# ---- block 1 ----
`src/rtl/traffic_pkg.sv`:
```
// traffic_pkg: light codes, phase encoding and default durations shared by traffic_phase_ctrl
package traffic_pkg;
  localparam logic [1:0] RED = 2'b00;
  localparam logic [1:0] YELLOW = 2'b01;
  localparam logic [1:0] GREEN = 2'b10;
  typedef enum logic [1:0] {
    PH_GREEN = 2'b00,
    PH_YELLOW = 2'b01,
    PH_ALL_RED = 2'b10,
    PH_WALK = 2'b11
  } phase_t;
  localparam int DEF_NUM_WAYS = 4;
  localparam int DEF_CNT_W = 8;
  localparam int DEF_MIN_GREEN = 4;
  localparam int DEF_MAX_GREEN = 16;
  localparam int DEF_YELLOW_TIME = 3;
  localparam int DEF_ALL_RED_TIME = 2;
  localparam int DEF_WALK_TIME = 6;
endpackage

```
`src/rtl/traffic_phase_ctrl_rr_next_way.sv`:
```
// rr_next_way: finds the first requesting way after k, wrapping around and ending at k itself
module rr_next_way #(
  parameter int NUM_WAYS = 4,
  parameter int KW = $clog2(NUM_WAYS)
) (
  input logic [NUM_WAYS-1:0] req,
  input logic [KW-1:0] k,
  output logic [KW-1:0] nxt,
  output logic none
);
  logic [NUM_WAYS-1:0] rot;
  int off;
  // rot[p] is the request of way k+1+p (mod NUM_WAYS), so rot[NUM_WAYS-1] is way k
  assign rot = NUM_WAYS'({req, req} >> k >> 1);
  assign none = ~|req;
  always_comb begin
    off = NUM_WAYS - 1;
    for (int i = NUM_WAYS - 1; i >= 0; i--) off = rot[i] ? i : off;
    nxt = KW'((int'(k) + 1 + off) % NUM_WAYS);
  end
endmodule

```
`src/rtl/traffic_phase_ctrl.sv`:
```
// traffic_phase_ctrl: round-robin multi-approach signal sequencer with min/max green timing.
// Defining PED_WALK_EN adds the pedestrian WALK phase with ped_req/walk ports.
module traffic_phase_ctrl
  import traffic_pkg::*;
#(
  parameter int NUM_WAYS = DEF_NUM_WAYS,
  parameter int CNT_W = DEF_CNT_W,
  parameter int MIN_GREEN = DEF_MIN_GREEN,
  parameter int MAX_GREEN = DEF_MAX_GREEN,
  parameter int YELLOW_TIME = DEF_YELLOW_TIME,
  parameter int ALL_RED_TIME = DEF_ALL_RED_TIME,
  parameter int WALK_TIME = DEF_WALK_TIME
) (
  input logic clk,
  input logic rst,
`ifdef PED_WALK_EN
  input logic ped_req,
  output logic walk,
`endif
  input logic [NUM_WAYS-1:0] req,
  output logic [2*NUM_WAYS-1:0] lights,
  output logic [$clog2(NUM_WAYS)-1:0] active_way,
  output logic [1:0] phase
);
  localparam int KW = $clog2(NUM_WAYS);
  localparam logic [CNT_W-1:0] MIN_T = CNT_W'(MIN_GREEN - 1);
  localparam logic [CNT_W-1:0] MAX_T = CNT_W'(MAX_GREEN - 1);
  localparam logic [CNT_W-1:0] YEL_T = CNT_W'(YELLOW_TIME - 1);
  localparam logic [CNT_W-1:0] AR_T = CNT_W'(ALL_RED_TIME - 1);
  localparam logic [CNT_W-1:0] WALK_T = CNT_W'(WALK_TIME - 1);
  localparam logic [2*NUM_WAYS-1:0] RST_LIGHTS = {{(NUM_WAYS-1){RED}}, GREEN};
  phase_t st, nxt_st;
  logic [KW-1:0] k, nxt_k, pick;
  logic [CNT_W-1:0] timer, nxt_timer;
  logic [2*NUM_WAYS-1:0] nxt_lights;
  logic none, other, ped_due;
  rr_next_way #(.NUM_WAYS(NUM_WAYS), .KW(KW)) u_rr (.req(req), .k(k), .nxt(pick), .none(none));
  assign phase = st;
  assign active_way = k;
`ifdef PED_WALK_EN
  logic ped_pend;
  assign ped_due = ped_pend;
`else
  assign ped_due = 1'b0;
`endif
  // a side road always counts as demand so control returns to way 0
  always_comb begin
    other = |(req & ~(NUM_WAYS'(1) << k)) || k != '0 || ped_due;
    nxt_st = st;
    nxt_k = k;
    case (st)
      PH_GREEN: nxt_st = (timer >= MIN_T && other && (!req[k] || timer >= MAX_T)) ? PH_YELLOW : PH_GREEN;
      PH_YELLOW: nxt_st = (timer == YEL_T) ? PH_ALL_RED : PH_YELLOW;
      PH_ALL_RED: if (timer == AR_T) begin
        nxt_st = ped_due ? PH_WALK : PH_GREEN;
        nxt_k = ped_due ? k : none ? '0 : pick;
      end
      default: nxt_st = (timer == WALK_T) ? PH_ALL_RED : PH_WALK;
    endcase
    nxt_timer = (nxt_st != st) ? '0 : (&timer) ? timer : timer + 1'b1;
    nxt_lights = {NUM_WAYS{RED}};
    if (nxt_st == PH_GREEN || nxt_st == PH_YELLOW) nxt_lights[2*nxt_k +: 2] = (nxt_st == PH_GREEN) ? GREEN : YELLOW;
  end
  always_ff @(posedge clk) begin
    if (rst) begin
      st <= PH_GREEN;
      k <= '0;
      timer <= '0;
      lights <= RST_LIGHTS;
`ifdef PED_WALK_EN
      ped_pend <= 1'b0;
      walk <= 1'b0;
`endif
    end else begin
      st <= nxt_st;
      k <= nxt_k;
      timer <= nxt_timer;
      lights <= nxt_lights;
`ifdef PED_WALK_EN
      ped_pend <= ped_req || (ped_pend && !(nxt_st == PH_WALK && st != PH_WALK));
      walk <= nxt_st == PH_WALK;
`endif
    end
  end
endmodule

```
`config.mk`:
```
export PLATFORM = sky130hd
export DESIGN_NAME = traffic_phase_ctrl
export DESIGN_NICKNAME = d
export VERILOG_FILES = /design/src/rtl/traffic_pkg.sv /design/src/rtl/traffic_phase_ctrl_rr_next_way.sv /design/src/rtl/traffic_phase_ctrl.sv
export SDC_FILE = /design/constraint.sdc
export NUM_CORES = 1
export LEC_CHECK = 0
export CAP_MARGIN = 20
export CORE_ASPECT_RATIO = 0.7
export CORE_MARGIN = 4
export CORE_UTILIZATION = 25
export CTS_CLUSTER_SIZE = 24
export DETAILED_ROUTE_END_ITERATION = 8
export PLACE_DENSITY_LB_ADDON = 0.3
export SLEW_MARGIN = 20
export SYNTH_ARGS = -nofsm -noshare
export SYNTH_HDL_FRONTEND = slang
export SYNTH_SLANG_ARGS = --single-unit
```
`constraint.sdc`:
```
create_clock -name clk -period 2.3 [get_ports clk]
set_input_delay 0.46 -clock clk [delete_from_list [all_inputs] [get_ports clk]]
set_output_delay 0.46 -clock clk [all_outputs]
set_load 0.02 [all_outputs]
```
# ---- block 2 ----
**src/rtl/agg_pkg.sv**
```systemverilog
// Types and helpers shared by the chunked-aggregator sweep controller and its users.
package agg_pkg;

  typedef enum logic [1:0] {
    ST_IDLE  = 2'd0,
    ST_ISSUE = 2'd1,
    ST_DRAIN = 2'd2,
    ST_DONE  = 2'd3
  } agg_state_e;

  // Keys are zero-extended to this width before comparison.
  localparam int KEY_MAX_W = 32;

  function automatic int clog2_min1(input int n);
    return (n <= 1) ? 1 : $clog2(n);
  endfunction

  // True when key a strictly beats key b; ties never win.
  function automatic logic better(input logic [KEY_MAX_W-1:0] a,
                                  input logic [KEY_MAX_W-1:0] b,
                                  input logic                 min_wins);
    return min_wins ? (a < b) : (a > b);
  endfunction

endpackage

```
**src/rtl/agg_tag_pipe.sv**
```systemverilog
// DEPTH-stage valid/last tag delay matching the aggregator latency; wires at depth 0.
module agg_tag_pipe #(
  parameter int DEPTH = 2
) (
  input  logic clk,
  input  logic clr_i,
  input  logic vld_i,
  input  logic last_i,
  output logic vld_o,
  output logic last_o
);

  if (DEPTH == 0) begin : g_wire
    assign vld_o  = vld_i;
    assign last_o = last_i;
  end else begin : g_pipe
    logic [DEPTH-1:0] vld_q;
    logic [DEPTH-1:0] last_q;

    always_ff @(posedge clk) begin
      if (clr_i) begin
        vld_q  <= '0;
        last_q <= '0;
      end else begin
        // NOTE: non-blocking assignments keep every stage sampling the pre-edge value.
        vld_q  <= DEPTH'({vld_q, vld_i});
        last_q <= DEPTH'({last_q, last_i});
      end
    end

    assign vld_o  = vld_q[DEPTH-1];
    assign last_o = last_q[DEPTH-1];
  end

endmodule

```
**src/rtl/agg_sweep_ctrl.sv**
```systemverilog
// Sweeps chunk indices through a pipelined binary aggregator and folds the
// per-chunk winners into one global winner, reported with a start/done handshake.
module agg_sweep_ctrl
  import agg_pkg::*;
#(
  parameter int  CHUNK_CNT   = 8,
  parameter int  KEY_WIDTH   = 6,
  parameter int  DATA_WIDTH  = 16,
  parameter int  AGG_LATENCY = 2,
  parameter bit  MIN_WINS    = 1'b1,
  localparam int IDX_W       = clog2_min1(CHUNK_CNT)
) (
  input  logic                  clk,
  input  logic                  rst,
  input  logic                  start,
  input  logic                  abort,
  output logic                  busy,
  output logic                  issue_vld,
  output logic [IDX_W-1:0]      issue_idx,
  input  logic                  agg_vld,
  input  logic [KEY_WIDTH-1:0]  agg_key,
  input  logic [DATA_WIDTH-1:0] agg_data,
  output logic                  done,
  output logic                  result_vld,
  output logic [KEY_WIDTH-1:0]  result_key,
  output logic [DATA_WIDTH-1:0] result_data
);

  localparam logic [IDX_W-1:0] LAST_IDX = IDX_W'(CHUNK_CNT - 1);

  agg_state_e            state_q, state_d;
  logic [IDX_W-1:0]      idx_q, idx_d;
  logic                  best_vld_q, best_vld_d;
  logic [KEY_WIDTH-1:0]  best_key_q, best_key_d;
  logic [DATA_WIDTH-1:0] best_data_q, best_data_d;
  logic                  res_vld_q, res_vld_d;
  logic [KEY_WIDTH-1:0]  res_key_q, res_key_d;
  logic [DATA_WIDTH-1:0] res_data_q, res_data_d;

  logic last_issue;
  logic tag_vld;
  logic tag_last;

  assign issue_vld  = (state_q == ST_ISSUE);
  assign last_issue = issue_vld && (idx_q == LAST_IDX);

  // Abort flushes in-flight tags so a later search never samples stale chunks.
  agg_tag_pipe #(
    .DEPTH (AGG_LATENCY)
  ) u_tag_pipe (
    .clk    (clk),
    .clr_i  (rst | abort),
    .vld_i  (issue_vld),
    .last_i (last_issue),
    .vld_o  (tag_vld),
    .last_o (tag_last)
  );

  always_comb begin
    // NOTE: every variable gets a default first so no path can infer a latch.
    state_d     = state_q;
    idx_d       = idx_q;
    best_vld_d  = best_vld_q;
    best_key_d  = best_key_q;
    best_data_d = best_data_q;
    res_vld_d   = res_vld_q;
    res_key_d   = res_key_q;
    res_data_d  = res_data_q;

    // Strict compare: on equal keys the earlier chunk stays the winner.
    if (tag_vld && agg_vld &&
        (!best_vld_q || better(KEY_MAX_W'(agg_key), KEY_MAX_W'(best_key_q), MIN_WINS))) begin
      best_vld_d  = 1'b1;
      best_key_d  = agg_key;
      best_data_d = agg_data;
    end

    unique case (state_q)
      ST_IDLE: begin
        if (start && !abort) begin
          state_d     = ST_ISSUE;
          idx_d       = '0;
          best_vld_d  = 1'b0;
          best_key_d  = '0;
          best_data_d = '0;
        end
      end
      ST_ISSUE: begin
        if (abort) begin
          state_d = ST_IDLE;
          idx_d   = '0;
        end else if (idx_q == LAST_IDX) begin
          state_d = (AGG_LATENCY == 0) ? ST_DONE : ST_DRAIN;
        end else begin
          idx_d = idx_q + IDX_W'(1);
        end
      end
      ST_DRAIN: begin
        if (abort) begin
          state_d = ST_IDLE;
          idx_d   = '0;
        end else if (tag_last) begin
          state_d = ST_DONE;
        end
      end
      ST_DONE: state_d = ST_IDLE;
      default: state_d = ST_IDLE;
    endcase

    // Load on entry to DONE so the result includes the final chunk's merge.
    if (state_d == ST_DONE && state_q != ST_DONE) begin
      res_vld_d  = best_vld_d;
      res_key_d  = best_key_d;
      res_data_d = best_data_d;
    end
  end

  always_ff @(posedge clk) begin
    if (rst) begin
      state_q     <= ST_IDLE;
      idx_q       <= '0;
      best_vld_q  <= 1'b0;
      best_key_q  <= '0;
      best_data_q <= '0;
      res_vld_q   <= 1'b0;
      res_key_q   <= '0;
      res_data_q  <= '0;
    end else begin
      state_q     <= state_d;
      idx_q       <= idx_d;
      best_vld_q  <= best_vld_d;
      best_key_q  <= best_key_d;
      best_data_q <= best_data_d;
      res_vld_q   <= res_vld_d;
      res_key_q   <= res_key_d;
      res_data_q  <= res_data_d;
    end
  end

  assign busy        = (state_q == ST_ISSUE) || (state_q == ST_DRAIN);
  assign done        = (state_q == ST_DONE);
  assign issue_idx   = idx_q;
  assign result_vld  = res_vld_q;
  assign result_key  = res_key_q;
  assign result_data = res_data_q;

endmodule
```
**config.mk**
```make
export PLATFORM = sky130hd
export DESIGN_NAME = agg_sweep_ctrl
export DESIGN_NICKNAME = d
export VERILOG_FILES = /design/src/rtl/agg_pkg.sv /design/src/rtl/agg_tag_pipe.sv /design/src/rtl/agg_sweep_ctrl.sv
export SDC_FILE = /design/constraint.sdc
export NUM_CORES = 1
export LEC_CHECK = 0
export CAP_MARGIN = 40
export CELL_PAD_IN_SITES_DETAIL_PLACEMENT = 0
export CELL_PAD_IN_SITES_GLOBAL_PLACEMENT = 2
export CORE_ASPECT_RATIO = 0.6
export CORE_MARGIN = 10
export CORE_UTILIZATION = 30
export DETAILED_ROUTE_END_ITERATION = 8
export PLACE_DENSITY = 0.82
export SLEW_MARGIN = 5
export SYNTH_ARGS = -nofsm -noshare
export SYNTH_HDL_FRONTEND = slang
export SYNTH_HIERARCHICAL = 1
export SYNTH_SLANG_ARGS = --single-unit
```
**constraint.sdc**
```tcl
create_clock -name clk -period 2.75 [get_ports clk]
set_input_delay 0.55 -clock clk [delete_from_list [all_inputs] [get_ports clk]]
set_output_delay 0.55 -clock clk [all_outputs]
set_load 0.05 [all_outputs]
```
# ---- block 3 ----
<file path="src/rtl/addsub_pkg.sv">
// Shared types and helpers for the pipelined add/subtract/accumulate unit.
package addsub_pkg;

  typedef enum logic [1:0] {
    OP_ADD     = 2'b00,
    OP_SUB     = 2'b01,
    OP_ACC_ADD = 2'b10,
    OP_ACC_SUB = 2'b11
  } addsub_op_e;

  // One extra bit carries the carry/borrow out of the operand width.
  function automatic int res_width(input int data_width);
    return data_width + 1;
  endfunction

  function automatic logic is_acc_op(input addsub_op_e op);
    return (op == OP_ACC_ADD) || (op == OP_ACC_SUB);
  endfunction

endpackage

</file>
<file path="src/rtl/addsub_alu.sv">
// Combinational datapath: plain add/sub on zero-extended operands, or
// accumulate against acc (cleared first when clr is set).
module addsub_alu
  import addsub_pkg::*;
#(
  parameter  int DATA_WIDTH = 8,
  localparam int RW         = res_width(DATA_WIDTH)
) (
  input  addsub_op_e            op,
  input  logic [DATA_WIDTH-1:0] a,
  input  logic [DATA_WIDTH-1:0] b,
  input  logic [RW-1:0]         acc,
  input  logic                  clr,
  output logic [RW-1:0]         result,
  output logic [RW-1:0]         acc_next,
  output logic                  acc_we
);

  logic [RW-1:0] a_ext;
  logic [RW-1:0] b_ext;
  logic [RW-1:0] base;

  always_comb begin
    a_ext  = {1'b0, a};
    b_ext  = {1'b0, b};
    base   = clr ? '0 : acc;
    result = '0;
    unique case (op)
      OP_ADD:     result = a_ext + b_ext;
      OP_SUB:     result = a_ext - b_ext;
      OP_ACC_ADD: result = base + a_ext;
      OP_ACC_SUB: result = base - a_ext;
      default:    result = '0;
    endcase
    acc_we   = is_acc_op(op);
    acc_next = acc_we ? result : base;
  end

endmodule

</file>
<file path="src/rtl/addsub_acc_pipe.sv">
// Two-stage add/sub/accumulate pipe with valid/ready on both sides.
// Stage 1 holds the captured beat; stage 2 is the output register.
module addsub_acc_pipe
  import addsub_pkg::*;
#(
  parameter  int DATA_WIDTH = 8,
  localparam int RW         = res_width(DATA_WIDTH)
) (
  input  logic                  clk,
  input  logic                  rst,
  input  logic                  in_valid,
  output logic                  in_ready,
  input  logic [1:0]            op,
  input  logic [DATA_WIDTH-1:0] data_in_1,
  input  logic [DATA_WIDTH-1:0] data_in_2,
  input  logic                  acc_clr,
  output logic                  out_valid,
  input  logic                  out_ready,
  output logic [RW-1:0]         data_out,
  output logic [RW-1:0]         acc_out
);

  localparam int STAGES = 2;

  logic [STAGES:1]       vld_pipe_q, vld_pipe_d;
  addsub_op_e            s1_op_q, s1_op_d;
  logic [DATA_WIDTH-1:0] s1_a_q, s1_a_d;
  logic [DATA_WIDTH-1:0] s1_b_q, s1_b_d;
  logic [RW-1:0]         data_q, data_d;
  logic [RW-1:0]         acc_q, acc_d;

  logic          stall;
  logic          s1_move;
  logic [RW-1:0] alu_result;
  logic [RW-1:0] alu_acc_next;
  logic          alu_acc_we;

  // Whole-pipe stall only when a finished result is refused.
  assign stall    = vld_pipe_q[STAGES] & ~out_ready;
  assign in_ready = ~stall;
  assign s1_move  = vld_pipe_q[1] & ~stall;

  addsub_alu #(.DATA_WIDTH(DATA_WIDTH)) u_alu (
    .op       (s1_op_q),
    .a        (s1_a_q),
    .b        (s1_b_q),
    .acc      (acc_q),
    .clr      (acc_clr),
    .result   (alu_result),
    .acc_next (alu_acc_next),
    .acc_we   (alu_acc_we)
  );

  always_comb begin
    vld_pipe_d = vld_pipe_q;
    s1_op_d    = s1_op_q;
    s1_a_d     = s1_a_q;
    s1_b_d     = s1_b_q;
    data_d     = data_q;
    if (!stall) begin
      vld_pipe_d = {vld_pipe_q[STAGES-1:1], in_valid};
      if (in_valid) begin
        s1_op_d = addsub_op_e'(op);
        s1_a_d  = data_in_1;
        s1_b_d  = data_in_2;
      end
      if (vld_pipe_q[1]) data_d = alu_result;
    end
    // A clear applies even while stalled; a moving ACC beat already saw it.
    acc_d = acc_clr ? '0 : acc_q;
    if (s1_move && alu_acc_we) acc_d = alu_acc_next;
  end

  always_ff @(posedge clk) begin
    if (rst) begin
      vld_pipe_q <= '0;
      s1_op_q    <= OP_ADD;
      s1_a_q     <= '0;
      s1_b_q     <= '0;
      data_q     <= '0;
      acc_q      <= '0;
    end else begin
      vld_pipe_q <= vld_pipe_d;
      s1_op_q    <= s1_op_d;
      s1_a_q     <= s1_a_d;
      s1_b_q     <= s1_b_d;
      data_q     <= data_d;
      acc_q      <= acc_d;
    end
  end

  assign out_valid = vld_pipe_q[STAGES];
  assign data_out  = data_q;
  assign acc_out   = acc_q;

endmodule

</file>
<file path="config.mk">
export PLATFORM = sky130hd
export DESIGN_NAME = addsub_acc_pipe
export DESIGN_NICKNAME = d
export VERILOG_FILES = /design/src/rtl/addsub_pkg.sv /design/src/rtl/addsub_alu.sv /design/src/rtl/addsub_acc_pipe.sv
export SDC_FILE = /design/constraint.sdc
export NUM_CORES = 1
export LEC_CHECK = 0
export ABC_AREA = 0
export ABC_CLOCK_PERIOD_IN_PS = 5120
export CAP_MARGIN = 20
export CORE_MARGIN = 4
export CORE_UTILIZATION = 55
export CTS_BUF_LIST = sky130_fd_sc_hd__clkbuf_4 sky130_fd_sc_hd__clkbuf_8 sky130_fd_sc_hd__clkbuf_16
export DETAILED_ROUTE_END_ITERATION = 10
export GPL_ROUTABILITY_DRIVEN = 0
export PLACE_DENSITY_LB_ADDON = 0.25
export SYNTH_ARGS = -nofsm -noshare
export SYNTH_HDL_FRONTEND = slang
export SYNTH_HIERARCHICAL = 1
export SYNTH_SLANG_ARGS = --single-unit
</file>
<file path="constraint.sdc">
create_clock -name clk -period 5.12 [get_ports clk]
set_input_delay 0.512 -clock clk [delete_from_list [all_inputs] [get_ports clk]]
set_output_delay 0.512 -clock clk [all_outputs]
set_load 0.1 [all_outputs]
</file>
# ---- block 4 ----
$ cat src/rtl/mano_pkg.sv
// mano_pkg: bus-select codes, opcode decode indices and default SC width for mano_seq_ctrl.
package mano_pkg;
    localparam int SC_W_DEF = 3;
    localparam logic [2:0] BUS_AR  = 3'd1;
    localparam logic [2:0] BUS_PC  = 3'd2;
    localparam logic [2:0] BUS_IR  = 3'd5;
    localparam logic [2:0] BUS_TR  = 3'd6;
    localparam logic [2:0] BUS_MEM = 3'd7;
    localparam int D_AND = 0;
    localparam int D_ADD = 1;
    localparam int D_LDA = 2;
    localparam int D_STA = 3;
    localparam int D_BUN = 4;
    localparam int D_BSA = 5;
    localparam int D_ISZ = 6;
    localparam int D_REG = 7;
endpackage

$ cat src/rtl/mano_sc_timing.sv
// mano_sc_timing: sequence counter with one-hot T decode; clear wins over increment.
module mano_sc_timing
    import mano_pkg::*;
#(
    parameter int SC_W = SC_W_DEF
) (
    input  logic                 clk,
    input  logic                 rst,
    input  logic                 run,
    input  logic                 clr,
    output logic [SC_W-1:0]      sc,
    output logic [2**SC_W-1:0]   t,
    output logic                 wrap
);
    localparam int N = 2**SC_W;
    localparam logic [N-1:0] ONE = N'(1);
    logic [SC_W-1:0] sc_d, sc_q;
    always_comb begin
        sc_d = run ? (clr ? '0 : sc_q + 1'b1) : sc_q;
    end
    always_ff @(posedge clk) begin
        if (rst) sc_q <= '0;
        else     sc_q <= sc_d;
    end
    assign sc   = sc_q;
    assign t    = run ? ONE << sc_q : '0;
    assign wrap = run && !clr && (&sc_q);
endmodule

$ cat src/rtl/mano_seq_ctrl.sv
// mano_seq_ctrl: Mano basic-computer timing/sequencing controller (fetch, decode, indirect).
// Define INTR_EN to add the interrupt cycle (R flip-flop and its T0..T2 strobes).
module mano_seq_ctrl
    import mano_pkg::*;
#(
    parameter int SC_W    = SC_W_DEF,
    parameter int HLT_BIT = 0
) (
    input  logic                 clk,
    input  logic                 rst,
    input  logic                 start,
    input  logic [15:0]          ir,
    input  logic                 exec_done,
    input  logic                 ien,
    input  logic                 fgi,
    input  logic                 fgo,
    output logic [2**SC_W-1:0]   t,
    output logic [7:0]           d,
    output logic                 i_ff,
    output logic                 s_ff,
    output logic                 r_ff,
    output logic                 ar_ld,
    output logic                 ar_inc,
    output logic                 ar_clr,
    output logic                 ir_ld,
    output logic                 pc_inc,
    output logic                 pc_clr,
    output logic                 tr_ld,
    output logic                 mem_rd,
    output logic                 mem_wr,
    output logic                 ien_clr,
    output logic [2:0]           bus_sel,
    output logic                 seq_err
);
    localparam int N = 2**SC_W;
    logic s_q, s_d, i_q, i_d, r_q, r_d, err_q, err_d;
    logic [7:0] d_q, d_d;
    logic [SC_W-1:0] sc;
    logic [N-1:0] t_raw, tv;
    logic clr, wrap, ind;
    logic unused_ok;
    mano_sc_timing #(.SC_W(SC_W)) u_sc (
        .clk  (clk),
        .rst  (rst),
        .run  (s_q),
        .clr  (clr),
        .sc   (sc),
        .t    (t_raw),
        .wrap (wrap)
    );
    always_comb begin
        clr   = (exec_done && sc >= SC_W'(4)) || (t_raw[3] && d_q[D_REG]) || (r_q && t_raw[2]);
        s_d   = (!s_q && start) ? 1'b1 :
                (t_raw[3] && d_q[D_REG] && !i_q && ir[HLT_BIT]) ? 1'b0 : s_q;
        d_d   = (t_raw[2] && !r_q) ? 8'd1 << ir[14:12] : d_q;
        i_d   = (t_raw[2] && !r_q) ? ir[15] : i_q;
        err_d = err_q | wrap;
`ifdef INTR_EN
        r_d   = (r_q && t_raw[2]) ? 1'b0 :
                (s_q && sc >= SC_W'(3) && ien && (fgi || fgo)) ? 1'b1 : r_q;
`else
        r_d   = 1'b0;
`endif
    end
    always_ff @(posedge clk) begin
        if (rst) begin
            s_q   <= 1'b0;
            i_q   <= 1'b0;
            r_q   <= 1'b0;
            err_q <= 1'b0;
            d_q   <= '0;
        end else begin
            s_q   <= s_d;
            i_q   <= i_d;
            r_q   <= r_d;
            err_q <= err_d;
            d_q   <= d_d;
        end
    end
    // Strobes are masked in the reset cycle even if an instruction was in flight.
    assign tv  = rst ? '0 : t_raw;
    assign ind = tv[3] && !d_q[D_REG] && i_q;
    always_comb begin
        ar_ld   = !r_q && (tv[0] || tv[2] || ind);
        ar_inc  = 1'b0;
        ar_clr  = r_q && tv[0];
        tr_ld   = r_q && tv[0];
        ir_ld   = !r_q && tv[1];
        mem_rd  = !r_q && (tv[1] || ind);
        mem_wr  = r_q && tv[1];
        pc_clr  = r_q && tv[1];
        pc_inc  = (!r_q && tv[1]) || (r_q && tv[2]);
        ien_clr = r_q && tv[2];
        bus_sel = tv[0] ? BUS_PC :
                  tv[1] ? (r_q ? BUS_TR : BUS_MEM) :
                  (tv[2] && !r_q) ? BUS_IR :
                  (ind && !r_q) ? BUS_MEM : 3'd0;
    end
    assign t         = tv;
    assign d         = d_q;
    assign i_ff      = i_q;
    assign s_ff      = s_q;
    assign r_ff      = r_q && s_q;
    assign seq_err   = err_q;
    assign unused_ok = ^{ien, fgi, fgo, ir};
endmodule

$ cat config.mk
export PLATFORM = sky130hd
export DESIGN_NAME = mano_seq_ctrl
export DESIGN_NICKNAME = d
export VERILOG_FILES = /design/src/rtl/mano_pkg.sv /design/src/rtl/mano_sc_timing.sv /design/src/rtl/mano_seq_ctrl.sv
export SDC_FILE = /design/constraint.sdc
export NUM_CORES = 1
export LEC_CHECK = 0
export ABC_AREA = 1
export ABC_CLOCK_PERIOD_IN_PS = 1880
export CAP_MARGIN = 15
export CORE_UTILIZATION = 39
export CTS_CLUSTER_SIZE = 24
export DETAILED_ROUTE_END_ITERATION = 12
export PLACE_DENSITY = 0.85
export SLEW_MARGIN = 25
export SYNTH_ARGS = -nofsm -noshare
export SYNTH_HDL_FRONTEND = slang
export SYNTH_SLANG_ARGS = --single-unit
$ cat constraint.sdc
create_clock -name clk -period 1.88 [get_ports clk]
set_input_delay 0.188 -clock clk [delete_from_list [all_inputs] [get_ports clk]]
set_output_delay 0.188 -clock clk [all_outputs]
set_load 0.05 [all_outputs]

==> notes/layouts.md <==
Pictures saved along the way, in no particular order.

Sequential cells colored by netlist name.
image #1
(3 px per um)
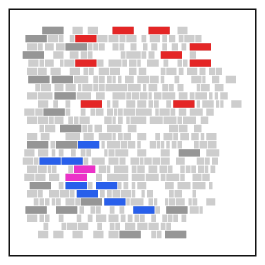
image #2
(6 px per um)
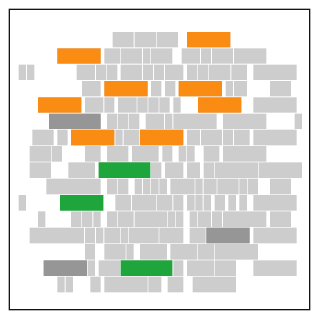
image #3
(3 px per um)
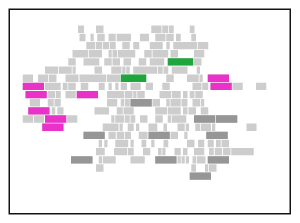
image #4
(2 px per um)
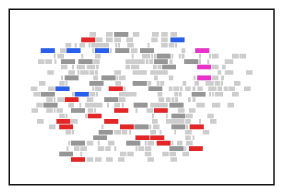
Image #3 is block 1.
Image #4 is block 2.
Image #2 is block 4.
Image #1 is block 3.
Of these, fewest sequential cells: image #2
Of these, largest die: image #4

### Routing congestion map, block 2

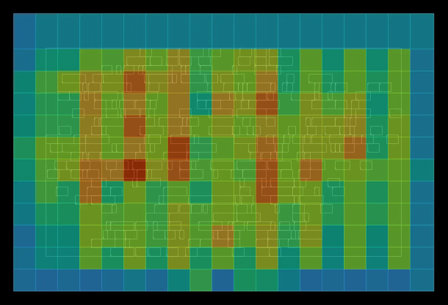
mean routed wirelength per cell: 15.2 um
global-route met1 utilization: 14.2%
GR peak layer: met2

==> impl_metrics.xml, block 2 <==
<?xml version="1.0" encoding="UTF-8"?>
<metrics>
  <group name="synthesis">
    <metric name="syn-instance-count" unit="">222</metric>
    <metric name="top_cell_type_by_instance_count_after_synthesis" unit="">sky130_fd_sc_hd__dfxtp_1</metric>
    <metric name="synthXorXnorAreaFrac" unit="%">0</metric>
    <metric name="post-synth-top-area-fraction" unit="%">49.1</metric>
  </group>
  <group name="layout">
    <metric name="sh_comb_area" unit="%">32.0</metric>
  </group>
  <group name="global_routing">
    <metric name="met2_usage" unit="%">14.4</metric>
    <metric name="first_global_vias" unit="">1763</metric>
  </group>
  <group name="power">
    <metric name="pwr.group.sequential" unit="uW">801</metric>
    <metric name="part_of_the_total_power_dissipated_in_combinational_logic" unit="%">7.5</metric>
    <metric name="power.share.switching" unit="%">21.4</metric>
    <metric name="power.clock.total" unit="uW">602</metric>
  </group>
  <group name="setup_path">
    <metric name="critPathSlowestCell" unit="">sky130_fd_sc_hd__clkdlybuf4s50_1</metric>
    <metric name="endpoint_kind" unit="">output pin</metric>
    <metric name="critPathLaunch" unit="">state_q[1]</metric>
  </group>
  <group name="run_status">
    <metric name="outcome" unit="">finished clean</metric>
  </group>
  <group name="clocking">
    <metric name="ctsHoldBuffers" unit="">0</metric>
    <metric name="clock_latency_reported_for_the_late_side_of_the_worst_skew_pair" unit="ns">0.29</metric>
    <metric name="worst_setup_hold_path_clk_slew" unit="ns">0.07</metric>
    <metric name="post_cts_resize_count" unit="">0</metric>
  </group>
  <group name="timing">
    <metric name="fmax" unit="MHz">400</metric>
    <metric name="share_of_the_cycle_needed_by_the_critical_path_after_routing" unit="%">90.9</metric>
    <metric name="hold-worst-slack" unit="ns">0.438</metric>
    <metric name="clock_skew" unit="ns">0.00462</metric>
  </group>
  <group name="placed_design">
    <metric name="cell_area_after_placement" unit="sq um">2920</metric>
  </group>
  <group name="worst_hold_path">
    <metric name="worst_hold_path_ep" unit="">u_tag_pipe/g_pipe.last_q[1]</metric>
  </group>
  <group name="floorplanning">
    <metric name="nWellTaps" unit="">104</metric>
    <metric name="core-area" unit="sq um">7270</metric>
  </group>
</metrics>
[block 2: worst max-delay path by stage]
stage | to | slack (ns)
after CTS | issue_vld | 0.23
after global placement | result_key[4] | 0.09
final | issue_vld | 0.25
after global routing | issue_vld | 0.16
after floorplan | result_data[10] | 0.50
after detailed placement | result_key[4] | 0.11
[block 2: cells by family (layout without fill, tap and decap cells)]
kind of cell | count (synthesis) | count (layout)
AOI/OAI and AO/OA | 39 | 39
buffers and inverters | 41 | 98
muxes | 25 | 25
adders and majority gates | 12 | 12
DFF | 55 | 55
and+or+nand+nor | 50 | 50
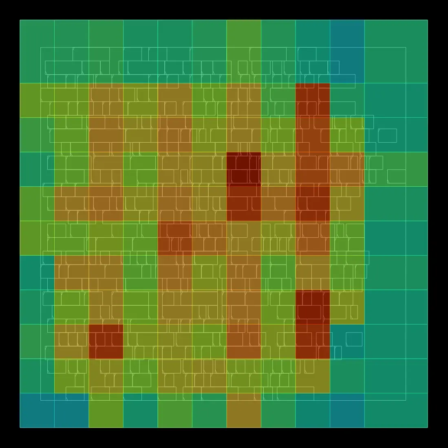
*Routing congestion map, block 3*
GR peak layer: met2
global-route met1 utilization: 33.8%
GR Layer Usage met3: 3.51%
final standard cell utilization of the core: 66.2%
met2 demand-to-capacity share in global routing: 35.6%

### Metal 3, block 3

(3 px per um) Cells faint in the background.
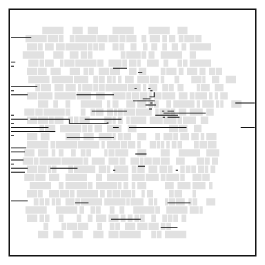
nets with wire on the layer	42
main direction	horizontal
share of all routed wire	3.9%
wire length on this layer	286 um

==> impl_metrics.xml, block 3 <==
<?xml version="1.0" encoding="UTF-8"?>
<metrics>
  <group name="layout">
    <metric name="fin_area" unit="sq um">3430</metric>
    <metric name="finish.net_count" unit="">437</metric>
    <metric name="mostFrequentLayoutCell" unit="">sky130_fd_sc_hd__o21ai_0</metric>
    <metric name="fraction_of_area_in_non_clock_buffers" unit="%">12.7</metric>
    <metric name="count_of_antenna_diodes_in_the_layout" unit="">0</metric>
  </group>
  <group name="drt">
    <metric name="finalWirelength" unit="mm">7.29</metric>
    <metric name="drcViolationCount" unit="">0</metric>
  </group>
  <group name="timing">
    <metric name="final_max_slew_viol_count" unit="">0</metric>
    <metric name="share_of_the_cycle_needed_by_the_critical_path_after_routing" unit="%">66.8</metric>
    <metric name="setup_viol" unit="">0</metric>
    <metric name="timing.setup.tns" unit="ns">0</metric>
    <metric name="clock_skew" unit="ns">0.00478</metric>
    <metric name="slew-limit-headroom" unit="%">34.5</metric>
  </group>
  <group name="global_routing">
    <metric name="grt_first_pass_wirelength" unit="mm">12.0</metric>
    <metric name="overflow" unit="">0</metric>
    <metric name="first_global_vias" unit="">2495</metric>
  </group>
  <group name="setup_path">
    <metric name="critical_path.max_fanout" unit="">39</metric>
    <metric name="crit_required" unit="ns">4.61</metric>
    <metric name="critPathArrivalTime" unit="ns">2.91</metric>
    <metric name="endpoint_kind" unit="">output pin</metric>
    <metric name="rrSetupSlack" unit="ns">2.08</metric>
    <metric name="critPathSlowestCell" unit="">sky130_fd_sc_hd__clkdlybuf4s50_1</metric>
    <metric name="crit_cells" unit="">4</metric>
  </group>
  <group name="run_status">
    <metric name="outcome" unit="">finished clean</metric>
  </group>
  <group name="synthesis">
    <metric name="syn_area" unit="sq um">2980</metric>
    <metric name="simple_gate_share_of_the_synthesized_area" unit="%">22.4</metric>
  </group>
  <group name="floorplanning">
    <metric name="nWellTaps" unit="">70</metric>
  </group>
  <group name="flow_run">
    <metric name="drv.max_cap_violation_count" unit="">0</metric>
  </group>
  <group name="power">
    <metric name="totalPowerFinal" unit="uW">931</metric>
  </group>
</metrics>
## block 3: layer usage
metal,vias to the layer above,track usage [%]
li1,1368,-
met3,19,3.51
met1,1293,33.8
met2,69,35.6
met4,0,6.31
met5,-,0
## block 3: power breakdown
| part | internal (mW) | switching (mW) | leakage, nW |
|---|---|---|---|
| Combinational | 0.147 | 0.228 | 0.887 |
| Clock | 0.111 | 0.116 | 0.0478 |
| Sequential | 0.312 | 0.0176 | 0.311 |
| Total | 0.569 | 0.362 | 1.25 |
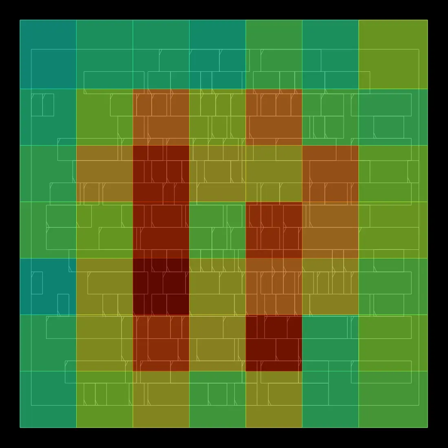
*Routing congestion map, block 4*
aggregate global-route resource usage: 20.1%
final standard cell utilization of the core: 73.7%
global-route met1 utilization: 21.5%

==> impl_metrics.xml, block 4 <==
<?xml version="1.0" encoding="UTF-8"?>
<metrics>
  <group name="run_status">
    <metric name="outcome" unit="">finished clean</metric>
  </group>
  <group name="placed_design">
    <metric name="gp_congestion" unit="">0.849</metric>
    <metric name="dpl.cell_count" unit="">175</metric>
  </group>
  <group name="setup_path">
    <metric name="cp_cell_sequence" unit="">ha_4 -&gt; ha_4 -&gt; nand2_4 -&gt; nor2_4 -&gt; nand2_2 -&gt; nand3_2 -&gt; nand2_2 -&gt; clkinvlp_4 -&gt; buf_12</metric>
    <metric name="critPathKind" unit="">register to output pin</metric>
    <metric name="rrSetupSlack" unit="ns">0.55</metric>
    <metric name="critical-path-top-delay-family" unit="">simple AND/OR/NAND/NOR gates</metric>
  </group>
  <group name="clocking">
    <metric name="clockBufferDepth" unit="">2</metric>
    <metric name="cts_tree" unit="">yes</metric>
    <metric name="worst_setup_hold_path_clk_slew" unit="ns">0.09</metric>
  </group>
  <group name="timing">
    <metric name="share_of_the_cycle_needed_by_the_critical_path_after_routing" unit="%">98.5</metric>
    <metric name="clock_skew" unit="ns">0.00419</metric>
  </group>
  <group name="layout">
    <metric name="mostFrequentLayoutCell" unit="">sky130_fd_sc_hd__nand3_1</metric>
    <metric name="syn_to_final_growth" unit="%">70.4</metric>
    <metric name="largest_reg_flops" unit="">8</metric>
    <metric name="finish.net_count" unit="">187</metric>
  </group>
  <group name="drt">
    <metric name="dr_wl_met2" unit="mm">1.27</metric>
  </group>
  <group name="flow_run">
    <metric name="drv.max_cap_violation_count" unit="">0</metric>
  </group>
  <group name="power">
    <metric name="power.ir.vdd_worst" unit="uV">388</metric>
  </group>
</metrics>
block 4: final cells by class:
type | count | area (sq um) | share of cell area (%)
Multi-Input combinational cell | 80 | 527 | 34.7
Inverter | 16 | 66.3 | 4.36
Clock buffer | 4 | 36.3 | 2.39
Sequential cell | 14 | 292 | 19.2
Tap cell | 27 | 33.8 | 2.22
Timing Repair Buffer | 43 | 566 | 37.2
block 4: worst max-delay path by stage:
stage,end,slack (ns)
finish,bus_sel[2],0.03
floorplan,bus_sel[2],0.003
global placement,bus_sel[0],0.21
global route,bus_sel[2],-0.05
CTS,bus_sel[2],0.003
detailed placement,bus_sel[2],0.20
### Routed metal, one color a layer, block 1

(3 px per um)
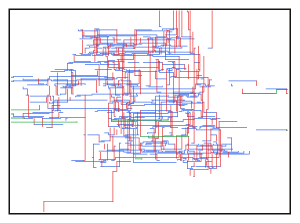
color	layer	wire length
blue	M1	1,800 um
red	M2	1,150 um
green	M3	122 um
orange	M4	12.9 um

==> impl_metrics.xml, block 1 <==
<?xml version="1.0" encoding="UTF-8"?>
<metrics>
  <group name="run_status">
    <metric name="outcome" unit="">finished clean</metric>
  </group>
  <group name="drt">
    <metric name="drt-initial-drc-count" unit="">65</metric>
  </group>
  <group name="global_routing">
    <metric name="first_global_vias" unit="">1102</metric>
    <metric name="grt_antenna_before_repair" unit="">0</metric>
  </group>
  <group name="synthesis">
    <metric name="synth-main-ff-cell" unit="">sky130_fd_sc_hd__dfxtp_1</metric>
    <metric name="syn-num-nets" unit="">160</metric>
    <metric name="synthDistinctLibCells" unit="">47</metric>
  </group>
  <group name="layout">
    <metric name="final-instance-count-excl-fill" unit="">268</metric>
    <metric name="syn_to_final_growth" unit="%">50.0</metric>
    <metric name="fin_area" unit="sq um">1910</metric>
  </group>
  <group name="clocking">
    <metric name="ctsHtreeMaxLevel" unit="">1</metric>
    <metric name="ctsHoldBuffers" unit="">0</metric>
  </group>
  <group name="setup_path">
    <metric name="crit_end" unit="">lights[2]</metric>
    <metric name="crit_cells" unit="">10</metric>
    <metric name="rrSetupSlack" unit="ns">0.05</metric>
    <metric name="critPathArrivalTime" unit="ns">2.45</metric>
  </group>
  <group name="placed_design">
    <metric name="post-dp-hpwl" unit="mm">2.38</metric>
  </group>
  <group name="worst_hold_path">
    <metric name="min_path_type" unit="">register to register</metric>
  </group>
  <group name="timing">
    <metric name="final_max_slew_viol_count" unit="">0</metric>
  </group>
  <group name="floorplanning">
    <metric name="ioPinCount" unit="">18</metric>
  </group>
  <group name="power">
    <metric name="intPower" unit="uW">551</metric>
  </group>
</metrics>
[block 1: worst min-delay path by stage]
stage,startpoint,to,slack (ns)
6_report,timer[7],timer[7],0.63
5_1_grt,timer[7],timer[7],0.67
4_1_cts,timer[7],timer[7],0.63
3_5_place_dp,timer[7],timer[7],0.60
3_3_place_gp,timer[7],timer[7],0.61
2_1_floorplan,timer[1],timer[1],0.54
[block 1: final cells by class]
cell class | count | area (sq um)
clock buffer | 4 | 45.0
fill | 504 | 2930
inverter | 8 | 30.0
multi-input combinational | 114 | 912
sequential | 20 | 408
tap | 69 | 86.3
timing repair buffer | 53 | 424

# ---- block 5 ----
===== config.mk =====
export PLATFORM = sky130hd
export DESIGN_NAME = axi4_wr_arb2
export DESIGN_NICKNAME = d
export VERILOG_FILES = /design/src/rtl/axi4_wr_arb2.sv
export SDC_FILE = /design/constraint.sdc
export NUM_CORES = 1
export LEC_CHECK = 0
export CAP_MARGIN = 20
export CORE_MARGIN = 1
export CORE_UTILIZATION = 26
export DETAILED_ROUTE_END_ITERATION = 16
export PLACE_DENSITY = 0.95
export SYNTH_ARGS = -nofsm -noshare
export SYNTH_HDL_FRONTEND = slang
export SYNTH_SLANG_ARGS = --single-unit

===== constraint.sdc =====
create_clock -name clock -period 4.6 [get_ports clock]
set_clock_uncertainty 0.2 [all_clocks]
set_input_delay 1.15 -clock clock [delete_from_list [all_inputs] [get_ports clock]]
set_output_delay 1.15 -clock clock [all_outputs]
set_load 0.01 [all_outputs]

===== src/rtl/axi4_wr_arb2.sv =====
// Two-master AXI4 write-channel arbiter with one transaction in flight at a time.
// Define AXI4_WR_ARB_RR_EN for round-robin on simultaneous requests; default is fixed priority.
module axi4_wr_arb2 #(
    parameter int unsigned DSIZE  = 32,
    parameter int unsigned IDSIZE = 2,
    parameter int unsigned ASIZE  = 8,
    parameter int unsigned LSIZE  = 9
) (
    input  logic                clock,
    input  logic                rst_n,
    input  logic [1:0]          s_awvalid,
    output logic [1:0]          s_awready,
    input  logic [2*ASIZE-1:0]  s_awaddr,
    input  logic [2*IDSIZE-1:0] s_awid,
    input  logic [2*LSIZE-1:0]  s_awlen,
    input  logic [1:0]          s_wvalid,
    output logic [1:0]          s_wready,
    input  logic [2*DSIZE-1:0]  s_wdata,
    input  logic [1:0]          s_wlast,
    output logic [1:0]          s_bvalid,
    input  logic [1:0]          s_bready,
    output logic [IDSIZE-1:0]   s_bid,
    output logic                m_awvalid,
    input  logic                m_awready,
    output logic [ASIZE-1:0]    m_awaddr,
    output logic [IDSIZE-1:0]   m_awid,
    output logic [LSIZE-1:0]    m_awlen,
    output logic                m_wvalid,
    input  logic                m_wready,
    output logic [DSIZE-1:0]    m_wdata,
    output logic                m_wlast,
    input  logic                m_bvalid,
    output logic                m_bready,
    input  logic [IDSIZE-1:0]   m_bid
);

    typedef enum logic [1:0] {StIdle, StAw, StW, StB} state_e;

    state_e state_q, state_d;
    logic   grant_q, grant_d;
    logic   pick;

    logic [ASIZE-1:0]  sel_awaddr;
    logic [IDSIZE-1:0] sel_awid;
    logic [LSIZE-1:0]  sel_awlen;
    logic [DSIZE-1:0]  sel_wdata;

    assign sel_awaddr = grant_q ? s_awaddr[2*ASIZE-1:ASIZE]   : s_awaddr[ASIZE-1:0];
    assign sel_awid   = grant_q ? s_awid[2*IDSIZE-1:IDSIZE]   : s_awid[IDSIZE-1:0];
    assign sel_awlen  = grant_q ? s_awlen[2*LSIZE-1:LSIZE]    : s_awlen[LSIZE-1:0];
    assign sel_wdata  = grant_q ? s_wdata[2*DSIZE-1:DSIZE]    : s_wdata[DSIZE-1:0];

`ifdef AXI4_WR_ARB_RR_EN
    logic last_q, last_d;

    // On a tie, hand the bus to whoever did not finish the previous transaction.
    assign pick = (&s_awvalid) ? ~last_q : s_awvalid[1];

    always_ff @(posedge clock) begin
        if (!rst_n) begin
            last_q <= 1'b1;
        end else begin
            last_q <= last_d;
        end
    end
`else
    assign pick = (&s_awvalid) ? 1'b0 : s_awvalid[1];
`endif

    always_ff @(posedge clock) begin
        if (!rst_n) begin
            state_q <= StIdle;
            grant_q <= 1'b0;
        end else begin
            state_q <= state_d;
            grant_q <= grant_d;
        end
    end

    always_comb begin
        state_d = state_q;
        grant_d = grant_q;
`ifdef AXI4_WR_ARB_RR_EN
        last_d  = last_q;
`endif
        unique case (state_q)
            StIdle: begin
                if (|s_awvalid) begin
                    grant_d = pick;
                    state_d = StAw;
                end
            end
            StAw: begin
                if (m_awready) state_d = StW;
            end
            StW: begin
                if (s_wvalid[grant_q] && m_wready && s_wlast[grant_q]) state_d = StB;
            end
            StB: begin
                if (m_bvalid && s_bready[grant_q]) begin
`ifdef AXI4_WR_ARB_RR_EN
                    last_d  = grant_q;
`endif
                    state_d = StIdle;
                end
            end
        endcase
    end

    // Everything not owned by the current phase is held at zero.
    always_comb begin
        s_awready = 2'b00;
        s_wready  = 2'b00;
        s_bvalid  = 2'b00;
        s_bid     = '0;
        m_awvalid = 1'b0;
        m_awaddr  = '0;
        m_awid    = '0;
        m_awlen   = '0;
        m_wvalid  = 1'b0;
        m_wdata   = '0;
        m_wlast   = 1'b0;
        m_bready  = 1'b0;
        unique case (state_q)
            StIdle: ;
            StAw: begin
                m_awvalid          = 1'b1;
                m_awaddr           = sel_awaddr;
                m_awid             = sel_awid;
                m_awlen            = sel_awlen;
                s_awready[grant_q] = m_awready;
            end
            StW: begin
                m_wvalid          = s_wvalid[grant_q];
                m_wdata           = sel_wdata;
                m_wlast           = s_wlast[grant_q];
                s_wready[grant_q] = m_wready;
            end
            StB: begin
                s_bvalid[grant_q] = m_bvalid;
                m_bready          = s_bready[grant_q];
                s_bid             = m_bid;
            end
        endcase
    end

endmodule


# ---- block 6 ----
==> src/rtl/alu_pipe_if.sv <==
// alu_pipe_if: operand/result handshake bus for alu_pipe.
// master = operand sequencer / result sink side, slave = the ALU.
interface alu_pipe_if #(
  parameter int WIDTH = 4
);
  logic             in_valid;
  logic             in_ready;
  logic [2:0]       opcode;
  logic [WIDTH-1:0] a;
  logic [WIDTH-1:0] b;
  logic             out_valid;
  logic             out_ready;
  logic [WIDTH:0]   result;
  logic             zero;
  logic             neg;
  logic             ovf;

  modport master (
    output in_valid, opcode, a, b, out_ready,
    input  in_ready, out_valid, result, zero, neg, ovf
  );

  modport slave (
    input  in_valid, opcode, a, b, out_ready,
    output in_ready, out_valid, result, zero, neg, ovf
  );
endinterface

==> src/rtl/alu_pipe.sv <==
// alu_pipe: two-stage stallable signed ALU with persistent accumulator.
// Stage 1 captures the operand beat, stage 2 computes and registers the
// result and flags. A single advance enable stalls both stages together.
// Build option: define ALU_SAT_EN to saturate accumulator overflow instead
// of wrapping modulo 2^(WIDTH+1).
module alu_pipe #(
  parameter int WIDTH = 4
) (
  input logic       clk,
  input logic       reset,
  alu_pipe_if.slave bus
);

  typedef enum logic [2:0] {
    OP_ADD   = 3'b000,
    OP_SUB   = 3'b001,
    OP_NOT_A = 3'b010,
    OP_ROR_B = 3'b011,
    OP_AND   = 3'b100,
    OP_XOR   = 3'b101,
    OP_ACC   = 3'b110,
    OP_CLR   = 3'b111
  } op_t;

  // pipeline advance: everything moves unless a result is stuck at the output
  logic en;

  // stage 1
  logic             s1_valid_reg;
  op_t              s1_op_reg;
  logic [WIDTH-1:0] s1_a_reg;
  logic [WIDTH-1:0] s1_b_reg;

  // stage 2 / output
  logic           out_valid_reg;
  logic [WIDTH:0] result_reg;
  logic           zero_reg;
  logic           neg_reg;
  logic           ovf_reg;

  // accumulator
  logic signed [WIDTH:0] acc_reg;

  // stage-2 combinational datapath
  logic signed [WIDTH:0]   sa;
  logic signed [WIDTH:0]   sb;
  logic signed [WIDTH:0]   res_next;
  logic signed [WIDTH:0]   acc_next;
  logic        [WIDTH+1:0] acc_sum;
  logic                    acc_ovf;
  logic                    ovf_next;
  logic                    acc_we;

  assign en           = !out_valid_reg || bus.out_ready;
  assign bus.in_ready = en;

  assign bus.out_valid = out_valid_reg;
  assign bus.result    = result_reg;
  assign bus.zero      = zero_reg;
  assign bus.neg       = neg_reg;
  assign bus.ovf       = ovf_reg;

  assign sa = {s1_a_reg[WIDTH-1], s1_a_reg};
  assign sb = {s1_b_reg[WIDTH-1], s1_b_reg};

  // one extra bit of headroom so the true ACC sum is exact; overflow is a
  // disagreement between the two top bits
  assign acc_sum = {acc_reg[WIDTH], acc_reg} + {sa[WIDTH], sa};
  assign acc_ovf = acc_sum[WIDTH+1] ^ acc_sum[WIDTH];

  // stage 1: capture the operand beat on an accepting edge
  always_ff @(posedge clk) begin
    if (reset) begin
      s1_valid_reg <= 1'b0;
      s1_op_reg    <= OP_ADD;
      s1_a_reg     <= '0;
      s1_b_reg     <= '0;
    end else if (en) begin
      s1_valid_reg <= bus.in_valid;
      if (bus.in_valid) begin
        s1_op_reg <= op_t'(bus.opcode);
        s1_a_reg  <= bus.a;
        s1_b_reg  <= bus.b;
      end
    end
  end

  // stage 2 datapath: result, overflow and accumulator update per opcode
  always_comb begin
    res_next = '0;
    ovf_next = 1'b0;
    acc_next = acc_reg;
    acc_we   = 1'b0;
    case (s1_op_reg)
      OP_ADD:   res_next = sa + sb;
      OP_SUB:   res_next = sa - sb;
      OP_NOT_A: res_next = ~sa;
      OP_ROR_B: res_next = {{WIDTH{1'b0}}, |s1_b_reg};
      OP_AND:   res_next = sa & sb;
      OP_XOR:   res_next = sa ^ sb;
      OP_ACC: begin
        acc_we   = 1'b1;
        ovf_next = acc_ovf;
`ifdef ALU_SAT_EN
        // clamp toward the sign of the true sum
        if (acc_ovf) begin
          acc_next = acc_sum[WIDTH+1] ? {1'b1, {WIDTH{1'b0}}} : {1'b0, {WIDTH{1'b1}}};
        end else begin
          acc_next = acc_sum[WIDTH:0];
        end
`else
        // dropping the headroom bit wraps modulo 2^(WIDTH+1)
        acc_next = acc_sum[WIDTH:0];
`endif
        res_next = acc_next;
      end
      OP_CLR: begin
        acc_we   = 1'b1;
        acc_next = '0;
        res_next = '0;
      end
      default: ;
    endcase
  end

  // stage 2 registers: bubbles clear out_valid but leave result, flags and acc alone
  always_ff @(posedge clk) begin
    if (reset) begin
      out_valid_reg <= 1'b0;
      result_reg    <= '0;
      zero_reg      <= 1'b0;
      neg_reg       <= 1'b0;
      ovf_reg       <= 1'b0;
    end else if (en) begin
      out_valid_reg <= s1_valid_reg;
      if (s1_valid_reg) begin
        result_reg <= res_next;
        zero_reg   <= (res_next == '0);
        neg_reg    <= res_next[WIDTH];
        ovf_reg    <= ovf_next;
      end
    end
  end

  // accumulator: only a valid ACC/CLR beat leaving stage 1 changes it, so
  // back-to-back ACC beats each see the previous update without bubbles
  always_ff @(posedge clk) begin
    if (reset) begin
      acc_reg <= '0;
    end else if (en && s1_valid_reg && acc_we) begin
      acc_reg <= acc_next;
    end
  end

endmodule

==> src/flat_wrapper.sv <==
// flat-port wrapper written by rule: the top's interface ports become plain ports
module alu_pipe_flat 
#(
  parameter int WIDTH = 4
)
  (clk, reset, bus_in_valid, bus_opcode, bus_a, bus_b, bus_out_ready, bus_in_ready, bus_out_valid, bus_result, bus_zero, bus_neg, bus_ovf);
  alu_pipe_if #(.WIDTH(WIDTH)) bus_i ();
  input logic clk;
  input logic reset;
  input wire logic [$bits(bus_i.in_valid)-1:0] bus_in_valid;
  input wire logic [$bits(bus_i.opcode)-1:0] bus_opcode;
  input wire logic [$bits(bus_i.a)-1:0] bus_a;
  input wire logic [$bits(bus_i.b)-1:0] bus_b;
  input wire logic [$bits(bus_i.out_ready)-1:0] bus_out_ready;
  output wire logic [$bits(bus_i.in_ready)-1:0] bus_in_ready;
  output wire logic [$bits(bus_i.out_valid)-1:0] bus_out_valid;
  output wire logic [$bits(bus_i.result)-1:0] bus_result;
  output wire logic [$bits(bus_i.zero)-1:0] bus_zero;
  output wire logic [$bits(bus_i.neg)-1:0] bus_neg;
  output wire logic [$bits(bus_i.ovf)-1:0] bus_ovf;
  assign bus_i.in_valid = bus_in_valid;
  assign bus_i.opcode = bus_opcode;
  assign bus_i.a = bus_a;
  assign bus_i.b = bus_b;
  assign bus_i.out_ready = bus_out_ready;
  assign bus_in_ready = bus_i.in_ready;
  assign bus_out_valid = bus_i.out_valid;
  assign bus_result = bus_i.result;
  assign bus_zero = bus_i.zero;
  assign bus_neg = bus_i.neg;
  assign bus_ovf = bus_i.ovf;
  alu_pipe #(.WIDTH(WIDTH)) u_core (.clk(clk), .reset(reset), .bus(bus_i));
endmodule
==> config.mk <==
export PLATFORM = sky130hd
export DESIGN_NAME = alu_pipe_flat
export DESIGN_NICKNAME = d
export VERILOG_FILES = /design/src/rtl/alu_pipe_if.sv /design/src/rtl/alu_pipe.sv /design/src/flat_wrapper.sv
export SDC_FILE = /design/constraint.sdc
export NUM_CORES = 1
export LEC_CHECK = 0
export CORE_ASPECT_RATIO = 1.5
export CORE_MARGIN = 5
export CORE_UTILIZATION = 60
export CTS_BUF_LIST = sky130_fd_sc_hd__clkbuf_4
export CTS_CLUSTER_DIAMETER = 50
export DETAILED_ROUTE_END_ITERATION = 16
export PLACE_DENSITY = 0.88
export SYNTH_ARGS = -nofsm -noshare
export SYNTH_HDL_FRONTEND = slang
export SYNTH_SLANG_ARGS = --single-unit
==> constraint.sdc <==
create_clock -name clk -period 3.85 [get_ports clk]
set_input_delay 0.77 -clock clk [delete_from_list [all_inputs] [get_ports clk]]
set_output_delay 0.77 -clock clk [all_outputs]
set_load 0.01 [all_outputs]
# ---- block 7 ----
File: src/rtl/genesis_multipad_reader.sv
// Polls NUM_PADS Genesis/Mega Drive DB9 pads once per vga_vs falling edge through an
// 8-phase Select sequence, then commits button words, presence and six-button flags together.
module genesis_multipad_reader #(
    parameter int NUM_PADS     = 2,
    parameter int PHASE_CYCLES = 1000
) (
    input  logic                    clock_50,
    input  logic                    reset,
    input  logic                    vga_vs,
    input  logic [6*NUM_PADS-1:0]   pad_pins,
    output logic                    pad_select,
    output logic [12*NUM_PADS-1:0]  buttons,
    output logic [12*NUM_PADS-1:0]  pressed,
    output logic [NUM_PADS-1:0]     pad_present,
    output logic [NUM_PADS-1:0]     pad_six,
    output logic                    frame_valid,
    output logic                    busy
);
    localparam int CW = $clog2(PHASE_CYCLES);

    typedef enum logic {IDLE, POLL} state_t;

    state_t                  state, state_next;
    logic [2:0]              phase, phase_next;
    logic [CW-1:0]           cyc, cyc_next;
    logic                    sel_next;
    logic                    commit;
    logic                    last_cycle;
    logic [2:0]              vs_sync;
    logic                    vs_fall;
    logic [6*NUM_PADS-1:0]   pins_meta, pins_sync;
    logic [12*NUM_PADS-1:0]  shadow_btn;
    logic [NUM_PADS-1:0]     shadow_present, shadow_six;
    logic [12*NUM_PADS-1:0]  commit_btn;
    logic [NUM_PADS-1:0]     commit_six;

    assign last_cycle = (cyc == CW'(PHASE_CYCLES - 1));
    assign busy       = (state == POLL);

    // The falling-edge pulse is registered once more so the FSM only sees clean, synchronised events.
    always_ff @(posedge clock_50) begin
        if (reset) begin
            vs_sync   <= '0;
            vs_fall   <= 1'b0;
            pins_meta <= '0;
            pins_sync <= '0;
        end else begin
            vs_sync   <= {vs_sync[1:0], vga_vs};
            vs_fall   <= vs_sync[2] & ~vs_sync[1];
            pins_meta <= pad_pins;
            pins_sync <= pins_meta;
        end
    end

    always_comb begin
        state_next = state;
        phase_next = phase;
        cyc_next   = cyc;
        sel_next   = pad_select;
        commit     = 1'b0;
        case (state)
            IDLE: begin
                sel_next = 1'b1;
                if (vs_fall) begin
                    state_next = POLL;
                    phase_next = 3'd0;
                    cyc_next   = '0;
                end
            end
            POLL: begin
                if (last_cycle) begin
                    cyc_next   = '0;
                    phase_next = phase + 3'd1;
                    // Next phase k+1 is even (Select high) exactly when the current phase is odd.
                    sel_next   = phase[0];
                    if (phase == 3'd7) begin
                        state_next = IDLE;
                        commit     = 1'b1;
                        sel_next   = 1'b1;
                    end
                end else begin
                    cyc_next = cyc + CW'(1);
                end
            end
        endcase
    end

    // Absent pads read as all-zero; three-button pads never report X/Y/Z/Mode.
    always_comb begin
        commit_btn = shadow_btn;
        commit_six = shadow_six & shadow_present;
        for (int n = 0; n < NUM_PADS; n++) begin
            if (!shadow_present[n]) begin
                commit_btn[12*n +: 12] = '0;
            end else if (!shadow_six[n]) begin
                commit_btn[12*n+8 +: 4] = '0;
            end
        end
    end

    always_ff @(posedge clock_50) begin
        if (reset) begin
            state          <= IDLE;
            phase          <= 3'd0;
            cyc            <= '0;
            pad_select     <= 1'b1;
            shadow_btn     <= '0;
            shadow_present <= '0;
            shadow_six     <= '0;
            buttons        <= '0;
            pressed        <= '0;
            pad_present    <= '0;
            pad_six        <= '0;
            frame_valid    <= 1'b0;
        end else begin
            state       <= state_next;
            phase       <= phase_next;
            cyc         <= cyc_next;
            pad_select  <= sel_next;
            frame_valid <= commit;
            pressed     <= '0;
            if (state == POLL && last_cycle) begin
                for (int n = 0; n < NUM_PADS; n++) begin
                    case (phase)
                        3'd1: begin
                            shadow_btn[12*n+4]  <= ~pins_sync[6*n+4];
                            shadow_btn[12*n+7]  <= ~pins_sync[6*n+5];
                            shadow_present[n]   <= ~pins_sync[6*n+2] & ~pins_sync[6*n+3];
                        end
                        3'd2: begin
                            shadow_btn[12*n +: 4] <= ~pins_sync[6*n +: 4];
                            shadow_btn[12*n+5]    <= ~pins_sync[6*n+4];
                            shadow_btn[12*n+6]    <= ~pins_sync[6*n+5];
                        end
                        3'd5: begin
                            shadow_six[n] <= shadow_present[n] & (pins_sync[6*n +: 4] == 4'b0000);
                        end
                        3'd6: begin
                            shadow_btn[12*n+10] <= ~pins_sync[6*n+0];
                            shadow_btn[12*n+9]  <= ~pins_sync[6*n+1];
                            shadow_btn[12*n+8]  <= ~pins_sync[6*n+2];
                            shadow_btn[12*n+11] <= ~pins_sync[6*n+3];
                        end
                        default: ;
                    endcase
                end
            end
            if (commit) begin
                buttons     <= commit_btn;
                pressed     <= commit_btn & ~buttons;
                pad_present <= shadow_present;
                pad_six     <= commit_six;
            end
        end
    end
endmodule
File: config.mk
export PLATFORM = sky130hd
export DESIGN_NAME = genesis_multipad_reader
export DESIGN_NICKNAME = d
export VERILOG_FILES = /design/src/rtl/genesis_multipad_reader.sv
export SDC_FILE = /design/constraint.sdc
export NUM_CORES = 1
export LEC_CHECK = 0
export ABC_CLOCK_PERIOD_IN_PS = 1930
export CAP_MARGIN = 25
export CORE_MARGIN = 4
export CORE_UTILIZATION = 47
export CTS_CLUSTER_DIAMETER = 80
export DETAILED_ROUTE_END_ITERATION = 8
export PLACE_DENSITY = 0.79
export SYNTH_ARGS = -nofsm -noshare
export SYNTH_HDL_FRONTEND = slang
export SYNTH_SLANG_ARGS = --single-unit
File: constraint.sdc
create_clock -name clock_50 -period 1.93 [get_ports clock_50]
set_input_delay 0.4825 -clock clock_50 [delete_from_list [all_inputs] [get_ports clock_50]]
set_output_delay 0.4825 -clock clock_50 [all_outputs]
set_load 0.01 [all_outputs]
# ---- block 8 ----
--- src/rtl/pwm_pkg.sv ---
// Shared PWM definitions: capture FSM states and the field width common to
// the PWM generator and the PWM capture block.
package pwm_pkg;
   localparam int PWM_CW         = 8;
   localparam int PWM_MAX_PERIOD = 2 ** PWM_CW;

   typedef enum logic [1:0] {IDLE, MEASURE, TIMEOUT} state_t;
endpackage

--- src/rtl/pwm_capture_if.sv ---
// Result bus of the PWM capture block: captured word, update strobe and
// lock/stuck status.
interface pwm_capture_if import pwm_pkg::*; #(parameter int CW = PWM_CW) ();
   logic [2*CW-1:0] pwm_word;
   logic            valid;
   logic            locked;
   logic            stuck;
   logic            stuck_level;

   modport master (output pwm_word, valid, locked, stuck, stuck_level);
   modport slave  (input  pwm_word, valid, locked, stuck, stuck_level);
endinterface

--- src/rtl/pwm_in_sync.sv ---
// Two-flop synchroniser for the asynchronous PWM input plus a history flop
// for rising-edge detection.
module pwm_in_sync import pwm_pkg::*; (
   input  logic clk,
   input  logic reset,
   input  logic pwm_in,
   output logic s2,
   output logic rise
);
   logic s1;
   logic prev;

   always_ff @(posedge clk) begin
      if (reset) begin
         s1   <= 1'b0;
         s2   <= 1'b0;
         prev <= 1'b0;
      end else begin
         s1   <= pwm_in;
         s2   <= s1;
         prev <= s2;
      end
   end

   assign rise = s2 & ~prev;
endmodule

--- src/rtl/pwm_capture.sv ---
// PWM decoder: measures period and high time of pwm_in in clk cycles and
// reports them in the generator's {period-1, duty} word format.
module pwm_capture import pwm_pkg::*; #(
   parameter int CW = PWM_CW
) (
   input  logic          clk,
   input  logic          reset,
   input  logic          pwm_in,
   pwm_capture_if.master bus
);
   localparam logic [CW:0] MAXP = {1'b1, {CW{1'b0}}};
   localparam logic [CW:0] ONE  = {{CW{1'b0}}, 1'b1};

   state_t      state;
   logic [CW:0] pcnt;
   logic [CW:0] hcnt;
   logic        s2;
   logic        rise;

   pwm_in_sync u_sync (
      .clk    (clk),
      .reset  (reset),
      .pwm_in (pwm_in),
      .s2     (s2),
      .rise   (rise)
   );

   always_ff @(posedge clk) begin
      if (reset) begin
         state           <= IDLE;
         pcnt            <= '0;
         hcnt            <= '0;
         bus.pwm_word    <= '0;
         bus.valid       <= 1'b0;
         bus.locked      <= 1'b0;
         bus.stuck       <= 1'b0;
         bus.stuck_level <= 1'b0;
      end else begin
         bus.valid <= 1'b0;

         // Both counters include the rise cycle itself, so at the next rise
         // they hold exactly P and H; saturation keeps them parked at 2^CW.
         if (rise) begin
            pcnt <= ONE;
            hcnt <= ONE;
         end else begin
            if (pcnt != MAXP) pcnt <= pcnt + ONE;
            if (hcnt != MAXP) hcnt <= hcnt + {{CW{1'b0}}, s2};
         end

         case (state)
            IDLE: begin
               if (rise) state <= MEASURE;
            end
            MEASURE: begin
               if (rise) begin
                  bus.pwm_word <= {pcnt[CW-1:0] - CW'(1), hcnt[CW-1:0] - CW'(1)};
                  bus.valid    <= 1'b1;
                  bus.locked   <= 1'b1;
               end else if (pcnt == MAXP) begin
                  state           <= TIMEOUT;
                  bus.stuck       <= 1'b1;
                  bus.locked      <= 1'b0;
                  bus.stuck_level <= s2;
               end
            end
            TIMEOUT: begin
               if (rise) begin
                  bus.stuck <= 1'b0;
                  state     <= MEASURE;
               end
            end
            default: state <= IDLE;
         endcase
      end
   end
endmodule

--- src/flat_wrapper.sv ---
// flat-port wrapper written by rule: the top's interface ports become plain ports
module pwm_capture_flat import pwm_pkg::*;
#(
   parameter int CW = PWM_CW
)
  (clk, reset, pwm_in, bus_pwm_word, bus_valid, bus_locked, bus_stuck, bus_stuck_level);
  pwm_capture_if #(.CW(CW)) bus_i ();
  input  logic clk;
  input  logic reset;
  input  logic pwm_in;
  output wire logic [$bits(bus_i.pwm_word)-1:0] bus_pwm_word;
  output wire logic [$bits(bus_i.valid)-1:0] bus_valid;
  output wire logic [$bits(bus_i.locked)-1:0] bus_locked;
  output wire logic [$bits(bus_i.stuck)-1:0] bus_stuck;
  output wire logic [$bits(bus_i.stuck_level)-1:0] bus_stuck_level;
  assign bus_pwm_word = bus_i.pwm_word;
  assign bus_valid = bus_i.valid;
  assign bus_locked = bus_i.locked;
  assign bus_stuck = bus_i.stuck;
  assign bus_stuck_level = bus_i.stuck_level;
  pwm_capture #(.CW(CW)) u_core (.clk(clk), .reset(reset), .pwm_in(pwm_in), .bus(bus_i));
endmodule
--- config.mk ---
export PLATFORM = sky130hd
export DESIGN_NAME = pwm_capture_flat
export DESIGN_NICKNAME = d
export VERILOG_FILES = /design/src/rtl/pwm_pkg.sv /design/src/rtl/pwm_capture_if.sv /design/src/rtl/pwm_in_sync.sv /design/src/rtl/pwm_capture.sv /design/src/flat_wrapper.sv
export SDC_FILE = /design/constraint.sdc
export NUM_CORES = 1
export LEC_CHECK = 0
export ABC_AREA = 1
export CORE_MARGIN = 2
export CORE_UTILIZATION = 58
export CTS_BUF_LIST = sky130_fd_sc_hd__clkbuf_8
export DETAILED_ROUTE_END_ITERATION = 8
export PLACE_DENSITY = 0.9
export REMOVE_ABC_BUFFERS = 1
export SLEW_MARGIN = 20
export SYNTH_ARGS = -nofsm -noshare
export SYNTH_HDL_FRONTEND = slang
export SYNTH_SLANG_ARGS = --single-unit
export TNS_END_PERCENT = 10
--- constraint.sdc ---
create_clock -name clk -period 1.91 [get_ports clk]
set_input_delay 0.382 -clock clk [delete_from_list [all_inputs] [get_ports clk]]
set_output_delay 0.382 -clock clk [all_outputs]
set_load 0.02 [all_outputs]

## Gallery

Sequential cells colored by netlist name.
picture 1
(4 px per um)
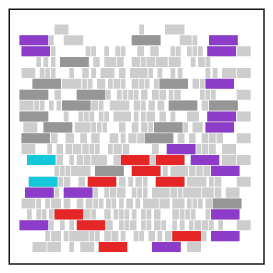
picture 2
(3 px per um)
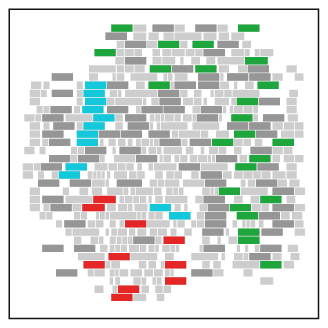
picture 3
(4 px per um)
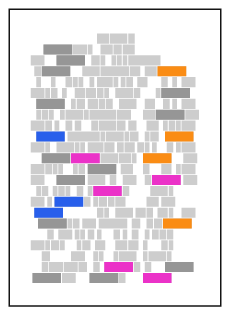
Block 8 is picture 1.
Block 7 is picture 2.
Block 6 is picture 3.
- fewest sequential cells: picture 3

### Signal metal coverage by tile, block 5

(4 px per um) The die is cut into 14 by 14 equal tiles; dark purple is low, yellow is high, scaled to the fullest tile. Values are wire area over tile area, all layers added.
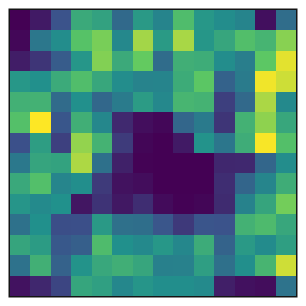
fullest tile	0.40
nearly empty tiles	7.1%
tiles over half the peak	41%
emptiest ninth of the die	center
mean over tiles	0.17

### Clock wires, drivers and flops, block 5

(4 px per um)
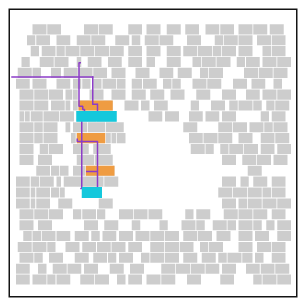
[orange] flip-flops | count: 3
[purple] clock wires | length: 97.3 um
[cyan] clock-net drivers | count: 3
routed clock nets	4

==> impl_metrics.xml, block 5 <==
<?xml version="1.0" encoding="UTF-8"?>
<metrics>
  <group name="run_status">
    <metric name="outcome" unit="">finished clean</metric>
  </group>
  <group name="clocking">
    <metric name="post_cts_resize_count" unit="">0</metric>
    <metric name="ctsHtreeMaxLevel" unit="">1</metric>
  </group>
  <group name="power">
    <metric name="totalPowerFinal" unit="uW">901</metric>
    <metric name="cellPowerDensity" unit="nW/um^2">289</metric>
  </group>
  <group name="layout">
    <metric name="non_clock_inverter_count" unit="">2</metric>
    <metric name="drive_above_1_share" unit="%">3.02</metric>
    <metric name="final_core_utilization" unit="%">69.2</metric>
  </group>
  <group name="timing">
    <metric name="final_max_slew_viol_count" unit="">0</metric>
    <metric name="hold-worst-slack" unit="ns">0.320</metric>
  </group>
  <group name="placed_design">
    <metric name="dp_worst_setup_slack" unit="ns">0.837</metric>
    <metric name="dpl.cell_count" unit="">379</metric>
    <metric name="gp_congestion" unit="">0.812</metric>
  </group>
  <group name="drt">
    <metric name="mean_routed_wirelength_per_cell" unit="um">13.9</metric>
  </group>
  <group name="floorplanning">
    <metric name="die_w" unit="um">71.5</metric>
    <metric name="chip_area" unit="sq um">5110</metric>
  </group>
  <group name="synthesis">
    <metric name="synth.area.mux_share" unit="%">43.9</metric>
    <metric name="yosysWarningCount" unit="">0</metric>
    <metric name="synth_adder_area_share" unit="%">4.99</metric>
    <metric name="synth_seq_share" unit="%">4.79</metric>
  </group>
  <group name="global_routing">
    <metric name="grt_antenna_before_repair" unit="">0</metric>
  </group>
  <group name="setup_path">
    <metric name="reg2reg_to" unit="">state_q[0]</metric>
  </group>
</metrics>
block 5: sequential cells by signal, summed over array words and instances, names as in the netlist:
| signal | flops |
|---|---|
| state_q | 2 |
| grant_q | 1 |
block 5: metal layers:
metal	up-vias	share of wire, %
met5	-	0
met3	12	9.3
met2	98	52
met1	776	36
met4	0	1.9
li1	893	-
block 5: worst min-delay path: cells and delay by family, from the launching register on:
family	cells	cell delay (ns)
DFF	1	0.33
muxes	1	0.07
and+or+nand+nor	1	0.06
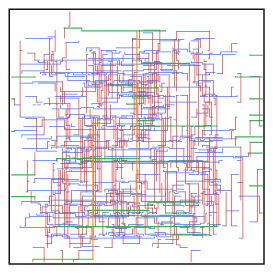
*Routed metal, one color a layer, block 8*
(4 px per um)
color	layer	wire length
blue	M1	1,940 um
red	M2	1,890 um
green	M3	319 um
orange	M4	78.9 um

==> impl_metrics.xml, block 8 <==
<?xml version="1.0" encoding="UTF-8"?>
<metrics>
  <group name="setup_path">
    <metric name="critPathArrivalTime" unit="ns">1.27</metric>
    <metric name="critical-path-top-delay-family" unit="">buffers and inverters</metric>
  </group>
  <group name="placed_design">
    <metric name="dpl.cell_count" unit="">353</metric>
  </group>
  <group name="power">
    <metric name="intPower" unit="mW">1.30</metric>
    <metric name="part_of_the_total_power_dissipated_in_combinational_logic" unit="%">9.8</metric>
    <metric name="p_seq_share" unit="%">54.1</metric>
    <metric name="power.share.switching" unit="%">24.3</metric>
    <metric name="cellPowerDensity" unit="nW/um^2">719</metric>
  </group>
  <group name="floorplanning">
    <metric name="core-area" unit="sq um">3360</metric>
  </group>
  <group name="synthesis">
    <metric name="simple_gate_share_of_the_synthesized_area" unit="%">30.7</metric>
    <metric name="synth_adder_area_share" unit="%">3.06</metric>
    <metric name="top_cell_type_by_instance_count_after_synthesis" unit="">sky130_fd_sc_hd__nand2_1</metric>
    <metric name="synth-async-reset-ratio" unit="%">0</metric>
    <metric name="syn_avg_cell_area" unit="sq um">6.99</metric>
  </group>
  <group name="layout">
    <metric name="buffers" unit="">25</metric>
    <metric name="layout.comb_gates.multi_input" unit="">200</metric>
    <metric name="sequential_cell_area" unit="sq um">861</metric>
    <metric name="drive_above_1_share" unit="%">7.62</metric>
    <metric name="fin_area" unit="sq um">2390</metric>
  </group>
  <group name="global_routing">
    <metric name="overflow" unit="">0</metric>
    <metric name="grt_antenna_before_repair" unit="">0</metric>
    <metric name="grt.met3_usage" unit="%">5.89</metric>
    <metric name="grt_max_degree" unit="">22</metric>
  </group>
  <group name="clocking">
    <metric name="cts_tree" unit="">yes</metric>
    <metric name="clock_sinks" unit="">43</metric>
    <metric name="numCtsBuffers" unit="">5</metric>
  </group>
  <group name="run_status">
    <metric name="outcome" unit="">finished clean</metric>
  </group>
  <group name="timing">
    <metric name="hold-worst-slack" unit="ns">0.411</metric>
  </group>
  <group name="worst_hold_path">
    <metric name="hold_path_startpoint" unit="">u_core.u_sync.s1</metric>
  </group>
  <group name="drt">
    <metric name="maxUsedRoutingLayer" unit="">met4</metric>
  </group>
</metrics>
[block 8: sequential cells by signal (all words and copies together), names as in the netlist]
register / cells
u_core.bus.locked: 1
u_core.bus.pwm_word: 16
u_core.bus.stuck: 1
u_core.bus.stuck_level: 1
u_core.bus.valid: 1
u_core.hcnt: 9
u_core.pcnt: 9
u_core.state: 2
u_core.u_sync.prev: 1
u_core.u_sync.s1: 1
u_core.u_sync.s2: 1
[block 8: cell families after synthesis]
kind of cell	Yosys count
compound gates	47
simple gates	142
buf+inv	49
fa+ha+maj	5
xor+xnor	6
flops	43
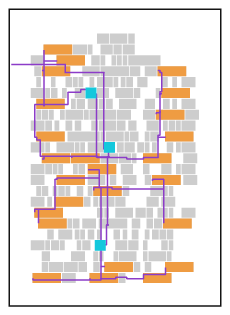
*Clock wires, drivers and flops, block 6*
(4 px per um)
[orange] flip-flops | count: 25
[cyan] clock-net drivers | count: 3
[purple] clock wires | length: 332 um
flops lie	all over the die
routed clock nets	4

==> impl_metrics.xml, block 6 <==
<?xml version="1.0" encoding="UTF-8"?>
<metrics>
  <group name="setup_path">
    <metric name="critical_path.reg2reg.startpoint" unit="">u_core.s1_op_reg[0]</metric>
    <metric name="cp_cell_sequence" unit="">nor3b_4 -&gt; mux2_2 -&gt; fa_1 -&gt; xor2_1 -&gt; o22ai_1 -&gt; a211oi_1 -&gt; nand2_1 -&gt; o32ai_1 -&gt; and3_1</metric>
    <metric name="critPathArrivalTime" unit="ns">3.10</metric>
    <metric name="cp_num_buf_inv" unit="">0</metric>
  </group>
  <group name="synthesis">
    <metric name="synthXorXnorAreaFrac" unit="%">4.07</metric>
    <metric name="area_fraction_in_compound_gates" unit="%">19.1</metric>
    <metric name="yosysWarningCount" unit="">0</metric>
    <metric name="yosys.stat.chipArea" unit="sq um">1630</metric>
    <metric name="synth.largest_area_cell" unit="">sky130_fd_sc_hd__dfxtp_1</metric>
  </group>
  <group name="run_status">
    <metric name="outcome" unit="">finished clean</metric>
  </group>
  <group name="layout">
    <metric name="largest_reg_flops" unit="">5</metric>
    <metric name="count_of_antenna_diodes_in_the_layout" unit="">0</metric>
    <metric name="layout_top_cells" unit="">39 x sky130_fd_sc_hd__nand2_1, 31 x sky130_fd_sc_hd__a21oi_1, 25 x sky130_fd_sc_hd__dfxtp_1</metric>
  </group>
  <group name="placed_design">
    <metric name="cell_area_after_placement" unit="sq um">1850</metric>
  </group>
  <group name="timing">
    <metric name="hold-worst-slack" unit="ns">0.462</metric>
    <metric name="tightestPinTransition" unit="ns">0.832</metric>
    <metric name="layout_min_cycle_time" unit="ns">2.82</metric>
    <metric name="final_worst_setup_slack" unit="ns">1.03</metric>
  </group>
  <group name="power">
    <metric name="p_switching" unit="uW">177</metric>
    <metric name="cellPowerDensity" unit="nW/um^2">307</metric>
  </group>
  <group name="global_routing">
    <metric name="overflow" unit="">0</metric>
    <metric name="grt_max_degree" unit="">24</metric>
    <metric name="grt.met3_usage" unit="%">2.43</metric>
  </group>
  <group name="floorplanning">
    <metric name="core-area" unit="sq um">2650</metric>
    <metric name="placement_rows" unit="">23</metric>
  </group>
  <group name="drt">
    <metric name="dr_wl_met2" unit="mm">1.82</metric>
    <metric name="maxUsedRoutingLayer" unit="">met4</metric>
  </group>
</metrics>
## block 6: worst paths after layout
check | endpoint | slack, ns | cells past startpoint
min reg2reg | u_core.bus.result[3] | 0.46 | 2
min | u_core.bus.result[3] | 0.46 | 2
max reg2reg | u_core.bus.zero | 1.03 | 9
max | u_core.bus.zero | 1.03 | 9
## block 6: layout make-up
class | count | area [sq um]
well taps | 37 | 46.3
repair buffers | 24 | 240
flip-flops and latches | 25 | 500
inverters | 14 | 52.6
clock buffers | 4 | 30.0
fillers | 241 | 764
multi-input cells | 157 | 1010
### Routing congestion map, block 7

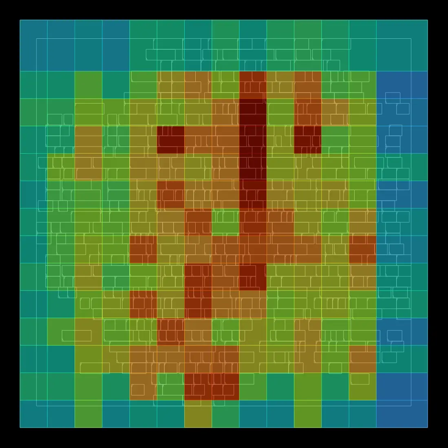
aggregate global-route resource usage: 18.8%
GR peak layer: met2
final standard cell utilization of the core: 66.2%
mean routed wirelength per cell: 15.9 um

==> impl_metrics.xml, block 7 <==
<?xml version="1.0" encoding="UTF-8"?>
<metrics>
  <group name="clocking">
    <metric name="postCtsSetupRepairBufs" unit="">0</metric>
    <metric name="cts_tree" unit="">yes</metric>
    <metric name="clock-root-buffer" unit="">sky130_fd_sc_hd__clkbuf_8</metric>
    <metric name="worst_setup_hold_path_clk_slew" unit="ns">0.06</metric>
  </group>
  <group name="synthesis">
    <metric name="synth.largest_area_cell" unit="">sky130_fd_sc_hd__dfxtp_1</metric>
    <metric name="synth_adder_area_share" unit="%">1.49</metric>
    <metric name="synth.area.mux_share" unit="%">0.238</metric>
    <metric name="synth_seq_share" unit="%">59.0</metric>
  </group>
  <group name="placed_design">
    <metric name="gp_congestion" unit="">0.857</metric>
  </group>
  <group name="layout">
    <metric name="layout_top_cells" unit="">120 x sky130_fd_sc_hd__dfxtp_1, 41 x sky130_fd_sc_hd__clkdlybuf4s50_1, 30 x sky130_fd_sc_hd__nor2b_1</metric>
    <metric name="seq-cell-share" unit="%">43.1</metric>
    <metric name="count_of_antenna_diodes_in_the_layout" unit="">0</metric>
    <metric name="final-instance-count-excl-fill" unit="">604</metric>
    <metric name="fraction_of_area_in_non_clock_buffers" unit="%">16.2</metric>
  </group>
  <group name="worst_hold_path">
    <metric name="hold_path_startpoint" unit="">reset</metric>
  </group>
  <group name="drt">
    <metric name="post_drt_via_cell_ratio" unit="">5.40</metric>
    <metric name="drcViolationCount" unit="">0</metric>
    <metric name="drt_pass1_iterations" unit="">4</metric>
  </group>
  <group name="timing">
    <metric name="tightestPinTransition" unit="ns">0.528</metric>
  </group>
  <group name="setup_path">
    <metric name="crit_cells" unit="">1</metric>
    <metric name="critPathArrivalTime" unit="ns">1.39</metric>
  </group>
  <group name="flow_run">
    <metric name="stage_log_warnings" unit="">28</metric>
  </group>
  <group name="run_status">
    <metric name="outcome" unit="">finished clean</metric>
  </group>
</metrics>
[block 7: metal layers]
layer	wire length (um)	vias to the layer above	global-route usage (%)	part of all wire [%]
li1	-	1605	-	-
met1	3970	1519	21.9	41
met2	4810	127	31.1	50
met3	710	9	6.29	7.4
met4	97	0	9.38	1.0
met5	0	-	0	0
[block 7: power breakdown]
group | internal, mW | leakage, nW | switching, mW
sequential | 2.59 | 1.01 | 0.0159
combinational | 0.0518 | 1.07 | 0.0516
clock | 1.74 | 0.268 | 1.13
total | 4.38 | 2.35 | 1.20


==> gallery <==
Routed metal, one color a layer.
(a)
(4 px per um)
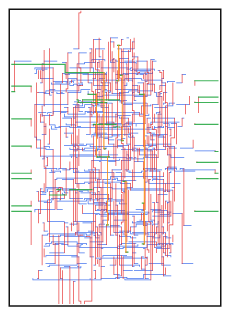
(b)
(4 px per um)
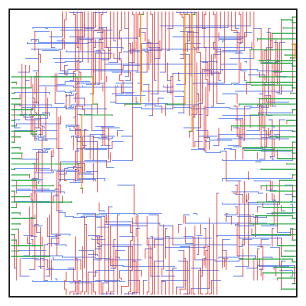
(c)
(6 px per um)
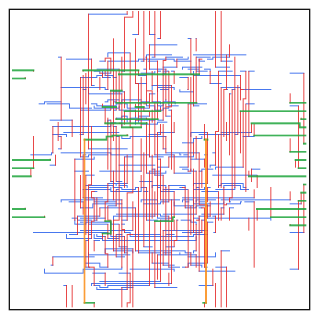
(d)
(3 px per um)
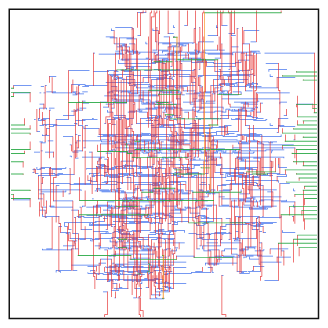
(e)
(3 px per um)
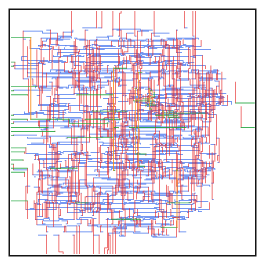
(f)
(2 px per um)
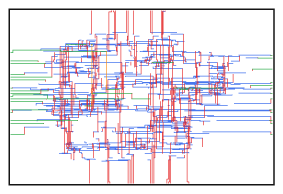
Of these, most wire: (d)
Of these, least wire: (c)
Block 7 is (d).
Block 4 is (c).
Block 6 is (a).
Block 2 is (f).
Block 5 is (b).
Block 3 is (e).


==> notes/layouts.md <==
Pictures saved along the way, in no particular order.

Routing congestion map.
panel A
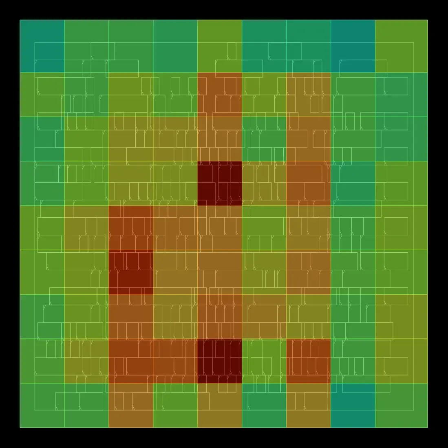
panel B
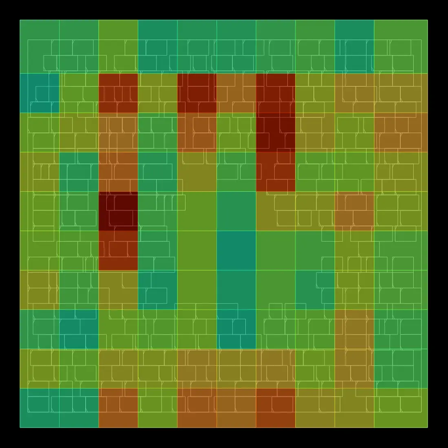
panel C
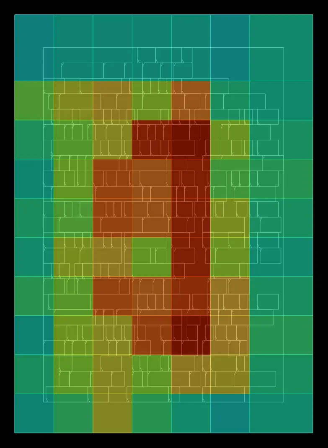
panel D
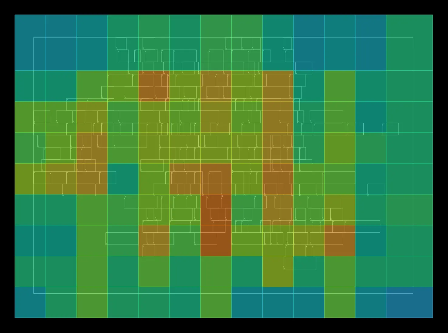
The one with the lowest track usage is panel D.
The one with the highest track usage is panel A.
block 1: panel D
block 5: panel B
block 6: panel C
block 8: panel A

Power is estimated from default activity; no workload was simulated.
